######## regfile_arbiter ########
==> regfile_arbiter/layer_met1.png <==
Scale: 3 px per um. Supply wires on this layer in gray. Cells faint in the background.
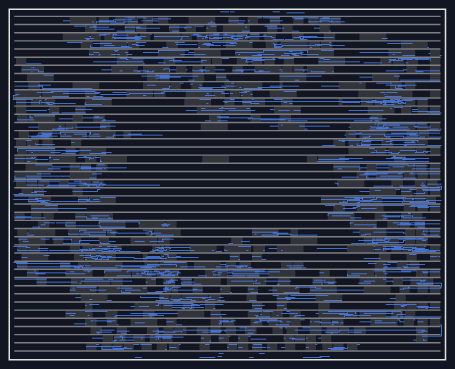
==> regfile_arbiter/layer_met2.png <==
Scale: 3 px per um.
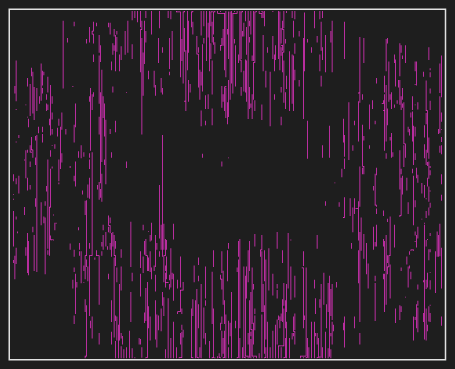
`src/rtl/regfile_arbiter.sv`:
```
// Two-port arbiter in front of a single-ported register file: one transaction at a time, all outputs registered.
// Build option: REGFILE_ARB_FIXED_PRIO_EN makes port 0 win every tie; otherwise ties alternate round-robin.
module regfile_arbiter #(
  parameter int R_ADDR_WIDTH = 2
) (
  input  logic                    clk,
  input  logic                    rst_n,

  input  logic                    p0_req,
  input  logic                    p0_we,
  input  logic [R_ADDR_WIDTH-1:0] p0_addr,
  input  logic [31:0]             p0_wdata,
  output logic                    p0_ack,
  output logic [31:0]             p0_rdata,

  input  logic                    p1_req,
  input  logic                    p1_we,
  input  logic [R_ADDR_WIDTH-1:0] p1_addr,
  input  logic [31:0]             p1_wdata,
  output logic                    p1_ack,
  output logic [31:0]             p1_rdata,

  output logic                    o_rd,
  output logic [R_ADDR_WIDTH-1:0] o_rreg,
  input  logic [31:0]             i_rdata,
  output logic                    o_wr,
  output logic [R_ADDR_WIDTH-1:0] o_wreg,
  output logic [31:0]             o_wdata
);

  typedef enum logic [1:0] {
    IDLE     = 2'd0,
    WRITE    = 2'd1,
    RD_ISSUE = 2'd2,
    RD_DONE  = 2'd3
  } state_e;

  // gnt_port_q remembers which port owns the transaction in flight; in round-robin
  // builds it is also the last grant, reset to 1 so port 0 wins the first tie.
`ifdef REGFILE_ARB_FIXED_PRIO_EN
  localparam logic GNT_RST = 1'b0;
`else
  localparam logic GNT_RST = 1'b1;
`endif

  state_e                  state_q, state_d;
  logic                    gnt_port_q, gnt_port_d;
  logic                    o_rd_q, o_rd_d;
  logic                    o_wr_q, o_wr_d;
  logic [R_ADDR_WIDTH-1:0] o_rreg_q, o_rreg_d;
  logic [R_ADDR_WIDTH-1:0] o_wreg_q, o_wreg_d;
  logic [31:0]             o_wdata_q, o_wdata_d;
  logic                    p0_ack_q, p0_ack_d;
  logic                    p1_ack_q, p1_ack_d;
  logic [31:0]             p0_rdata_q, p0_rdata_d;
  logic [31:0]             p1_rdata_q, p1_rdata_d;

  logic                    any_req;
  logic                    sel_port;
  logic                    sel_we;
  logic [R_ADDR_WIDTH-1:0] sel_addr;
  logic [31:0]             sel_wdata;

  always_comb begin
    any_req = p0_req | p1_req;
`ifdef REGFILE_ARB_FIXED_PRIO_EN
    sel_port = ~p0_req;
`else
    if (p0_req && p1_req) begin
      sel_port = ~gnt_port_q;
    end else begin
      sel_port = ~p0_req;
    end
`endif
    sel_we    = sel_port ? p1_we    : p0_we;
    sel_addr  = sel_port ? p1_addr  : p0_addr;
    sel_wdata = sel_port ? p1_wdata : p0_wdata;
  end

  always_comb begin
    state_d    = state_q;
    gnt_port_d = gnt_port_q;
    o_rd_d     = 1'b0;
    o_wr_d     = 1'b0;
    o_rreg_d   = o_rreg_q;
    o_wreg_d   = o_wreg_q;
    o_wdata_d  = o_wdata_q;
    p0_ack_d   = 1'b0;
    p1_ack_d   = 1'b0;
    p0_rdata_d = p0_rdata_q;
    p1_rdata_d = p1_rdata_q;

    case (state_q)
      IDLE: begin
        if (any_req) begin
          gnt_port_d = sel_port;
          if (sel_we) begin
            // Writes complete in the same cycle the strobe is issued.
            state_d   = WRITE;
            o_wr_d    = 1'b1;
            o_wreg_d  = sel_addr;
            o_wdata_d = sel_wdata;
            p0_ack_d  = ~sel_port;
            p1_ack_d  = sel_port;
          end else begin
            state_d  = RD_ISSUE;
            o_rd_d   = 1'b1;
            o_rreg_d = sel_addr;
          end
        end
      end
      RD_ISSUE: begin
        state_d = RD_DONE;
        if (gnt_port_q) begin
          p1_rdata_d = i_rdata;
          p1_ack_d   = 1'b1;
        end else begin
          p0_rdata_d = i_rdata;
          p0_ack_d   = 1'b1;
        end
      end
      // Ack cycle: requests are not sampled so a still-high req is not issued twice.
      WRITE, RD_DONE: begin
        state_d = IDLE;
      end
      default: begin
        state_d = IDLE;
      end
    endcase
  end

  always_ff @(posedge clk or negedge rst_n) begin
    if (!rst_n) begin
      state_q    <= IDLE;
      gnt_port_q <= GNT_RST;
      o_rd_q     <= 1'b0;
      o_wr_q     <= 1'b0;
      o_rreg_q   <= '0;
      o_wreg_q   <= '0;
      o_wdata_q  <= 32'd0;
      p0_ack_q   <= 1'b0;
      p1_ack_q   <= 1'b0;
      p0_rdata_q <= 32'd0;
      p1_rdata_q <= 32'd0;
    end else begin
      state_q    <= state_d;
      gnt_port_q <= gnt_port_d;
      o_rd_q     <= o_rd_d;
      o_wr_q     <= o_wr_d;
      o_rreg_q   <= o_rreg_d;
      o_wreg_q   <= o_wreg_d;
      o_wdata_q  <= o_wdata_d;
      p0_ack_q   <= p0_ack_d;
      p1_ack_q   <= p1_ack_d;
      p0_rdata_q <= p0_rdata_d;
      p1_rdata_q <= p1_rdata_d;
    end
  end

  assign o_rd     = o_rd_q;
  assign o_wr     = o_wr_q;
  assign o_rreg   = o_rreg_q;
  assign o_wreg   = o_wreg_q;
  assign o_wdata  = o_wdata_q;
  assign p0_ack   = p0_ack_q;
  assign p1_ack   = p1_ack_q;
  assign p0_rdata = p0_rdata_q;
  assign p1_rdata = p1_rdata_q;

endmodule

```
`config.mk`:
```
export PLATFORM = sky130hd
export DESIGN_NAME = regfile_arbiter
export DESIGN_NICKNAME = d
export VERILOG_FILES = /design/src/rtl/regfile_arbiter.sv
export SDC_FILE = /design/constraint.sdc
export NUM_CORES = 1
export LEC_CHECK = 0
export ABC_AREA = 0
export ABC_CLOCK_PERIOD_IN_PS = 3500
export CAP_MARGIN = 20
export CORE_ASPECT_RATIO = 0.8
export CORE_UTILIZATION = 27
export DETAILED_ROUTE_END_ITERATION = 8
export SYNTH_ARGS = -nofsm -noshare
export SYNTH_HDL_FRONTEND = slang
export SYNTH_SLANG_ARGS = --single-unit
```
`constraint.sdc`:
```
create_clock -name clk -period 3.5 [get_ports clk]
set_input_delay 0.7 -clock clk [delete_from_list [all_inputs] [get_ports clk]]
set_output_delay 0.7 -clock clk [all_outputs]
set_load 0.05 [all_outputs]
```
==> flow_summary.rst <==
Physical design figures
=======================

.. list-table::
   :header-rows: 1

   * - Metric
     - Value
   * - Capturing element type of the critical path
     - register
   * - Seq pwr share
     - 0.277
   * - Gate Count Post-Synth
     - 277
   * - Number of nets at the end of the flow
     - 594
   * - Inverter count of the layout excluding clock inverters
     - 1
   * - Tally of non-filler cells in the final layout
     - ~700
   * - HP Class
     - primary input to async pin
   * - Seq cells post-synth
     - between 100 and 150
   * - Worst Path Max Fanout
     - 32
   * - Area of the chip
     - 16900 sq um
   * - Run status
     - complete, no violations
   * - GRT overflow
     - 0
   * - Kind of start point of the critical path
     - primary input
   * - Number of well taps
     - 215
   * - Xor and xnor area share after synthesis
     - 0
   * - FP Core Util
     - 0.278
   * - Max-cap violations
     - 0
   * - DRC errors left
     - 0
   * - Top layer in use
     - met4
About regfile_arbiter/layer_met1.png:
share of all routed wire	43%
wire length on this layer	4640 um
longest straight run	59.3 um
main direction	horizontal
nets with wire on the layer	522
routing usage on met1: 0.162
vias: 3047
Post-Route WL: 10800 um

About regfile_arbiter/layer_met2.png:
wire length on this layer	5110 um
longest straight run	45.6 um
nets with wire on the layer	552
share of all routed wire	47%
main direction	vertical
met2 usage in global routing: 0.223


######## csr_unit ########
==> csr_unit/layer_met1.png <==
Scale: 3 px per um. Supply wires on this layer in gray. Cells faint in the background.
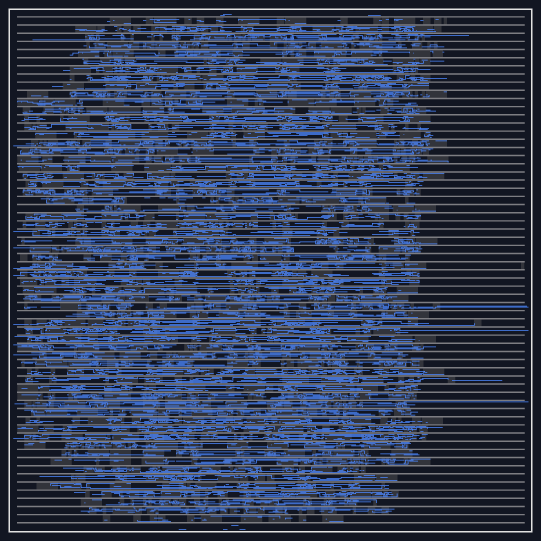
==> csr_unit/layer_met2.png <==
Scale: 3 px per um.
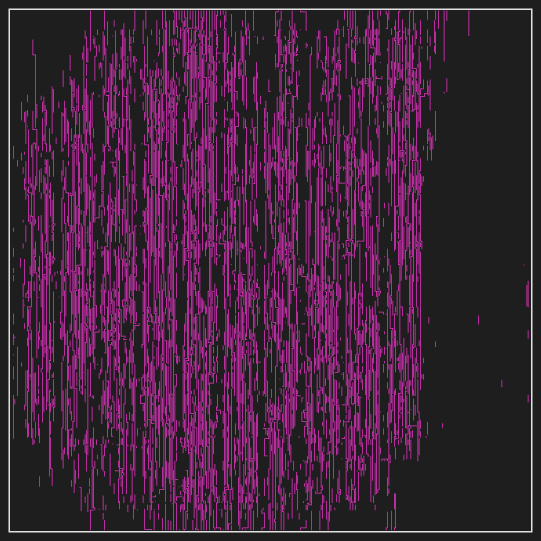
[config.mk]
export PLATFORM = sky130hd
export DESIGN_NAME = csr_unit
export DESIGN_NICKNAME = d
export VERILOG_FILES = /design/src/rtl/csr_unit_pkg.sv /design/src/rtl/csr_counter.sv /design/src/rtl/csr_unit.sv
export SDC_FILE = /design/constraint.sdc
export NUM_CORES = 1
export LEC_CHECK = 0
export CORE_MARGIN = 2
export CORE_UTILIZATION = 40
export CTS_CLUSTER_DIAMETER = 60
export DETAILED_ROUTE_END_ITERATION = 6
export DONT_BUFFER_PORTS = 1
export HOLD_SLACK_MARGIN = 0.02
export MAX_ROUTING_LAYER = met4
export REMOVE_ABC_BUFFERS = 1
export SYNTH_ARGS = -nofsm -noshare
export SYNTH_HDL_FRONTEND = slang
export SYNTH_SLANG_ARGS = --single-unit
[constraint.sdc]
create_clock -name clk -period 5.2 [get_ports clk]
set_clock_uncertainty 0.1 [all_clocks]
set_input_delay 1.56 -clock clk [delete_from_list [all_inputs] [get_ports clk]]
set_output_delay 1.56 -clock clk [all_outputs]
set_load 0.02 [all_outputs]
[src/rtl/csr_unit_pkg.sv]
// csr_unit_pkg: op encodings, CSR addresses and mstatus bit positions shared by the CSR file.
package csr_unit_pkg;

    typedef enum logic [2:0] {
        CSR_OP_NOP   = 3'd0,
        CSR_OP_RW    = 3'd1,
        CSR_OP_RS    = 3'd2,
        CSR_OP_RC    = 3'd3,
        CSR_OP_ECALL = 3'd4,
        CSR_OP_MRET  = 3'd5
    } csr_op_e;

    localparam logic [11:0] CSR_MSTATUS  = 12'h300;
    localparam logic [11:0] CSR_MTVEC    = 12'h305;
    localparam logic [11:0] CSR_MSCRATCH = 12'h340;
    localparam logic [11:0] CSR_MEPC     = 12'h341;
    localparam logic [11:0] CSR_MCAUSE   = 12'h342;
    localparam logic [11:0] CSR_MCYCLE   = 12'hB00;
    localparam logic [11:0] CSR_MCYCLEH  = 12'hB80;

    localparam int MSTATUS_MIE  = 3;
    localparam int MSTATUS_MPIE = 7;
    localparam int MSTATUS_MPP  = 11;

    localparam int ECALL_FROM_M = 11;

    function automatic logic is_csr_access(input csr_op_e op);
        return op == CSR_OP_RW || op == CSR_OP_RS || op == CSR_OP_RC;
    endfunction

endpackage

[src/rtl/csr_counter.sv]
// csr_counter: 64-bit free-running counter; a write to either half replaces it and
// freezes the other half for that cycle, so no carry crosses a written low half.
module csr_counter
    import csr_unit_pkg::*;
(
    input  logic        clk,
    input  logic        reset,
    input  logic        wr_lo,
    input  logic        wr_hi,
    input  logic [31:0] wdata_lo,
    input  logic [31:0] wdata_hi,
    output logic [63:0] count
);

    always_ff @(posedge clk) begin
        if (reset)
            count <= '0;
        else if (wr_lo || wr_hi)
            count <= {wr_hi ? wdata_hi : count[63:32], wr_lo ? wdata_lo : count[31:0]};
        else
            count <= count + 64'd1;
    end

endmodule

[src/rtl/csr_unit.sv]
// csr_unit: machine-mode CSR file with CSRRW/RS/RC, ECALL/MRET trap entry/return,
// masked mstatus, mscratch and mcycle; read data and redirect are combinational.
module csr_unit
    import csr_unit_pkg::*;
#(
    parameter int          XLEN         = 32,
    parameter bit          HAS_MSCRATCH = 1'b1,
    parameter bit          HAS_MCYCLE   = 1'b1,
    parameter logic [63:0] MTVEC_RESET  = 64'h0
) (
    input  logic            clk,
    input  logic            reset,
    input  logic            valid_i,
    input  logic [2:0]      csr_op_i,
    input  logic [11:0]     csr_addr_i,
    input  logic [XLEN-1:0] wdata_i,
    input  logic [XLEN-1:0] pc_i,
    output logic [XLEN-1:0] rdata_o,
    output logic            illegal_o,
    output logic            redirect_o,
    output logic [XLEN-1:0] redirect_pc_o
);

    localparam logic [XLEN-1:0] ALIGN_MASK = ~XLEN'(3);

    csr_op_e         op;
    logic            access, ecall, mret, legal, do_write;
    logic            mie, mpie;
    logic [XLEN-1:0] mstatus, mtvec, mepc, mcause, mscratch, cur, nv;
    logic [63:0]     cycle, nv64;

    assign op     = csr_op_e'(csr_op_i);
    assign access = valid_i && !reset && is_csr_access(op);
    assign ecall  = valid_i && !reset && op == CSR_OP_ECALL;
    assign mret   = valid_i && !reset && op == CSR_OP_MRET;

    always_comb begin
        mstatus = '0;
        mstatus[MSTATUS_MPP +: 2] = 2'b11;
        mstatus[MSTATUS_MPIE] = mpie;
        mstatus[MSTATUS_MIE] = mie;
    end

    always_comb begin
        legal = 1'b1;
        cur = '0;
        case (csr_addr_i)
            CSR_MSTATUS:  cur = mstatus;
            CSR_MTVEC:    cur = mtvec;
            CSR_MEPC:     cur = mepc;
            CSR_MCAUSE:   cur = mcause;
            CSR_MSCRATCH: begin
                legal = HAS_MSCRATCH;
                cur = mscratch;
            end
            CSR_MCYCLE: begin
                legal = HAS_MCYCLE;
                cur = cycle[XLEN-1:0];
            end
            CSR_MCYCLEH: begin
                legal = HAS_MCYCLE && XLEN == 32;
                cur = XLEN'(cycle[63:32]);
            end
            default:      legal = 1'b0;
        endcase
    end

    assign nv = op == CSR_OP_RW ? wdata_i : op == CSR_OP_RS ? cur | wdata_i : cur & ~wdata_i;
    assign do_write = access && legal && (op == CSR_OP_RW || wdata_i != '0);

    assign rdata_o       = access && legal ? cur : '0;
    assign illegal_o     = access && !legal;
    assign redirect_o    = ecall || mret;
    assign redirect_pc_o = ecall ? mtvec : mret ? mepc : '0;

    always_ff @(posedge clk) begin
        if (reset) begin
            mie      <= 1'b0;
            mpie     <= 1'b0;
            mtvec    <= MTVEC_RESET[XLEN-1:0] & ALIGN_MASK;
            mepc     <= '0;
            mcause   <= '0;
            mscratch <= '0;
        end else if (ecall) begin
            mepc   <= pc_i & ALIGN_MASK;
            mcause <= XLEN'(ECALL_FROM_M);
            mpie   <= mie;
            mie    <= 1'b0;
        end else if (mret) begin
            mie  <= mpie;
            mpie <= 1'b1;
        end else if (do_write) begin
            case (csr_addr_i)
                CSR_MSTATUS: begin
                    mie  <= nv[MSTATUS_MIE];
                    mpie <= nv[MSTATUS_MPIE];
                end
                CSR_MTVEC:    mtvec <= nv & ALIGN_MASK;
                CSR_MEPC:     mepc <= nv & ALIGN_MASK;
                CSR_MCAUSE:   mcause <= nv;
                CSR_MSCRATCH: mscratch <= nv;
                default: ;
            endcase
        end
    end

    assign nv64 = 64'(nv);

    // On XLEN=64 the single mcycle address spans both counter halves.
    generate
        if (HAS_MCYCLE) begin : g_mcycle
            csr_counter u_counter (
                .clk      (clk),
                .reset    (reset),
                .wr_lo    (do_write && csr_addr_i == CSR_MCYCLE),
                .wr_hi    (do_write && csr_addr_i == (XLEN == 64 ? CSR_MCYCLE : CSR_MCYCLEH)),
                .wdata_lo (nv64[31:0]),
                .wdata_hi (XLEN == 64 ? nv64[63:32] : nv64[31:0]),
                .count    (cycle)
            );
        end else begin : g_no_mcycle
            assign cycle = '0;
        end
    endgenerate

endmodule

==> flow_summary.rst <==
Physical design figures
=======================

.. list-table::
   :header-rows: 1

   * - Metric
     - Value
   * - CP peak stage delay
     - 870 ps
   * - Number of warnings in the stage logs
     - 29
   * - Chip area in the Yosys report
     - 11500 sq um
   * - Violated checks
     - DRC
   * - Fin crit period
     - 5120 ps
   * - Total iterations of the first detailed-routing run
     - 7
   * - CTS root buf
     - clkbuf_16
   * - Source of the worst hold timing path
     - mcause[27]$_SDFFE_PP0P_
   * - Worst reg2reg setup slack
     - around 2000 ps
   * - Overall global routing resource usage
     - 0.313
   * - FP Core Util
     - 0.403
   * - Number of cells in the design after placement
     - 1881
   * - Peak-usage layer in the global routing report
     - met2
   * - Cell-internal power
     - 0.00224 W
   * - HP Class
     - register to register
   * - Max-slew violations
     - 0
   * - DP HPWL
     - 33400 um
   * - Primary FF master, synth
     - dfxtp_1
   * - Cell depth of the worst min-delay path
     - 2
   * - TritonCTS clock tree
     - built
   * - DRC errors left
     - 7
   * - Final design instance area without fill
     - ~13000 sq um
   * - Top cell excl fill/tap
     - nand2_1
   * - Met3 track demand over resource
     - 0.0658
   * - Worst path arrival time
     - 3460 ps
   * - Data required time at the worst endpoint
     - between 3000 and 4000 ps
   * - Number of stages on the worst setup path
     - 7
   * - Top cell types by occurrence after synthesis
     - 253 x nand2_1, 190 x dfxtp_1, 157 x nor2_1
   * - Antenna violations before repair
     - 0
   * - Fraction of area in non-clock buffers
     - 0.0852
   * - Final antenna-violating net count
     - 0
   * - Largest net degree at the start of global routing
     - 164
   * - Area of the chip
     - 30200 sq um
   * - Number of cells in Yosys stat
     - ~1500
   * - Run status
     - finished with violations
   * - Routed met3 length
     - between 4000 and 5000 um
   * - Share of synthesized cell area in full adder, half adder and majority cells
     - 0.00109
   * - Synth Warn #
     - 0
   * - Combined area of all synthesized cells
     - between 10000 and 15000 sq um
   * - Clock Power
     - 0.00138 W
   * - CTS Hold Buffers Added
     - 0
   * - Buffers added on ports
     - 0
   * - Worst Path Max Fanout
     - 25
About csr_unit/layer_met1.png:
longest straight run	64.9 um
wire length on this layer	19400 um
main direction	horizontal
nets with wire on the layer	1477
vias: 12200
Post-Route WL: 46800 um

About csr_unit/layer_met2.png:
share of all routed wire	45%
wire length on this layer	20.8 mm
longest straight run	61.4 um
nets with wire on the layer	1317
met2 usage in global routing: 0.470


######## mem_access_unit ########
==> mem_access_unit/layer_met1.png <==
Scale: 3 px per um. Supply wires on this layer in gray. Cells faint in the background.
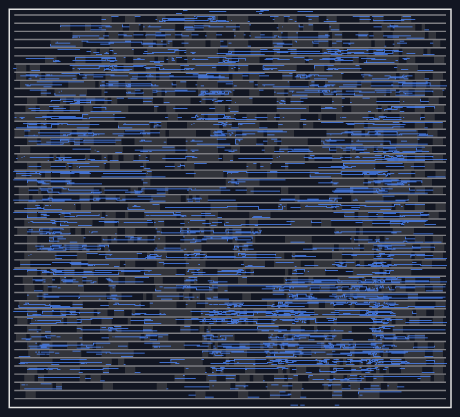
==> mem_access_unit/layer_met2.png <==
Scale: 3 px per um.
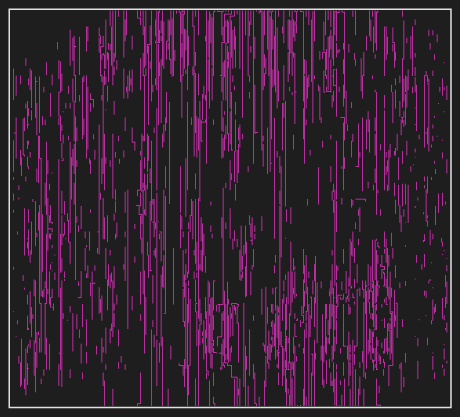
`config.mk`:
```
export PLATFORM = sky130hd
export DESIGN_NAME = mem_access_unit
export DESIGN_NICKNAME = d
export VERILOG_FILES = /design/src/rtl/mem_access_unit.sv
export SDC_FILE = /design/constraint.sdc
export NUM_CORES = 1
export LEC_CHECK = 0
export CELL_PAD_IN_SITES_DETAIL_PLACEMENT = 1
export CELL_PAD_IN_SITES_GLOBAL_PLACEMENT = 1
export CORE_ASPECT_RATIO = 0.9
export CORE_UTILIZATION = 33
export DETAILED_ROUTE_END_ITERATION = 12
export GPL_TIMING_DRIVEN = 0
export PLACE_DENSITY_LB_ADDON = 0.1
export SETUP_SLACK_MARGIN = 0.05
export SLEW_MARGIN = 20
export SYNTH_ARGS = -nofsm -noshare
export SYNTH_HDL_FRONTEND = slang
export SYNTH_SLANG_ARGS = --single-unit
```
`constraint.sdc`:
```
create_clock -name clk -period 7.2 [get_ports clk]
set_clock_uncertainty 0.2 [all_clocks]
set_input_delay 1.44 -clock clk [delete_from_list [all_inputs] [get_ports clk]]
set_output_delay 1.44 -clock clk [all_outputs]
set_load 0.1 [all_outputs]
```
`src/rtl/mem_access_unit.sv`:
```
// MEM-stage load/store unit: EX/MEM consumer with req/ack data-memory handshake and MEM/WB registers.
// Optional macro MISALIGN_TRAP_EN: trap misaligned accesses (misalign_o) instead of rounding the address.
module mem_access_unit #(
    parameter int TIMEOUT_CYCLES = 255
) (
    input  logic        clk,
    input  logic        rst,
    input  logic        MemRead_i,
    input  logic        MemtoReg_i,
    input  logic        MemWrite_i,
    input  logic        RegWrite_i,
    input  logic [31:0] ALUResult_i,
    input  logic [31:0] MemData_i,
    input  logic [4:0]  rd_i,
    input  logic [2:0]  funct3_i,
    output logic        dmem_req_o,
    output logic        dmem_we_o,
    output logic [31:0] dmem_addr_o,
    output logic [3:0]  dmem_be_o,
    output logic [31:0] dmem_wdata_o,
    input  logic        dmem_ack_i,
    input  logic [31:0] dmem_rdata_i,
    output logic        stall_o,
    output logic        RegWrite_o,
    output logic        MemtoReg_o,
    output logic [31:0] ReadData_o,
    output logic [31:0] ALUResult_o,
    output logic [4:0]  rd_o,
`ifdef MISALIGN_TRAP_EN
    output logic        misalign_o,
`endif
    output logic        err_o
);

    localparam int CNT_W = (TIMEOUT_CYCLES > 1) ? $clog2(TIMEOUT_CYCLES) : 1;
    localparam logic [CNT_W-1:0] CNT_LAST = CNT_W'((TIMEOUT_CYCLES > 0) ? TIMEOUT_CYCLES - 1 : 0);
    localparam bit TIMEOUT_EN = (TIMEOUT_CYCLES != 0);

    typedef enum logic {IDLE, REQ} state_t;
    typedef enum logic [1:0] {SZ_B, SZ_H, SZ_W} size_t;

    function automatic size_t size_of(input logic [2:0] f3);
        case (f3)
            3'b000, 3'b100: return SZ_B;
            3'b001, 3'b101: return SZ_H;
            default:        return SZ_W;
        endcase
    endfunction

    state_t           state, state_nx;
    logic [CNT_W-1:0] cnt;

    logic [31:0] cap_addr, cap_wdata;
    logic [3:0]  cap_be;
    logic [2:0]  cap_f3;
    logic        cap_we, cap_regwrite, cap_memtoreg;
    logic [4:0]  cap_rd;

    logic        mem_op, mis_trap, ack_hit, timeout_hit;
    size_t       size_in;
    logic [3:0]  be_in;
    logic [31:0] wdata_in, load_data;
    logic [7:0]  lane_b;
    logic [15:0] lane_h;

    assign mem_op      = MemRead_i | MemWrite_i;
    assign size_in     = size_of(funct3_i);
    assign ack_hit     = (state == REQ) & dmem_ack_i;
    assign timeout_hit = TIMEOUT_EN & (state == REQ) & ~dmem_ack_i & (cnt == CNT_LAST);

`ifdef MISALIGN_TRAP_EN
    assign mis_trap = (state == IDLE) & mem_op &
                      (((size_in == SZ_H) & ALUResult_i[0]) |
                       ((size_in == SZ_W) & (ALUResult_i[1:0] != 2'b00)));
`else
    assign mis_trap = 1'b0;
`endif

    // Store lanes: without the trap, low address bits below the access size are ignored.
    always_comb begin
        // NOTE: every always_comb output gets a default first so no path can infer a latch.
        be_in    = 4'b1111;
        wdata_in = MemData_i;
        case (size_in)
            SZ_B: begin
                be_in    = 4'b0001 << ALUResult_i[1:0];
                wdata_in = {4{MemData_i[7:0]}};
            end
            SZ_H: begin
                be_in    = ALUResult_i[1] ? 4'b1100 : 4'b0011;
                wdata_in = {2{MemData_i[15:0]}};
            end
            default: ;
        endcase
    end

    always_comb begin
        lane_b    = dmem_rdata_i[{cap_addr[1:0], 3'b000} +: 8];
        lane_h    = cap_addr[1] ? dmem_rdata_i[31:16] : dmem_rdata_i[15:0];
        load_data = dmem_rdata_i;
        case (size_of(cap_f3))
            SZ_B:    load_data = cap_f3[2] ? {24'd0, lane_b} : {{24{lane_b[7]}}, lane_b};
            SZ_H:    load_data = cap_f3[2] ? {16'd0, lane_h} : {{16{lane_h[15]}}, lane_h};
            default: ;
        endcase
    end

    always_ff @(posedge clk) begin
        // NOTE: sequential state uses non-blocking assignments so every flop samples pre-edge values.
        if (rst) state <= IDLE;
        else     state <= state_nx;
    end

    always_comb begin
        state_nx = state;
        case (state)
            IDLE: if (mem_op && !mis_trap) state_nx = REQ;
            REQ:  if (ack_hit || timeout_hit) state_nx = IDLE;
            default: state_nx = IDLE;
        endcase
    end

    always_comb begin
        dmem_req_o   = 1'b0;
        dmem_we_o    = 1'b0;
        dmem_addr_o  = '0;
        dmem_be_o    = '0;
        dmem_wdata_o = '0;
        if (state == REQ) begin
            dmem_req_o   = 1'b1;
            dmem_we_o    = cap_we;
            dmem_addr_o  = {cap_addr[31:2], 2'b00};
            dmem_be_o    = cap_be;
            dmem_wdata_o = cap_wdata;
        end
        stall_o = mem_op & ~ack_hit & ~timeout_hit & ~mis_trap;
    end

    // Request copy is only visible on the ports in REQ, so it carries no reset.
    always_ff @(posedge clk) begin
        if (state == IDLE && mem_op) begin
            cap_addr     <= ALUResult_i;
            cap_wdata    <= wdata_in;
            cap_be       <= be_in;
            cap_f3       <= funct3_i;
            cap_we       <= MemWrite_i;
            cap_regwrite <= RegWrite_i;
            cap_memtoreg <= MemtoReg_i;
            cap_rd       <= rd_i;
        end
    end

    always_ff @(posedge clk) begin
        if (rst) begin
            RegWrite_o  <= 1'b0;
            MemtoReg_o  <= 1'b0;
            ReadData_o  <= '0;
            ALUResult_o <= '0;
            rd_o        <= '0;
            err_o       <= 1'b0;
`ifdef MISALIGN_TRAP_EN
            misalign_o  <= 1'b0;
`endif
            cnt         <= '0;
        end else begin
            // Default is a WB bubble; the cases below overwrite it when a result retires.
            RegWrite_o  <= 1'b0;
            MemtoReg_o  <= 1'b0;
            ReadData_o  <= '0;
            ALUResult_o <= '0;
            rd_o        <= '0;
            err_o       <= 1'b0;
`ifdef MISALIGN_TRAP_EN
            misalign_o  <= mis_trap;
`endif
            cnt         <= '0;
            if (state == IDLE) begin
                if (!mem_op) begin
                    RegWrite_o  <= RegWrite_i & (rd_i != 5'd0);
                    MemtoReg_o  <= MemtoReg_i;
                    ALUResult_o <= ALUResult_i;
                    rd_o        <= rd_i;
                end
            end else if (ack_hit || timeout_hit) begin
                RegWrite_o  <= cap_regwrite & (cap_rd != 5'd0);
                MemtoReg_o  <= cap_memtoreg;
                ALUResult_o <= cap_addr;
                rd_o        <= cap_rd;
                ReadData_o  <= (ack_hit && !cap_we) ? load_data : '0;
                err_o       <= timeout_hit;
            end else begin
                cnt <= cnt + 1'b1;
            end
        end
    end

endmodule

```
==> flow_summary.rst <==
Physical design figures
=======================

.. list-table::
   :header-rows: 1

   * - Metric
     - Value
   * - CP peak stage delay
     - 1200 ps
   * - Drt via density
     - 4.83
   * - Setup slack after layout
     - 2110 ps
   * - Buffers & Inverters on Critical Path
     - 2
   * - Seq cells post-synth
     - 160
   * - Dominant delay contributor by cell family on the critical path
     - buffers and inverters
   * - Worst Path Max Fanout
     - 4
   * - Clock latency on the worst-skew pair
     - 420 ps
   * - Top achievable clock speed
     - slightly below 200 MHz
   * - Number of cells in Yosys stat
     - 495
   * - HP Class
     - register to register
   * - Cell depth of the worst min-delay path
     - 1
   * - Launch point of the critical path
     - dmem_ack_i
   * - Drt wl/cell
     - approximately 18 um
   * - TritonCTS clock tree
     - built
   * - Multiplexer share
     - 0.0455
   * - Number of flip-flops and latches
     - 160
   * - Max-slew violations
     - 0
   * - Run status
     - complete, no violations
   * - Max-cap violations
     - 0
   * - Final design utilization
     - 0.528
   * - Area occupied by multi-input gates
     - 1990 sq um
   * - Cell-by-cell listing of the critical path
     - clkdlybuf4s50_1 > o21bai_4 > a21oi_1 > clkdlybuf4s50_1
   * - Launch point of the worst reg-to-reg path
     - state$_SDFF_PP0_
   * - CTS Hold Buffers Added
     - 0
   * - Number of inserted filler cells in the final layout
     - 1907
   * - Area of the chip
     - ~19000 sq um
   * - Overall global routing resource usage
     - 0.199
Notes on mem_access_unit/layer_met1.png above:
longest straight run	40.9 um
share of all routed wire	42%
nets with wire on the layer	778
main direction	horizontal

Notes on mem_access_unit/layer_met2.png above:
wire length on this layer	9100 um
main direction	vertical
Post-Route WL: 18900 um
vias: 4968
met2 usage in global routing: 0.326


######## uart_digit_rx ########
==> uart_digit_rx/layer_met1.png <==
Scale: 6 px per um. Supply wires on this layer in gray. Cells faint in the background.
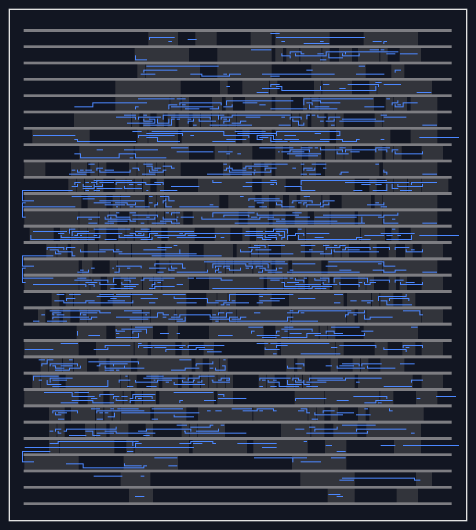
==> uart_digit_rx/layer_met2.png <==
Scale: 6 px per um.
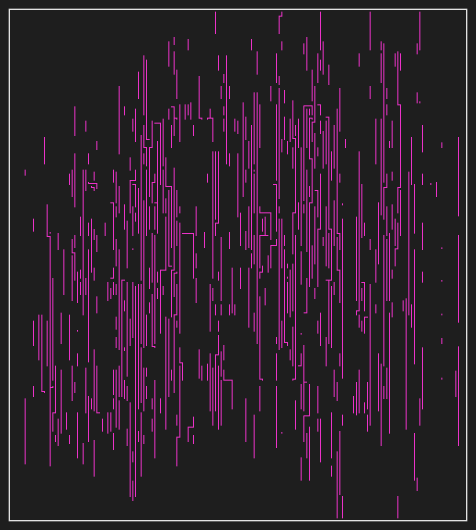
<file path="src/rtl/uart_digit_rx_pkg.sv">
// Shared types and constants for the UART digit receiver.
// Holds the bit-FSM state enum, ASCII digit bounds and digit count.
// Optional macro RX_PARITY_EN adds the PARITY state.
package uart_digit_rx_pkg;

    typedef enum logic [2:0] {
        IDLE,
        START,
        DATA,
`ifdef RX_PARITY_EN
        PARITY,
`endif
        STOP
    } rx_state_t;

    localparam logic [7:0] ASCII_ZERO = 8'h30;
    localparam logic [7:0] ASCII_NINE = 8'h39;
    localparam int NUM_DIGITS = 4;

    function automatic logic is_digit(input logic [7:0] b);
        return (b >= ASCII_ZERO) && (b <= ASCII_NINE);
    endfunction

endpackage

</file>
<file path="src/rtl/uart_rx_byte.sv">
// Oversampling UART byte receiver: synchronizer, tick divider, bit FSM.
// Ports: clk, rst (async high), rxd (serial, idle high, LSB first),
//   data (received byte), byte_ok / byte_bad (combinational, valid in
//   the stop-sample cycle), busy (not IDLE).
// Macro RX_PARITY_EN: even parity bit between bit 7 and stop.
module uart_rx_byte
    import uart_digit_rx_pkg::*;
#(
    parameter int CLK_FREQ   = 100000000,
    parameter int BAUD       = 9600,
    parameter int OVERSAMPLE = 16
) (
    input  logic       clk,
    input  logic       rst,
    input  logic       rxd,
    output logic [7:0] data,
    output logic       byte_ok,
    output logic       byte_bad,
    output logic       busy
);

    localparam int DIV = CLK_FREQ / (BAUD * OVERSAMPLE);
    localparam int DW  = (DIV > 1) ? $clog2(DIV) : 1;
    localparam int TW  = (OVERSAMPLE > 1) ? $clog2(OVERSAMPLE) : 1;
    localparam logic [DW-1:0] DIV_LAST  = DW'(DIV - 1);
    localparam logic [TW-1:0] HALF_LAST = TW'(OVERSAMPLE / 2 - 1);
    localparam logic [TW-1:0] FULL_LAST = TW'(OVERSAMPLE - 1);

    logic          sync1, sync2, rxd_s;
    rx_state_t     state, state_next;
    logic [DW-1:0] div_cnt;
    logic [TW-1:0] tick_cnt;
    logic [2:0]    bit_cnt;
    logic [7:0]    shreg;
    logic          tick, start_det, sample;
    logic          stop_ok;

    // Sync flops reset high so reset never looks like a start bit.
    always_ff @(posedge clk or posedge rst) begin
        if (rst) begin
            sync1 <= 1'b1;
            sync2 <= 1'b1;
        end else begin
            sync1 <= rxd;
            sync2 <= sync1;
        end
    end

    assign rxd_s     = sync2;
    assign start_det = (state == IDLE) && !rxd_s;
    assign tick      = (div_cnt == DIV_LAST);
    // Start bit is checked at its centre; every later bit a full bit on.
    assign sample    = tick && (tick_cnt ==
                       ((state == START) ? HALF_LAST : FULL_LAST));
    assign busy      = (state != IDLE);
    assign data      = shreg;

    always_ff @(posedge clk or posedge rst) begin
        if (rst) begin
            div_cnt <= '0;
        end else if (start_det || tick) begin
            div_cnt <= '0;
        end else begin
            div_cnt <= div_cnt + 1'b1;
        end
    end

    always_ff @(posedge clk or posedge rst) begin
        if (rst) begin
            tick_cnt <= '0;
        end else if (state == IDLE || sample) begin
            tick_cnt <= '0;
        end else if (tick) begin
            tick_cnt <= tick_cnt + 1'b1;
        end
    end

    always_ff @(posedge clk or posedge rst) begin
        if (rst) begin
            state <= IDLE;
        end else begin
            state <= state_next;
        end
    end

`ifdef RX_PARITY_EN
    logic par_err;

    always_ff @(posedge clk or posedge rst) begin
        if (rst) begin
            par_err <= 1'b0;
        end else if (start_det) begin
            par_err <= 1'b0;
        end else if (state == PARITY && sample) begin
            // Even parity: data plus parity bit must have even weight.
            par_err <= ^{shreg, rxd_s};
        end
    end

    assign stop_ok = rxd_s && !par_err;
`else
    assign stop_ok = rxd_s;
`endif

    always_comb begin
        state_next = state;
        byte_ok    = 1'b0;
        byte_bad   = 1'b0;
        unique case (state)
            IDLE: begin
                if (!rxd_s) state_next = START;
            end
            START: begin
                if (sample) state_next = rxd_s ? IDLE : DATA;
            end
            DATA: begin
                if (sample && bit_cnt == 3'd7) begin
`ifdef RX_PARITY_EN
                    state_next = PARITY;
`else
                    state_next = STOP;
`endif
                end
            end
`ifdef RX_PARITY_EN
            PARITY: begin
                if (sample) state_next = STOP;
            end
`endif
            STOP: begin
                if (sample) begin
                    state_next = IDLE;
                    byte_ok    = stop_ok;
                    byte_bad   = !stop_ok;
                end
            end
            default: state_next = IDLE;
        endcase
    end

    always_ff @(posedge clk or posedge rst) begin
        if (rst) begin
            bit_cnt <= '0;
            shreg   <= '0;
        end else if (start_det) begin
            bit_cnt <= '0;
        end else if (state == DATA && sample) begin
            shreg   <= {rxd_s, shreg[7:1]};
            bit_cnt <= bit_cnt + 3'd1;
        end
    end

endmodule

</file>
<file path="src/rtl/uart_digit_rx.sv">
// Receives ASCII digits over UART and shows groups of four on LED0..LED3.
// Ports: clk, rst (async high), Rxd (serial in), LED0..LED3 (digits,
//   LED0 first received), digits_valid / frame_err / char_err (one-cycle
//   pulses), busy (byte in progress).
// Macro RX_PARITY_EN: even parity; a parity mismatch counts as frame_err.
module uart_digit_rx
    import uart_digit_rx_pkg::*;
#(
    parameter int CLK_FREQ   = 100000000,
    parameter int BAUD       = 9600,
    parameter int OVERSAMPLE = 16
) (
    input  logic       clk,
    input  logic       rst,
    input  logic       Rxd,
    output logic [3:0] LED0,
    output logic [3:0] LED1,
    output logic [3:0] LED2,
    output logic [3:0] LED3,
    output logic       digits_valid,
    output logic       frame_err,
    output logic       char_err,
    output logic       busy
);

    localparam logic [1:0] LAST_IDX = 2'(NUM_DIGITS - 1);

    logic [7:0] rx_data;
    logic       byte_ok;
    logic       byte_bad;
    logic [1:0] idx;
    logic [3:0] shadow [NUM_DIGITS];

    uart_rx_byte #(
        .CLK_FREQ   (CLK_FREQ),
        .BAUD       (BAUD),
        .OVERSAMPLE (OVERSAMPLE)
    ) u_rx (
        .clk      (clk),
        .rst      (rst),
        .rxd      (Rxd),
        .data     (rx_data),
        .byte_ok  (byte_ok),
        .byte_bad (byte_bad),
        .busy     (busy)
    );

    // byte_ok/byte_bad are mutually exclusive, so at most one pulse fires.
    always_ff @(posedge clk or posedge rst) begin
        if (rst) begin
            idx          <= '0;
            LED0         <= '0;
            LED1         <= '0;
            LED2         <= '0;
            LED3         <= '0;
            digits_valid <= 1'b0;
            frame_err    <= 1'b0;
            char_err     <= 1'b0;
            for (int i = 0; i < NUM_DIGITS; i++) shadow[i] <= '0;
        end else begin
            digits_valid <= 1'b0;
            frame_err    <= 1'b0;
            char_err     <= 1'b0;
            if (byte_bad) begin
                frame_err <= 1'b1;
                idx       <= '0;
            end else if (byte_ok) begin
                if (!is_digit(rx_data)) begin
                    char_err <= 1'b1;
                    idx      <= '0;
                    for (int i = 0; i < NUM_DIGITS; i++) shadow[i] <= '0;
                end else if (idx == LAST_IDX) begin
                    // Last digit goes straight to LED3, bypassing shadow.
                    LED0         <= shadow[0];
                    LED1         <= shadow[1];
                    LED2         <= shadow[2];
                    LED3         <= rx_data[3:0];
                    digits_valid <= 1'b1;
                    idx          <= '0;
                end else begin
                    shadow[idx] <= rx_data[3:0];
                    idx         <= idx + 2'd1;
                end
            end
        end
    end

endmodule

</file>
<file path="config.mk">
export PLATFORM = sky130hd
export DESIGN_NAME = uart_digit_rx
export DESIGN_NICKNAME = d
export VERILOG_FILES = /design/src/rtl/uart_digit_rx_pkg.sv /design/src/rtl/uart_rx_byte.sv /design/src/rtl/uart_digit_rx.sv
export SDC_FILE = /design/constraint.sdc
export NUM_CORES = 1
export LEC_CHECK = 0
export ABC_AREA = 1
export ABC_CLOCK_PERIOD_IN_PS = 1500
export CAP_MARGIN = 20
export CORE_AREA = 2 2 74 83
export CTS_CLUSTER_DIAMETER = 30
export DETAILED_ROUTE_END_ITERATION = 6
export DIE_AREA = 0 0 76 85
export GPL_TIMING_DRIVEN = 0
export PLACE_DENSITY = 0.73
export SYNTH_ARGS = -nofsm -noshare
export SYNTH_HDL_FRONTEND = slang
export SYNTH_SLANG_ARGS = --single-unit
export TNS_END_PERCENT = 5
</file>
<file path="constraint.sdc">
create_clock -name clk -period 1.5 [get_ports clk]
set_input_delay 0.15 -clock clk [delete_from_list [all_inputs] [get_ports clk]]
set_output_delay 0.15 -clock clk [all_outputs]
set_load 0.02 [all_outputs]
</file>
==> flow_summary.rst <==
Physical design figures
=======================

.. list-table::
   :header-rows: 1

   * - Metric
     - Value
   * - Setup slack after layout
     - -219 ps
   * - DRC marker count from the first detailed-route iteration
     - 134
   * - Multiplexer share
     - 0
   * - GRT overflow
     - 0
   * - Run status
     - finished with violations
   * - Post-synthesis share of cell area spent on and, or, nand and nor gates
     - 0.327
   * - Combined area of all synthesized cells
     - 2830 sq um
   * - Worst reg2reg setup slack
     - -220 ps
   * - Number of flip-flops and latches
     - 62
   * - Capturing element type of the critical path
     - register
   * - Worst Max-Slew Pin Slew
     - between 600 and 700 ps
   * - Fraction of area in multi-input gates
     - 0.347
   * - Worst Hold End
     - u_rx.sync1$_DFF_PP1_
   * - Part of the power in the clock network
     - 0.479
   * - Peak ir drop on the vdd network
     - 0.585 mV
   * - Violated checks
     - setup timing
   * - Antenna violations before repair
     - 0
   * - Final setup violation count
     - 49
Notes on uart_digit_rx/layer_met1.png above:
main direction	horizontal
nets with wire on the layer	339
longest straight run	28.1 um
Post-Route WL: 5760 um
routing usage on met1: 0.240
vias: 2237

Notes on uart_digit_rx/layer_met2.png above:
longest straight run	41.8 um
main direction	vertical
nets with wire on the layer	300


######## uart_rx_packetizer ########
==> uart_rx_packetizer/layer_met1.png <==
Scale: 1.5 px per um. Supply wires on this layer in gray. Cells faint in the background.
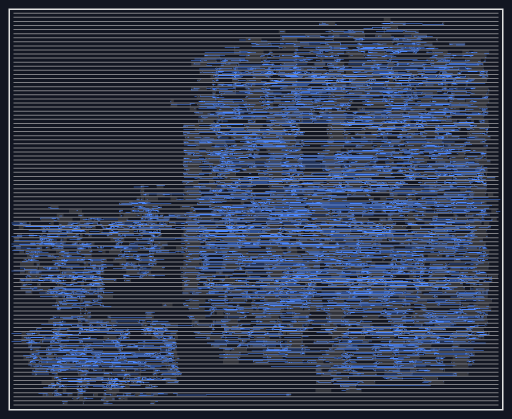
==> uart_rx_packetizer/layer_met2.png <==
Scale: 1.5 px per um.
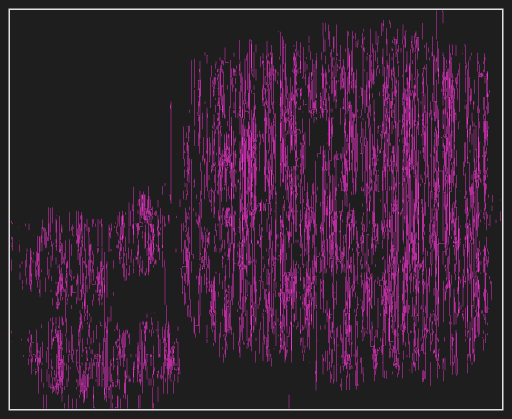
<file path="src/rtl/uart_rx_packetizer.sv">
// uart_rx_packetizer: buffers UART RX bytes in a FWFT FIFO and re-emits them as AXI-Stream packets,
// closing a packet after MAX_PKT bytes or once the RX line has been idle for idle_timeout cycles.
module uart_rx_packetizer #(
  parameter int FIFO_AW = 6,
  parameter int MAX_PKT = 64,
  parameter int TO_W    = 16
) (
  input  logic               PCLK,
  input  logic               PRESET,
  input  logic               rx_tvalid,
  input  logic [7:0]         rx_tdata,
  input  logic [TO_W-1:0]    idle_timeout,
  input  logic               ovf_clr,
  output logic               m_tvalid,
  input  logic               m_tready,
  output logic [7:0]         m_tdata,
  output logic               m_tlast,
  output logic [FIFO_AW:0]   fifo_level,
  output logic               overflow
);
  localparam int DEPTH = 1 << FIFO_AW;
  localparam int LW = FIFO_AW + 1;
  logic [7:0]         mem [DEPTH];
  logic [FIFO_AW-1:0] wr_ptr_q, wr_ptr_d, rd_ptr_q, rd_ptr_d;
  logic [LW-1:0]      level_q, level_d, rem_q, rem_d;
  logic [16:0]        out_cnt_q, out_cnt_d;
  logic [TO_W-1:0]    idle_cnt_q, idle_cnt_d;
  logic               flush_q, flush_d, ovf_q, ovf_d;
  logic               hs, wr_en, expire, load;

  always_comb begin
    m_tvalid   = level_q != '0;
    m_tdata    = m_tvalid ? mem[rd_ptr_q] : 8'h00;
    m_tlast    = m_tvalid & ((out_cnt_q == 17'(MAX_PKT - 1)) | (rem_q == LW'(1)));
    fifo_level = level_q;
    overflow   = ovf_q;
    hs         = m_tvalid & m_tready;
    wr_en      = rx_tvalid & (~level_q[FIFO_AW] | hs);
    expire     = ~rx_tvalid && idle_timeout != '0 && idle_cnt_q < idle_timeout &&
                 idle_cnt_q + TO_W'(1) == idle_timeout;
    load       = flush_q & (rem_q == '0);
  end

  always_comb begin
    wr_ptr_d   = wr_ptr_q + FIFO_AW'(wr_en);
    rd_ptr_d   = rd_ptr_q + FIFO_AW'(hs);
    level_d    = level_q + LW'(wr_en) - LW'(hs);
    ovf_d      = (rx_tvalid & ~wr_en) | (ovf_q & ~ovf_clr);
    out_cnt_d  = hs ? (m_tlast ? '0 : out_cnt_q + 17'(1)) : out_cnt_q;
    idle_cnt_d = rx_tvalid ? '0 : (idle_cnt_q < idle_timeout ? idle_cnt_q + TO_W'(1) : idle_cnt_q);
    // A pending flush only claims bytes once the previous boundary has drained
    rem_d      = load ? level_q - LW'(hs) : ((hs && rem_q != '0) ? rem_q - LW'(1) : rem_q);
    flush_d    = (expire & (level_q > rem_q)) | (flush_q & ~load);
  end

  always_ff @(posedge PCLK)
    if (wr_en) mem[wr_ptr_q] <= rx_tdata;

  always_ff @(posedge PCLK or posedge PRESET)
    if (PRESET) begin
      wr_ptr_q   <= '0;
      rd_ptr_q   <= '0;
      level_q    <= '0;
      rem_q      <= '0;
      out_cnt_q  <= '0;
      idle_cnt_q <= '0;
      flush_q    <= 1'b0;
      ovf_q      <= 1'b0;
    end else begin
      wr_ptr_q   <= wr_ptr_d;
      rd_ptr_q   <= rd_ptr_d;
      level_q    <= level_d;
      rem_q      <= rem_d;
      out_cnt_q  <= out_cnt_d;
      idle_cnt_q <= idle_cnt_d;
      flush_q    <= flush_d;
      ovf_q      <= ovf_d;
    end
endmodule
</file>
<file path="config.mk">
export PLATFORM = sky130hd
export DESIGN_NAME = uart_rx_packetizer
export DESIGN_NICKNAME = d
export VERILOG_FILES = /design/src/rtl/uart_rx_packetizer.sv
export SDC_FILE = /design/constraint.sdc
export NUM_CORES = 1
export LEC_CHECK = 0
export ABC_AREA = 1
export CELL_PAD_IN_SITES_DETAIL_PLACEMENT = 0
export CELL_PAD_IN_SITES_GLOBAL_PLACEMENT = 1
export CORE_AREA = 2 2 326 264
export CTS_BUF_LIST = sky130_fd_sc_hd__clkbuf_8
export CTS_CLUSTER_SIZE = 24
export DETAILED_ROUTE_END_ITERATION = 10
export DIE_AREA = 0 0 328 266
export PLACE_DENSITY = 0.58
export SLEW_MARGIN = 0
export SYNTH_ARGS = -nofsm -noshare
export SYNTH_HDL_FRONTEND = slang
export SYNTH_SLANG_ARGS = --single-unit
export TNS_END_PERCENT = 100
</file>
<file path="constraint.sdc">
create_clock -name PCLK -period 2.6 [get_ports PCLK]
set_clock_uncertainty 0.15 [all_clocks]
set_input_delay 0.52 -clock PCLK [delete_from_list [all_inputs] [get_ports PCLK]]
set_output_delay 0.52 -clock PCLK [all_outputs]
set_load 0.02 [all_outputs]
</file>
==> flow_summary.rst <==
Physical design figures
=======================

.. list-table::
   :header-rows: 1

   * - Metric
     - Value
   * - Seq pwr share
     - 0.306
   * - Compound Share, Synth
     - 0.100
   * - Number of well taps
     - 1127
   * - Post-synth tally of flip-flops with integrated enable
     - between 500 and 600
   * - Run status
     - finished with violations
   * - Violated checks
     - setup timing
   * - Number of inserted filler cells in the final layout
     - 8208
   * - Final design instance area without fill
     - 32200 sq um
   * - Critical path destination
     - m_tdata[5]
   * - Final setup violation count
     - 9
   * - Final hold viol count
     - 0
   * - Commonest cells after routing, fill and taps aside
     - 512 x edfxtp_1, 387 x nor2_1, 247 x nand2_1
   * - Primary FF master, synth
     - edfxtp_1
   * - Total iterations of the first detailed-routing run
     - 5
   * - Largest net degree at the start of global routing
     - ~65
   * - Reported sequential group power
     - 0.0110 W
   * - Cell-internal power
     - between 0.02 and 0.025 W
   * - Met2 usage in global routing
     - 0.267
   * - Setup slack after layout
     - -924 ps
   * - Synth Warn #
     - 0
   * - Top achievable clock speed
     - about 280 MHz
   * - Antenna fix cells
     - 0
   * - Static Leak
     - 11.7 nW
   * - Library cell with the largest summed area after synthesis
     - edfxtp_1
   * - Fraction of power spent switching nets
     - 0.389
   * - Wire length of the first global-routing pass
     - 114000 um
   * - Clk slew on worst S/H paths
     - 60 ps
   * - Final weighted congestion of routability-driven global placement
     - 0.847
   * - Number of flip-flops and latches
     - 573
   * - WS Path Type
     - register to primary output
## Picture notes: uart_rx_packetizer/layer_met1.png
longest straight run	84.9 um
main direction	horizontal
routing usage on met1: 0.252
vias: 18200
Post-Route WL: 76600 um

## Picture notes: uart_rx_packetizer/layer_met2.png
longest straight run	68.8 um
nets with wire on the layer	2033
wire length on this layer	34.1 mm


######## seq_signed_divider_flat ########
==> seq_signed_divider_flat/layer_met1.png <==
Scale: 4 px per um. Supply wires on this layer in gray. Cells faint in the background.
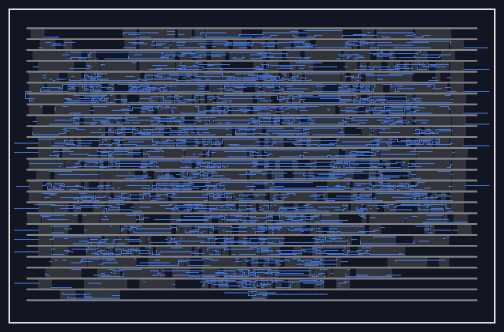
### config.mk
export PLATFORM = sky130hd
export DESIGN_NAME = seq_signed_divider_flat
export DESIGN_NICKNAME = d
export VERILOG_FILES = /design/src/rtl/fic_arith_pkg.sv /design/src/rtl/seq_signed_divider_if.sv /design/src/rtl/seq_signed_divider_div_step.sv /design/src/rtl/seq_signed_divider.sv /design/src/flat_wrapper.sv
export SDC_FILE = /design/constraint.sdc
export NUM_CORES = 1
export LEC_CHECK = 0
export CAP_MARGIN = 0
export CORE_AREA = 4 4 117 74
export CTS_CLUSTER_DIAMETER = 60
export CTS_CLUSTER_SIZE = 10
export DETAILED_ROUTE_END_ITERATION = 10
export DIE_AREA = 0 0 121 78
export GPL_TIMING_DRIVEN = 0
export MAX_ROUTING_LAYER = met4
export PLACE_DENSITY = 0.94
export SLEW_MARGIN = 20
export SYNTH_ARGS = -nofsm -noshare
export SYNTH_HDL_FRONTEND = slang
export SYNTH_SLANG_ARGS = --single-unit
### constraint.sdc
create_clock -name clk -period 6.6 [get_ports clk]
set_input_delay 0.66 -clock clk [delete_from_list [all_inputs] [get_ports clk]]
set_output_delay 0.66 -clock clk [all_outputs]
set_load 0.005 [all_outputs]
### src/rtl/fic_arith_pkg.sv
// rtl/fic_arith_pkg.sv - shared arithmetic constants and divider state encoding
//
// Purpose: definitions shared by the sign-extension stage and the sequential
//          signed divider.
// Contents:
//   FIC_OPERAND_W  default operand width (dividend is twice this width)
//   ST_*           3-bit divider state encodings
//   div_state_e    enumerated divider state type built on ST_*
package fic_arith_pkg;

  localparam int FIC_OPERAND_W = 8;

  localparam logic [2:0] ST_IDLE = 3'd0;
  localparam logic [2:0] ST_PREP = 3'd1;
  localparam logic [2:0] ST_RUN  = 3'd2;
  localparam logic [2:0] ST_FIX  = 3'd3;
  localparam logic [2:0] ST_DONE = 3'd4;

  typedef enum logic [2:0] {
    IDLE = ST_IDLE,
    PREP = ST_PREP,
    RUN  = ST_RUN,
    FIX  = ST_FIX,
    DONE = ST_DONE
  } div_state_e;

endpackage

### src/rtl/seq_signed_divider_if.sv
// rtl/seq_signed_divider_if.sv - operand/result handshake bundle for the divider
//
// Purpose: groups the operand and result valid/ready channels of the divider.
// Signals:
//   in_valid, in_ready      operand handshake
//   dividend [2W-1:0]       signed, sign-extended dividend
//   divisor  [W-1:0]        signed divisor
//   out_valid, out_ready    result handshake
//   quotient, remainder     signed W-bit results
//   div_zero, overflow      result flags, valid with out_valid
//   busy                    divider not in IDLE
// Modports: master = operand producer / result consumer, slave = divider.
interface seq_signed_divider_if
  import fic_arith_pkg::*;
#(
  parameter int W = FIC_OPERAND_W
);

  logic             in_valid;
  logic             in_ready;
  logic [2*W-1:0]   dividend;
  logic [W-1:0]     divisor;
  logic             out_valid;
  logic             out_ready;
  logic [W-1:0]     quotient;
  logic [W-1:0]     remainder;
  logic             div_zero;
  logic             overflow;
  logic             busy;

  modport master (
    output in_valid, dividend, divisor, out_ready,
    input  in_ready, out_valid, quotient, remainder, div_zero, overflow, busy
  );

  modport slave (
    input  in_valid, dividend, divisor, out_ready,
    output in_ready, out_valid, quotient, remainder, div_zero, overflow, busy
  );

endinterface

### src/rtl/seq_signed_divider_div_step.sv
// rtl/seq_signed_divider_div_step.sv - one restoring shift-subtract iteration
//
// Purpose: combinational single step of unsigned restoring division.
// Ports:
//   prem_in  [W:0]    partial remainder before this step
//   din               next dividend magnitude bit (MSB first)
//   dvs_mag  [W-1:0]  divisor magnitude (non-zero)
//   prem_out [W:0]    partial remainder after this step
//   q_bit             quotient bit produced by this step
module div_step #(
  parameter int W = 8
) (
  input  logic [W:0]   prem_in,
  input  logic         din,
  input  logic [W-1:0] dvs_mag,
  output logic [W:0]   prem_out,
  output logic         q_bit
);

  // One extra bit on the shifted value keeps the compare exact even if the
  // incoming remainder were ever at its full W+1-bit range.
  logic [W+1:0] shifted;
  logic [W+1:0] diff;

  always_comb begin
    shifted  = {prem_in, din};
    diff     = shifted - {2'b00, dvs_mag};
    q_bit    = (shifted >= {2'b00, dvs_mag});
    prem_out = q_bit ? diff[W:0] : shifted[W:0];
  end

endmodule

### src/rtl/seq_signed_divider.sv
// rtl/seq_signed_divider.sv - multi-cycle truncating signed divider
//
// Purpose: divides a 2W-bit signed dividend by a W-bit signed divisor using
//          restoring division on magnitudes followed by a sign fix-up.
//          Quotient rounds toward zero; remainder takes the dividend's sign.
// Ports:
//   clk    system clock, rising edge
//   rst_n  asynchronous active-low reset
//   bus    seq_signed_divider_if.slave: operand/result handshakes, results,
//          div_zero / overflow flags and busy
// Timing: accept edge = 0; result valid after edge 2W+2 (edge 2 for a zero
//          divisor). One operation at a time; operands offered while busy
//          are dropped.
module seq_signed_divider
  import fic_arith_pkg::*;
#(
  parameter int W = FIC_OPERAND_W
) (
  input  logic                   clk,
  input  logic                   rst_n,
  seq_signed_divider_if.slave    bus
);

  localparam int QW = 2 * W;
  localparam int CW = $clog2(QW);

  // Largest positive and negative quotient magnitudes representable in W bits.
  localparam logic [QW-1:0] POS_LIM = {{(W+1){1'b0}}, {(W-1){1'b1}}};
  localparam logic [QW-1:0] NEG_LIM = POS_LIM + QW'(1);

  div_state_e state_q, state_d;

  logic [QW-1:0] dvd_q;
  logic [W-1:0]  dvs_q;
  logic          sign_dvd_q;
  logic          sign_dvs_q;
  logic          zero_q;
  // Holds |dividend| at the start of RUN; quotient bits shift in from the
  // bottom as dividend bits shift out of the top, so it ends as |quotient|.
  logic [QW-1:0] acc_q;
  logic [W-1:0]  dvs_mag_q;
  logic [W:0]    prem_q;
  logic [CW-1:0] cnt_q;

  logic [W-1:0]  quo_q;
  logic [W-1:0]  rem_q;
  logic          dz_q;
  logic          ov_q;

  logic [W:0]    prem_next;
  logic          q_bit;

  logic [QW-1:0] dvd_mag;
  logic [W-1:0]  dvs_mag;
  logic          q_neg;
  logic [W-1:0]  q_lo;
  logic [W-1:0]  r_lo;
  logic [W-1:0]  quo_fix;
  logic [W-1:0]  rem_fix;
  logic          ov_fix;
  logic          unused_prem_top;

  div_step #(.W(W)) u_step (
    .prem_in  (prem_q),
    .din      (acc_q[QW-1]),
    .dvs_mag  (dvs_mag_q),
    .prem_out (prem_next),
    .q_bit    (q_bit)
  );

  // Two's-complement negation also maps the most negative value onto its
  // unsigned magnitude (e.g. 16'h8000 -> 32768).
  always_comb begin
    dvd_mag = sign_dvd_q ? (~dvd_q + QW'(1)) : dvd_q;
    dvs_mag = sign_dvs_q ? (~dvs_q + W'(1))  : dvs_q;
  end

  // The remainder magnitude is below |divisor| <= 2^(W-1), so its top bit
  // is always clear by the time FIX reads it.
  assign unused_prem_top = prem_q[W];

  always_comb begin
    q_neg   = sign_dvd_q ^ sign_dvs_q;
    q_lo    = acc_q[W-1:0];
    r_lo    = prem_q[W-1:0];
    quo_fix = q_neg ? (~q_lo + W'(1)) : q_lo;
    rem_fix = sign_dvd_q ? (~r_lo + W'(1)) : r_lo;
    ov_fix  = q_neg ? (acc_q > NEG_LIM) : (acc_q > POS_LIM);
  end

  always_ff @(posedge clk or negedge rst_n) begin
    if (!rst_n) begin
      state_q <= IDLE;
    end else begin
      state_q <= state_d;
    end
  end

  // A zero divisor skips RUN but still passes through FIX so that every
  // result is loaded into the output registers from the same state.
  always_comb begin
    state_d = state_q;
    unique case (state_q)
      IDLE: if (bus.in_valid) state_d = PREP;
      PREP: state_d = (dvs_q == '0) ? FIX : RUN;
      RUN:  if (cnt_q == '0) state_d = FIX;
      FIX:  state_d = DONE;
      DONE: if (bus.out_ready) state_d = IDLE;
      default: state_d = IDLE;
    endcase
  end

  always_ff @(posedge clk or negedge rst_n) begin
    if (!rst_n) begin
      dvd_q      <= '0;
      dvs_q      <= '0;
      sign_dvd_q <= 1'b0;
      sign_dvs_q <= 1'b0;
      zero_q     <= 1'b0;
      acc_q      <= '0;
      dvs_mag_q  <= '0;
      prem_q     <= '0;
      cnt_q      <= '0;
      quo_q      <= '0;
      rem_q      <= '0;
      dz_q       <= 1'b0;
      ov_q       <= 1'b0;
    end else begin
      unique case (state_q)
        IDLE: begin
          if (bus.in_valid) begin
            dvd_q      <= bus.dividend;
            dvs_q      <= bus.divisor;
            sign_dvd_q <= bus.dividend[QW-1];
            sign_dvs_q <= bus.divisor[W-1];
          end
        end
        PREP: begin
          zero_q    <= (dvs_q == '0);
          acc_q     <= dvd_mag;
          dvs_mag_q <= dvs_mag;
          prem_q    <= '0;
          cnt_q     <= CW'(QW - 1);
        end
        RUN: begin
          acc_q  <= {acc_q[QW-2:0], q_bit};
          prem_q <= prem_next;
          cnt_q  <= cnt_q - CW'(1);
        end
        FIX: begin
          if (zero_q) begin
            quo_q <= '0;
            rem_q <= dvd_q[W-1:0];
            dz_q  <= 1'b1;
            ov_q  <= 1'b0;
          end else begin
            quo_q <= quo_fix;
            rem_q <= rem_fix;
            dz_q  <= 1'b0;
            ov_q  <= ov_fix;
          end
        end
        default: begin
        end
      endcase
    end
  end

  assign bus.in_ready  = (state_q == IDLE);
  assign bus.busy      = (state_q != IDLE);
  assign bus.out_valid = (state_q == DONE);
  assign bus.quotient  = quo_q;
  assign bus.remainder = rem_q;
  assign bus.div_zero  = dz_q;
  assign bus.overflow  = ov_q;

endmodule
### src/flat_wrapper.sv
// flat-port wrapper written by rule: the top's interface ports become plain ports
module seq_signed_divider_flat import fic_arith_pkg::*;
#(
  parameter int W = FIC_OPERAND_W
)
  (clk, rst_n, bus_in_valid, bus_dividend, bus_divisor, bus_out_ready, bus_in_ready, bus_out_valid, bus_quotient, bus_remainder, bus_div_zero, bus_overflow, bus_busy);
  seq_signed_divider_if #(.W(W)) bus_i ();
  input  logic clk;
  input  logic rst_n;
  input wire logic [$bits(bus_i.in_valid)-1:0] bus_in_valid;
  input wire logic [$bits(bus_i.dividend)-1:0] bus_dividend;
  input wire logic [$bits(bus_i.divisor)-1:0] bus_divisor;
  input wire logic [$bits(bus_i.out_ready)-1:0] bus_out_ready;
  output wire logic [$bits(bus_i.in_ready)-1:0] bus_in_ready;
  output wire logic [$bits(bus_i.out_valid)-1:0] bus_out_valid;
  output wire logic [$bits(bus_i.quotient)-1:0] bus_quotient;
  output wire logic [$bits(bus_i.remainder)-1:0] bus_remainder;
  output wire logic [$bits(bus_i.div_zero)-1:0] bus_div_zero;
  output wire logic [$bits(bus_i.overflow)-1:0] bus_overflow;
  output wire logic [$bits(bus_i.busy)-1:0] bus_busy;
  assign bus_i.in_valid = bus_in_valid;
  assign bus_i.dividend = bus_dividend;
  assign bus_i.divisor = bus_divisor;
  assign bus_i.out_ready = bus_out_ready;
  assign bus_in_ready = bus_i.in_ready;
  assign bus_out_valid = bus_i.out_valid;
  assign bus_quotient = bus_i.quotient;
  assign bus_remainder = bus_i.remainder;
  assign bus_div_zero = bus_i.div_zero;
  assign bus_overflow = bus_i.overflow;
  assign bus_busy = bus_i.busy;
  seq_signed_divider #(.W(W)) u_core (.clk(clk), .rst_n(rst_n), .bus(bus_i));
endmodule
==> flow_summary.rst <==
Physical design figures
=======================

.. list-table::
   :header-rows: 1

   * - Metric
     - Value
   * - Critical path destination
     - bus_in_ready
   * - Number of global-route vias before repair
     - 3936
   * - Clock buffer count from CTS
     - 9
   * - Share of the synthesized area in the top cell type
     - 0.455
   * - Multiplexer share
     - 0.0869
   * - Final design instance area without fill
     - ~5500 sq um
   * - Cell Area, Placed
     - 5200 sq um
   * - Setup slack after layout
     - 3960 ps
   * - Clock sinks
     - 83
   * - Reported combinational group power
     - between 0.0015 and 0.002 W
   * - Total iterations of the first detailed-routing run
     - 5
   * - Buffers added on ports
     - 48
   * - Dominant kind of combinational cell
     - AND-OR/OR-AND gates
   * - Seq pwr share
     - 0.317
   * - Number of inserted filler cells in the final layout
     - 588
   * - Fraction of standard cell area that is sequential
     - 0.376
   * - Worst path arrival time
     - 1980 ps
   * - Commonest cells after routing, fill and taps aside
     - 83 x dfrtp_1, 48 x nand2_1, 48 x o21ai_0
   * - Buffers & Inverters on Critical Path
     - 3
   * - Chip area in the Yosys report
     - ~4600 sq um
   * - Capturing element type of the critical path
     - primary output
   * - Top cell types by occurrence after synthesis
     - 83 x dfrtp_1, 48 x nand2_1, 48 x o21ai_0
   * - Part of the power in the clock network
     - 0.172
   * - Launch point of the critical path
     - u_core.state_q[2]$_DFFE_PN0P_
   * - Max FFs per register
     - 16
   * - DRC errors left
     - 0
   * - Worst-case clock skew
     - 6.70 ps
   * - Post-cts gate resize count
     - 0
   * - Number of flip-flops and latches
     - 83
   * - Xor and xnor area share after synthesis
     - 0.0595
   * - Library cell with the largest summed area after synthesis
     - dfrtp_1
   * - CTS Hold Buffers Added
     - 0
   * - Number of combinational gates with multiple inputs
     - 336
   * - Clock latency on the worst-skew pair
     - around 340 ps
   * - Data required time at the worst endpoint
     - 5940 ps
   * - Setup slack at placement
     - 4060 ps
   * - Run status
     - complete, no violations
   * - FP Core Util
     - 0.595
   * - Top power group
     - combinational cells
   * - Routed met3 length
     - roughly 1300 um
   * - Fraction of power spent switching nets
     - 0.428
   * - Overall global routing resource usage
     - 0.276
   * - Final weighted congestion of routability-driven global placement
     - 0.931
Notes on seq_signed_divider_flat/layer_met1.png above:
wire length on this layer	5060 um
nets with wire on the layer	534
Post-Route WL: 11900 um
routing usage on met1: 0.376
vias: 3881


######## pc_sequencer_flat ########
### config.mk
export PLATFORM = sky130hd
export DESIGN_NAME = pc_sequencer_flat
export DESIGN_NICKNAME = d
export VERILOG_FILES = /design/src/rtl/pc_sequencer_if.sv /design/src/rtl/pc_sequencer.sv /design/src/flat_wrapper.sv
export SDC_FILE = /design/constraint.sdc
export NUM_CORES = 1
export LEC_CHECK = 0
export ABC_AREA = 1
export CAP_MARGIN = 20
export CORE_MARGIN = 2
export CORE_UTILIZATION = 45
export DETAILED_ROUTE_END_ITERATION = 16
export PLACE_DENSITY_LB_ADDON = 0.15
export SETUP_SLACK_MARGIN = 0.1
export SLEW_MARGIN = 30
export SYNTH_ARGS = -nofsm -noshare
export SYNTH_HDL_FRONTEND = slang
export SYNTH_SLANG_ARGS = --single-unit
### constraint.sdc
create_clock -name clock -period 1.7 [get_ports clock]
set_input_delay 0.17 -clock clock [delete_from_list [all_inputs] [get_ports clock]]
set_output_delay 0.17 -clock clock [all_outputs]
set_load 0.01 [all_outputs]
### src/rtl/pc_sequencer_if.sv
// PC sequencer bus: control and redirect targets in, fetch PC and status out.
// The master side drives control, and the slave side is the sequencer.
interface pc_sequencer_if #(
    parameter int WIDTH = 12
);
    logic             stall;
    logic [1:0]       sel;
    logic [WIDTH-1:0] data_branch;
    logic [WIDTH-1:0] data_jump;
    logic [WIDTH-1:0] data_jr;
    logic [WIDTH-1:0] pc_out;
    logic [WIDTH-1:0] pc_plus;
    logic             valid;
    logic             flush;
    logic             pending;

    modport master (
        output stall, sel, data_branch, data_jump, data_jr,
        input  pc_out, pc_plus, valid, flush, pending
    );

    modport slave (
        input  stall, sel, data_branch, data_jump, data_jr,
        output pc_out, pc_plus, valid, flush, pending
    );
endinterface

### src/rtl/pc_sequencer.sv
// Program counter sequencer with stall hold and one deferred redirect.
// A redirect seen during a stall is parked and applied when the stall drops.
module pc_sequencer #(
    parameter int               WIDTH     = 12,
    parameter logic [WIDTH-1:0] RESET_VEC = '0,
    parameter logic [WIDTH-1:0] INC       = WIDTH'(1)
) (
    input logic         clock,
    input logic         reset,
    pc_sequencer_if.slave bus
);
    localparam logic [1:0] INIT      = 2'b00;
    localparam logic [1:0] RUN       = 2'b01;
    localparam logic [1:0] HOLD      = 2'b10;
    localparam logic [1:0] HOLD_PEND = 2'b11;

    logic [1:0]       state;
    logic [WIDTH-1:0] pc_q;
    logic [WIDTH-1:0] pend_q;
    logic [WIDTH-1:0] pc_plus;
    logic [WIDTH-1:0] target;
    logic             flush_q;
    logic             redirect;

    assign pc_plus  = pc_q + INC;
    assign redirect = (bus.sel != 2'b00);

    always_comb begin
        target = pc_plus;
        unique case (1'b1)
            (bus.sel == 2'b00): target = pc_plus;
            (bus.sel == 2'b01): target = bus.data_branch;
            (bus.sel == 2'b10): target = bus.data_jump;
            (bus.sel == 2'b11): target = bus.data_jr;
            default:            target = pc_plus;
        endcase
    end

    always_ff @(posedge clock or negedge reset) begin
        if (!reset) begin
            state   <= INIT;
            pc_q    <= RESET_VEC;
            pend_q  <= '0;
            flush_q <= 1'b0;
        end else begin
            flush_q <= 1'b0;
            case (state)
                INIT: begin
                    state <= RUN;
                end
                RUN, HOLD: begin
                    if (!bus.stall) begin
                        pc_q    <= target;
                        flush_q <= redirect;
                        state   <= RUN;
                    end else if (redirect) begin
                        pend_q <= target;
                        state  <= HOLD_PEND;
                    end else begin
                        state <= HOLD;
                    end
                end
                HOLD_PEND: begin
                    // A fresh redirect outranks the parked one.
                    if (!bus.stall) begin
                        pc_q    <= redirect ? target : pend_q;
                        pend_q  <= '0;
                        flush_q <= 1'b1;
                        state   <= RUN;
                    end else if (redirect) begin
                        pend_q <= target;
                    end
                end
                default: state <= INIT;
            endcase
        end
    end

    assign bus.pc_out  = pc_q;
    assign bus.pc_plus = pc_plus;
    assign bus.valid   = (state != INIT);
    assign bus.flush   = flush_q;
    assign bus.pending = (state == HOLD_PEND);
endmodule

### src/flat_wrapper.sv
// flat-port wrapper written by rule: the top's interface ports become plain ports
module pc_sequencer_flat 
#(
    parameter int               WIDTH     = 12,
    parameter logic [WIDTH-1:0] RESET_VEC = '0,
    parameter logic [WIDTH-1:0] INC       = WIDTH'(1)
)
  (clock, reset, bus_stall, bus_sel, bus_data_branch, bus_data_jump, bus_data_jr, bus_pc_out, bus_pc_plus, bus_valid, bus_flush, bus_pending);
  pc_sequencer_if #(.WIDTH(WIDTH)) bus_i ();
  input logic clock;
  input logic reset;
  input wire logic [$bits(bus_i.stall)-1:0] bus_stall;
  input wire logic [$bits(bus_i.sel)-1:0] bus_sel;
  input wire logic [$bits(bus_i.data_branch)-1:0] bus_data_branch;
  input wire logic [$bits(bus_i.data_jump)-1:0] bus_data_jump;
  input wire logic [$bits(bus_i.data_jr)-1:0] bus_data_jr;
  output wire logic [$bits(bus_i.pc_out)-1:0] bus_pc_out;
  output wire logic [$bits(bus_i.pc_plus)-1:0] bus_pc_plus;
  output wire logic [$bits(bus_i.valid)-1:0] bus_valid;
  output wire logic [$bits(bus_i.flush)-1:0] bus_flush;
  output wire logic [$bits(bus_i.pending)-1:0] bus_pending;
  assign bus_i.stall = bus_stall;
  assign bus_i.sel = bus_sel;
  assign bus_i.data_branch = bus_data_branch;
  assign bus_i.data_jump = bus_data_jump;
  assign bus_i.data_jr = bus_data_jr;
  assign bus_pc_out = bus_i.pc_out;
  assign bus_pc_plus = bus_i.pc_plus;
  assign bus_valid = bus_i.valid;
  assign bus_flush = bus_i.flush;
  assign bus_pending = bus_i.pending;
  pc_sequencer #(.WIDTH(WIDTH), .RESET_VEC(RESET_VEC), .INC(INC)) u_core (.clock(clock), .reset(reset), .bus(bus_i));
endmodule
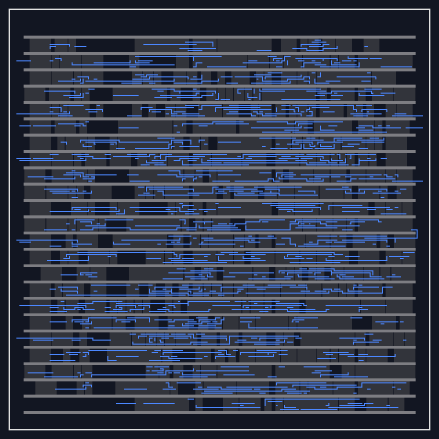
(pc_sequencer_flat/layer_met1.png)
Scale: 6 px per um. Supply wires on this layer in gray. Cells faint in the background.
main direction	horizontal
wire length on this layer	2690 um
nets with wire on the layer	379
longest straight run	21.2 um
share of all routed wire	40%

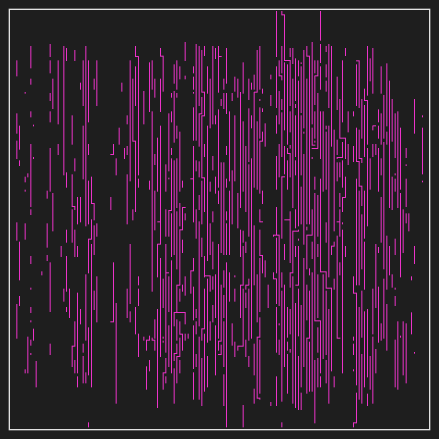
(pc_sequencer_flat/layer_met2.png)
Scale: 6 px per um.
main direction	vertical
share of all routed wire	49%
wire length on this layer	3330 um
longest straight run	29.9 um
vias: 2363
Post-Route WL: 6760 um
met2 usage in global routing: 0.433

==> flow_summary.rst <==
Physical design figures
=======================

.. list-table::
   :header-rows: 1

   * - Metric
     - Value
   * - DRC errors left
     - 0
   * - Avg Inst Size Synth
     - 7.09 sq um
   * - Antenna fix cells
     - 0
   * - Dominant kind of cell by area
     - multi-input combinational cells
   * - Primary FF master, synth
     - dfrtp_1
   * - Top power group
     - combinational cells
   * - Xor and xnor area share after synthesis
     - 0.0180
   * - Synth cell types
     - 30
   * - Worst-case headroom to the max-slew limit
     - 0.758
   * - Cell-internal power
     - 0.00343 W
   * - Drt wl/cell
     - 15.2 um
   * - Post-synthesis share of cell area spent on and, or, nand and nor gates
     - 0.384
   * - Fraction of layout instances using a drive strength above 1
     - 0.380
   * - Area of the chip
     - ~4900 sq um
   * - Run status
     - finished with violations
   * - Final setup violation count
     - 5
   * - DP HPWL
     - 4010 um
   * - Cell Area, Placed
     - between 2000 and 3000 sq um
   * - Buffers added on ports
     - 67
   * - Worst Path Max Fanout
     - 3
   * - Top achievable clock speed
     - 567 MHz
   * - Vertical extent of the die
     - 69.8 um
   * - Final-layout worst hold slack
     - 255 ps
   * - Cell-by-cell listing of the critical path
     - buf_4 > buf_6 > nand2_2 > nor2_4 > nand4_1 > and2_1 > buf_2
   * - FP Core Util
     - 0.477
   * - Data required time at the worst endpoint
     - approximately 1500 ps
   * - Fraction of power spent switching nets
     - 0.441
   * - Clock buffer count
     - 3
   * - CTS Hold Buffers Added
     - 0
   * - Inverter count of the layout excluding clock inverters
     - 31
   * - Setup slack after layout
     - -65.1 ps
   * - Sequential cell area
     - 677 sq um
   * - Gate Count Post-Synth
     - 275
   * - Clock Tree Buf Depth
     - 2
   * - Post-synth tally of flip-flops with integrated enable
     - 0
   * - Violated checks
     - setup timing
   * - Count of plain and timing-repair buffers
     - 124
   * - Dominant delay contributor by cell family on the critical path
     - simple AND/OR/NAND/NOR gates
   * - Fraction of area in multi-input gates
     - 0.394
   * - Final design utilization
     - 0.820
   * - Seq pwr share
     - 0.204

######## cdb_arbiter ########
**config.mk**
```make
export PLATFORM = sky130hd
export DESIGN_NAME = cdb_arbiter
export DESIGN_NICKNAME = d
export VERILOG_FILES = /design/src/rtl/cdb_arbiter_pkg.sv /design/src/rtl/cdb_arbiter_pick.sv /design/src/rtl/cdb_arbiter.sv
export SDC_FILE = /design/constraint.sdc
export NUM_CORES = 1
export LEC_CHECK = 0
export CORE_AREA = 5 5 126 68
export DETAILED_ROUTE_END_ITERATION = 10
export DIE_AREA = 0 0 131 73
export DONT_BUFFER_PORTS = 1
export SYNTH_ARGS = -nofsm -noshare
export SYNTH_HDL_FRONTEND = slang
export SYNTH_HIERARCHICAL = 1
export SYNTH_SLANG_ARGS = --single-unit
```
**constraint.sdc**
```tcl
create_clock -name clk -period 3.54 [get_ports clk]
set_input_delay 0.708 -clock clk [delete_from_list [all_inputs] [get_ports clk]]
set_output_delay 0.708 -clock clk [all_outputs]
set_load 0.1 [all_outputs]
```
**src/rtl/cdb_arbiter_pkg.sv**
```systemverilog
// Shared CDB globals: widths, requester count and requester index constants.
// The issue units use the same requester index constants.
package cdb_arbiter_pkg;

  localparam int CDB_N_REQ  = 4;
  localparam int CDB_W_DATA = 32;
  localparam int CDB_W_TAG  = 6;

  localparam int CDB_REQ_INT  = 0;
  localparam int CDB_REQ_LS   = 1;
  localparam int CDB_REQ_MULT = 2;
  localparam int CDB_REQ_DIV  = 3;

  // Pointer width; at least one bit even for a single requester.
  function automatic int cdb_ptr_w(input int n);
    return (n > 1) ? $clog2(n) : 1;
  endfunction

endpackage

```
**src/rtl/cdb_arbiter_pick.sv**
```systemverilog
// Combinational one-hot picker: the first requester at or after ptr_i wins, wrapping.
// REVERSE flips the search order so that, with ptr tied to 0, the highest index wins.
module cdb_arb_pick
  import cdb_arbiter_pkg::*;
#(
  parameter int N       = CDB_N_REQ,
  parameter int PW      = cdb_ptr_w(CDB_N_REQ),
  parameter bit REVERSE = 1'b0
) (
  input  logic          rst_i,
  input  logic [N-1:0]  req_i,
  input  logic [PW-1:0] ptr_i,
  output logic [N-1:0]  grant_o
);

  logic [N-1:0] req_ord;
  logic [N-1:0] gnt_ord;
  logic [PW:0]  sum;
  logic         found;

  for (genvar g = 0; g < N; g++) begin : g_ord
    if (REVERSE) begin : g_rev
      assign req_ord[g] = req_i[N-1-g];
      assign grant_o[g] = ~rst_i & gnt_ord[N-1-g];
    end else begin : g_fwd
      assign req_ord[g] = req_i[g];
      assign grant_o[g] = ~rst_i & gnt_ord[g];
    end
  end

  always_comb begin
    gnt_ord = '0;
    found   = 1'b0;
    sum     = '0;
    for (int k = 0; k < N; k++) begin
      sum = {1'b0, ptr_i} + (PW+1)'(k);
      if (sum >= (PW+1)'(N)) sum = sum - (PW+1)'(N);
      if (!found && req_ord[sum[PW-1:0]]) begin
        gnt_ord[sum[PW-1:0]] = 1'b1;
        found                = 1'b1;
      end
    end
  end

endmodule

```
**src/rtl/cdb_arbiter.sv**
```systemverilog
// Common Data Bus arbiter: grants one completed result per cycle and drives a registered
// broadcast. Define CDB_ARB_RR_EN for round-robin; otherwise fixed priority div>mult>ls>int.
module cdb_arbiter
  import cdb_arbiter_pkg::*;
#(
  parameter int N_REQ  = CDB_N_REQ,
  parameter int W_DATA = CDB_W_DATA,
  parameter int W_TAG  = CDB_W_TAG
) (
  input  logic                    clk,
  input  logic                    reset,
  input  logic [N_REQ-1:0]        req_valid,
  input  logic [N_REQ*W_TAG-1:0]  req_tag,
  input  logic [N_REQ*W_DATA-1:0] req_data,
  input  logic                    req_branch,
  input  logic                    req_taken,
  output logic [N_REQ-1:0]        grant,
  output logic                    cdb_valid,
  output logic [W_TAG-1:0]        cdb_tag,
  output logic [W_DATA-1:0]       cdb_data,
  output logic                    cdb_branch,
  output logic                    cdb_taken
);

  localparam int PW = cdb_ptr_w(N_REQ);

  logic [PW-1:0]     ptr;
  logic              any_gnt;
  logic [W_TAG-1:0]  sel_tag;
  logic [W_DATA-1:0] sel_data;

  logic              valid_q;
  logic [W_TAG-1:0]  tag_q;
  logic [W_DATA-1:0] data_q;
  logic              branch_q, taken_q;

`ifdef CDB_ARB_RR_EN
  localparam bit PICK_REV = 1'b0;

  logic [PW-1:0] ptr_q, ptr_d;
  logic [PW-1:0] gidx;

  always_comb begin
    gidx = '0;
    for (int i = 0; i < N_REQ; i++)
      if (grant[i]) gidx = PW'(i);
    ptr_d = ptr_q;
    if (any_gnt) ptr_d = (gidx == PW'(N_REQ-1)) ? '0 : gidx + PW'(1);
  end

  always_ff @(posedge clk or posedge reset) begin
    if (reset) ptr_q <= '0;
    else       ptr_q <= ptr_d;
  end

  assign ptr = ptr_q;
`else
  localparam bit PICK_REV = 1'b1;
  assign ptr = '0;
`endif

  cdb_arb_pick #(
    .N       (N_REQ),
    .PW      (PW),
    .REVERSE (PICK_REV)
  ) u_pick (
    .rst_i   (reset),
    .req_i   (req_valid),
    .ptr_i   (ptr),
    .grant_o (grant)
  );

  assign any_gnt = |grant;

  always_comb begin
    sel_tag  = '0;
    sel_data = '0;
    for (int i = 0; i < N_REQ; i++) begin
      if (grant[i]) begin
        sel_tag  = req_tag[i*W_TAG +: W_TAG];
        sel_data = req_data[i*W_DATA +: W_DATA];
      end
    end
  end

  // Payload holds when idle; consumers qualify it with cdb_valid.
  always_ff @(posedge clk or posedge reset) begin
    if (reset) begin
      valid_q  <= 1'b0;
      tag_q    <= '0;
      data_q   <= '0;
      branch_q <= 1'b0;
      taken_q  <= 1'b0;
    end else begin
      valid_q <= any_gnt;
      if (any_gnt) begin
        tag_q    <= sel_tag;
        data_q   <= sel_data;
        branch_q <= grant[CDB_REQ_INT] & req_branch;
        taken_q  <= grant[CDB_REQ_INT] & req_taken;
      end
    end
  end

  assign cdb_valid  = valid_q;
  assign cdb_tag    = tag_q;
  assign cdb_data   = data_q;
  assign cdb_branch = branch_q;
  assign cdb_taken  = taken_q;

endmodule

```
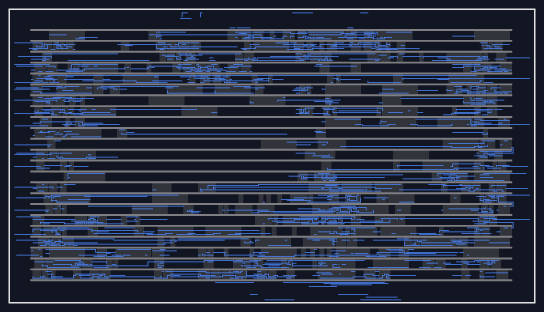
(cdb_arbiter/layer_met1.png)
Scale: 4 px per um. Supply wires on this layer in gray. Cells faint in the background.
longest straight run	107 um
nets with wire on the layer	429

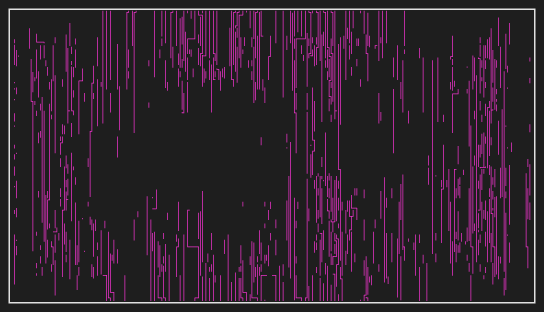
(cdb_arbiter/layer_met2.png)
Scale: 4 px per um.
main direction	vertical
longest straight run	50.0 um
wire length on this layer	4070 um
share of all routed wire	44%
Post-Route WL: 9230 um
met2 usage in global routing: 0.284
vias: 2532

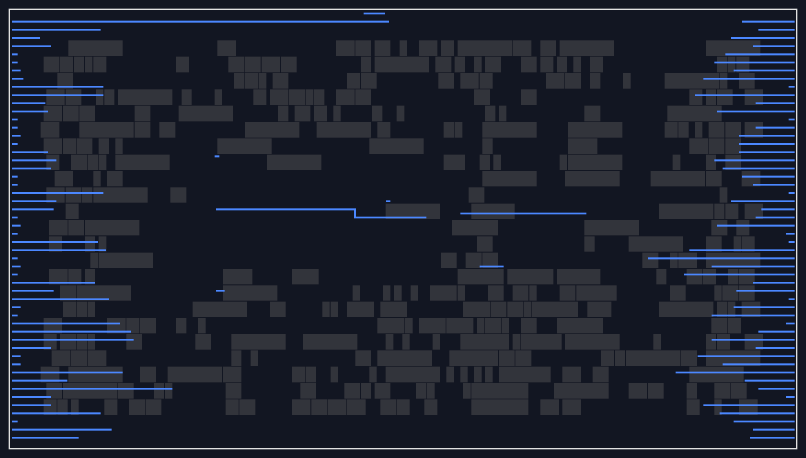
(cdb_arbiter/layer_met3.png)
Scale: 6 px per um. Cells faint in the background.
share of all routed wire	11%
longest straight run	62.6 um
main direction	horizontal
nets with wire on the layer	107
wire length on this layer	975 um

==> flow_summary.rst <==
Physical design figures
=======================

.. list-table::
   :header-rows: 1

   * - Metric
     - Value
   * - Top power group
     - sequential cells
   * - CP peak stage delay
     - roughly 480 ps
   * - Power density relative to cell area
     - slightly above 800 nW/um^2
   * - Xor and xnor area share after synthesis
     - 0
   * - Dominant kind of combinational cell
     - AND-OR/OR-AND gates
   * - Wire length of the first global-routing pass
     - between 10000 and 15000 um
   * - Primary FF master, synth
     - dfrtp_1
   * - Number of stages on the worst setup path
     - 6
   * - Library cell with the largest summed area after synthesis
     - dfrtp_1
   * - Die x size
     - 131 um
   * - Gate Count Post-Synth
     - 335
   * - WL met1
     - 4140 um
   * - Slowest CP cell
     - mux4_2
   * - Worst Max-Slew Pin Slew
     - between 1000 and 1500 ps
   * - Data required time at the worst endpoint
     - 2830 ps
   * - FP Core Util
     - 0.401
   * - Critical path destination
     - grant[1]
   * - DRC marker count from the first detailed-route iteration
     - 87
   * - Number of flip-flops and latches
     - ~40
   * - DP HPWL
     - roughly 6500 um
   * - Combined area of all synthesized cells
     - around 3000 sq um
   * - Share of synthesized cell area in full adder, half adder and majority cells
     - 0.0290
   * - Total iterations of the first detailed-routing run
     - 4
   * - Setup slack at placement
     - -117 ps
   * - Worst r2r path cells
     - 2
   * - Post-cts gate resize count
     - 0
   * - Post-synthesis share of cell area spent on and, or, nand and nor gates
     - 0.273
   * - Cell-internal power
     - 0.00109 W
   * - Fraction of area in non-clock buffers
     - 0.0283
   * - Dominant kind of cell by area
     - multi-input combinational cells
   * - Seq pwr share
     - 0.673
   * - Run status
     - complete, no violations
   * - Max FFs per register
     - 32
   * - Launch point of the critical path
     - req_valid[3]
   * - Peak-usage layer in the global routing report
     - met2
   * - CTS HTree Levels
     - 2


==> screenshots <==
Routing congestion map.
image #1
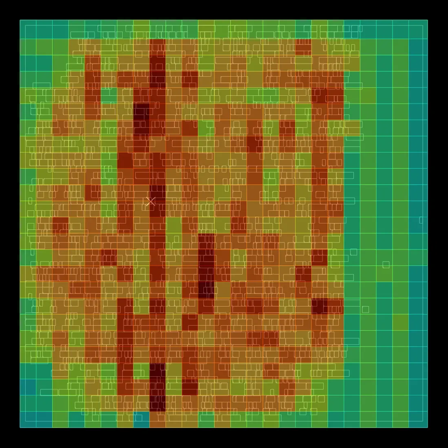
image #2
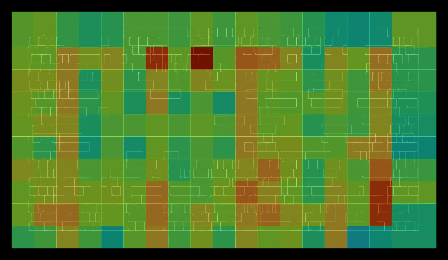
image #3
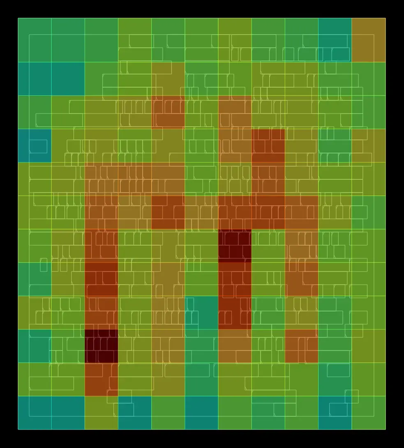
image #4
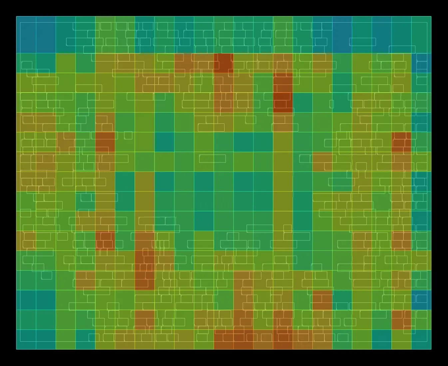
image #5
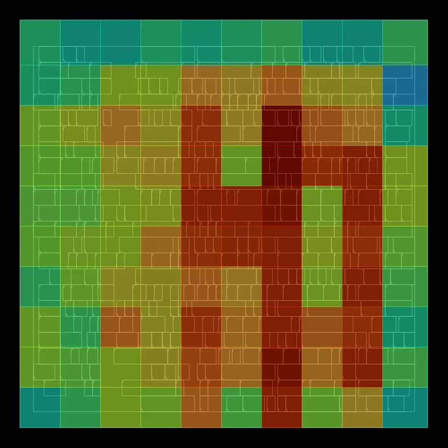
image #6
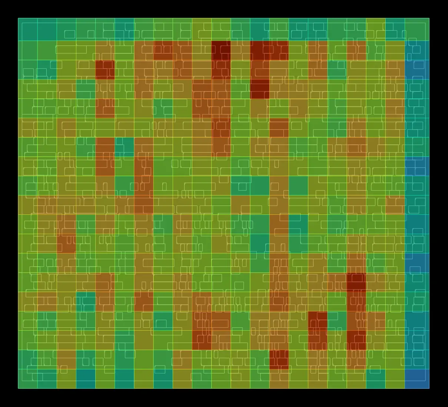
image #4 -> regfile_arbiter
image #2 -> cdb_arbiter
image #5 -> pc_sequencer_flat
image #6 -> mem_access_unit
image #1 -> csr_unit
image #3 -> uart_digit_rx
- least wire per cell: image #3
- highest track usage: image #1


==> gallery <==
The metal 3 layer.
shot_01.png
Scale: 4 px per um. Cells faint in the background.
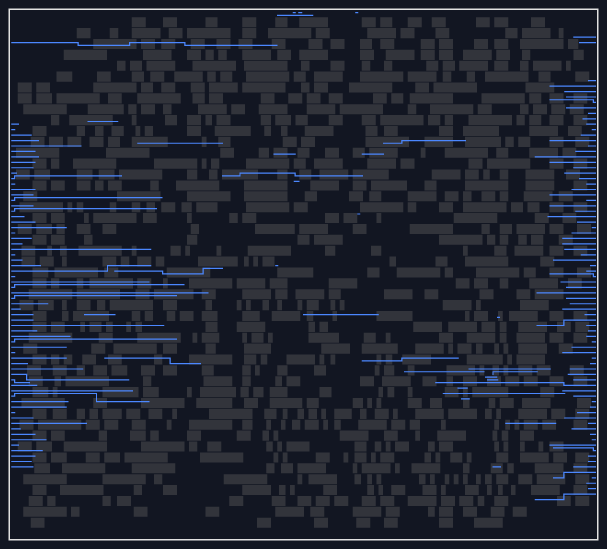
shot_02.png
Scale: 4 px per um. Cells faint in the background.
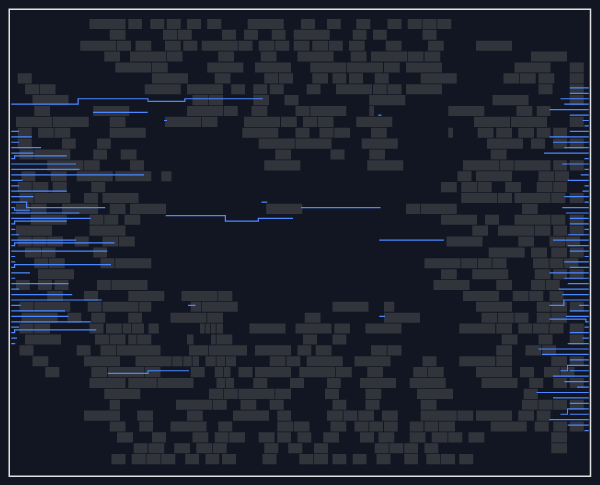
shot_03.png
Scale: 6 px per um. Cells faint in the background.
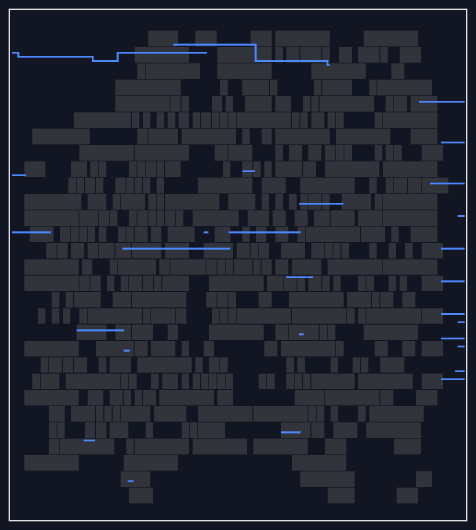
shot_04.png
Scale: 3 px per um. Cells faint in the background.
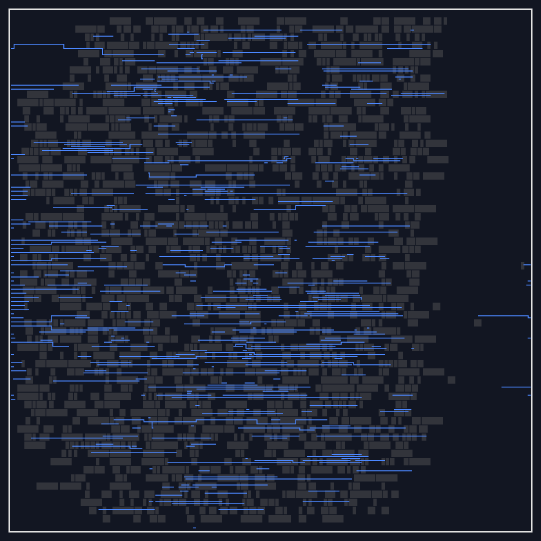
shot_05.png
Scale: 8 px per um. Cells faint in the background.
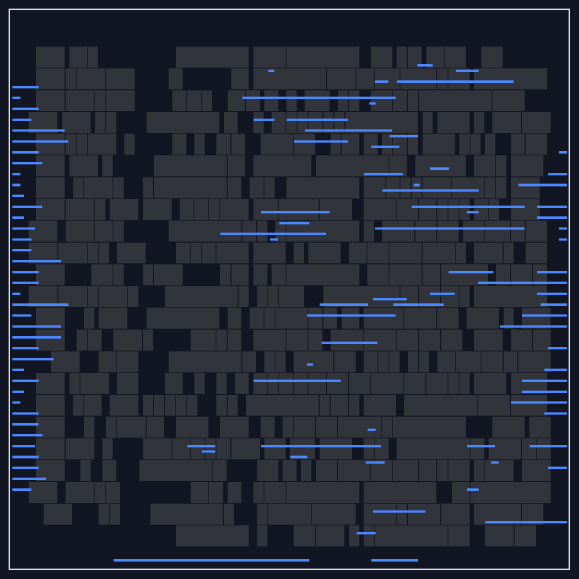
shot_06.png
Scale: 4 px per um. Cells faint in the background.
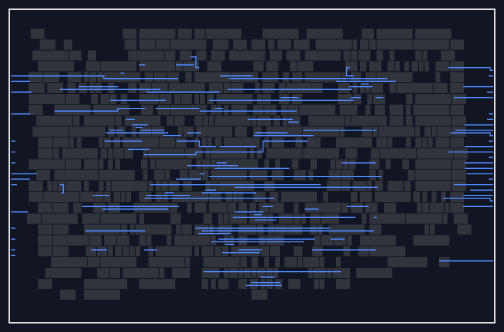
- smallest die: shot_05.png
- largest die: shot_04.png
| picture | from |
|---|---|
| shot_05.png | pc_sequencer_flat |
| shot_04.png | csr_unit |
| shot_03.png | uart_digit_rx |
| shot_01.png | mem_access_unit |
| shot_02.png | regfile_arbiter |
| shot_06.png | seq_signed_divider_flat |

Key to shot_06.png:
share of all routed wire	11%
longest straight run	42.8 um
wire length on this layer	1250 um
nets with wire on the layer	103
main direction	horizontal

Power figures rest on the tool's default switching activity, not on a simulated workload.
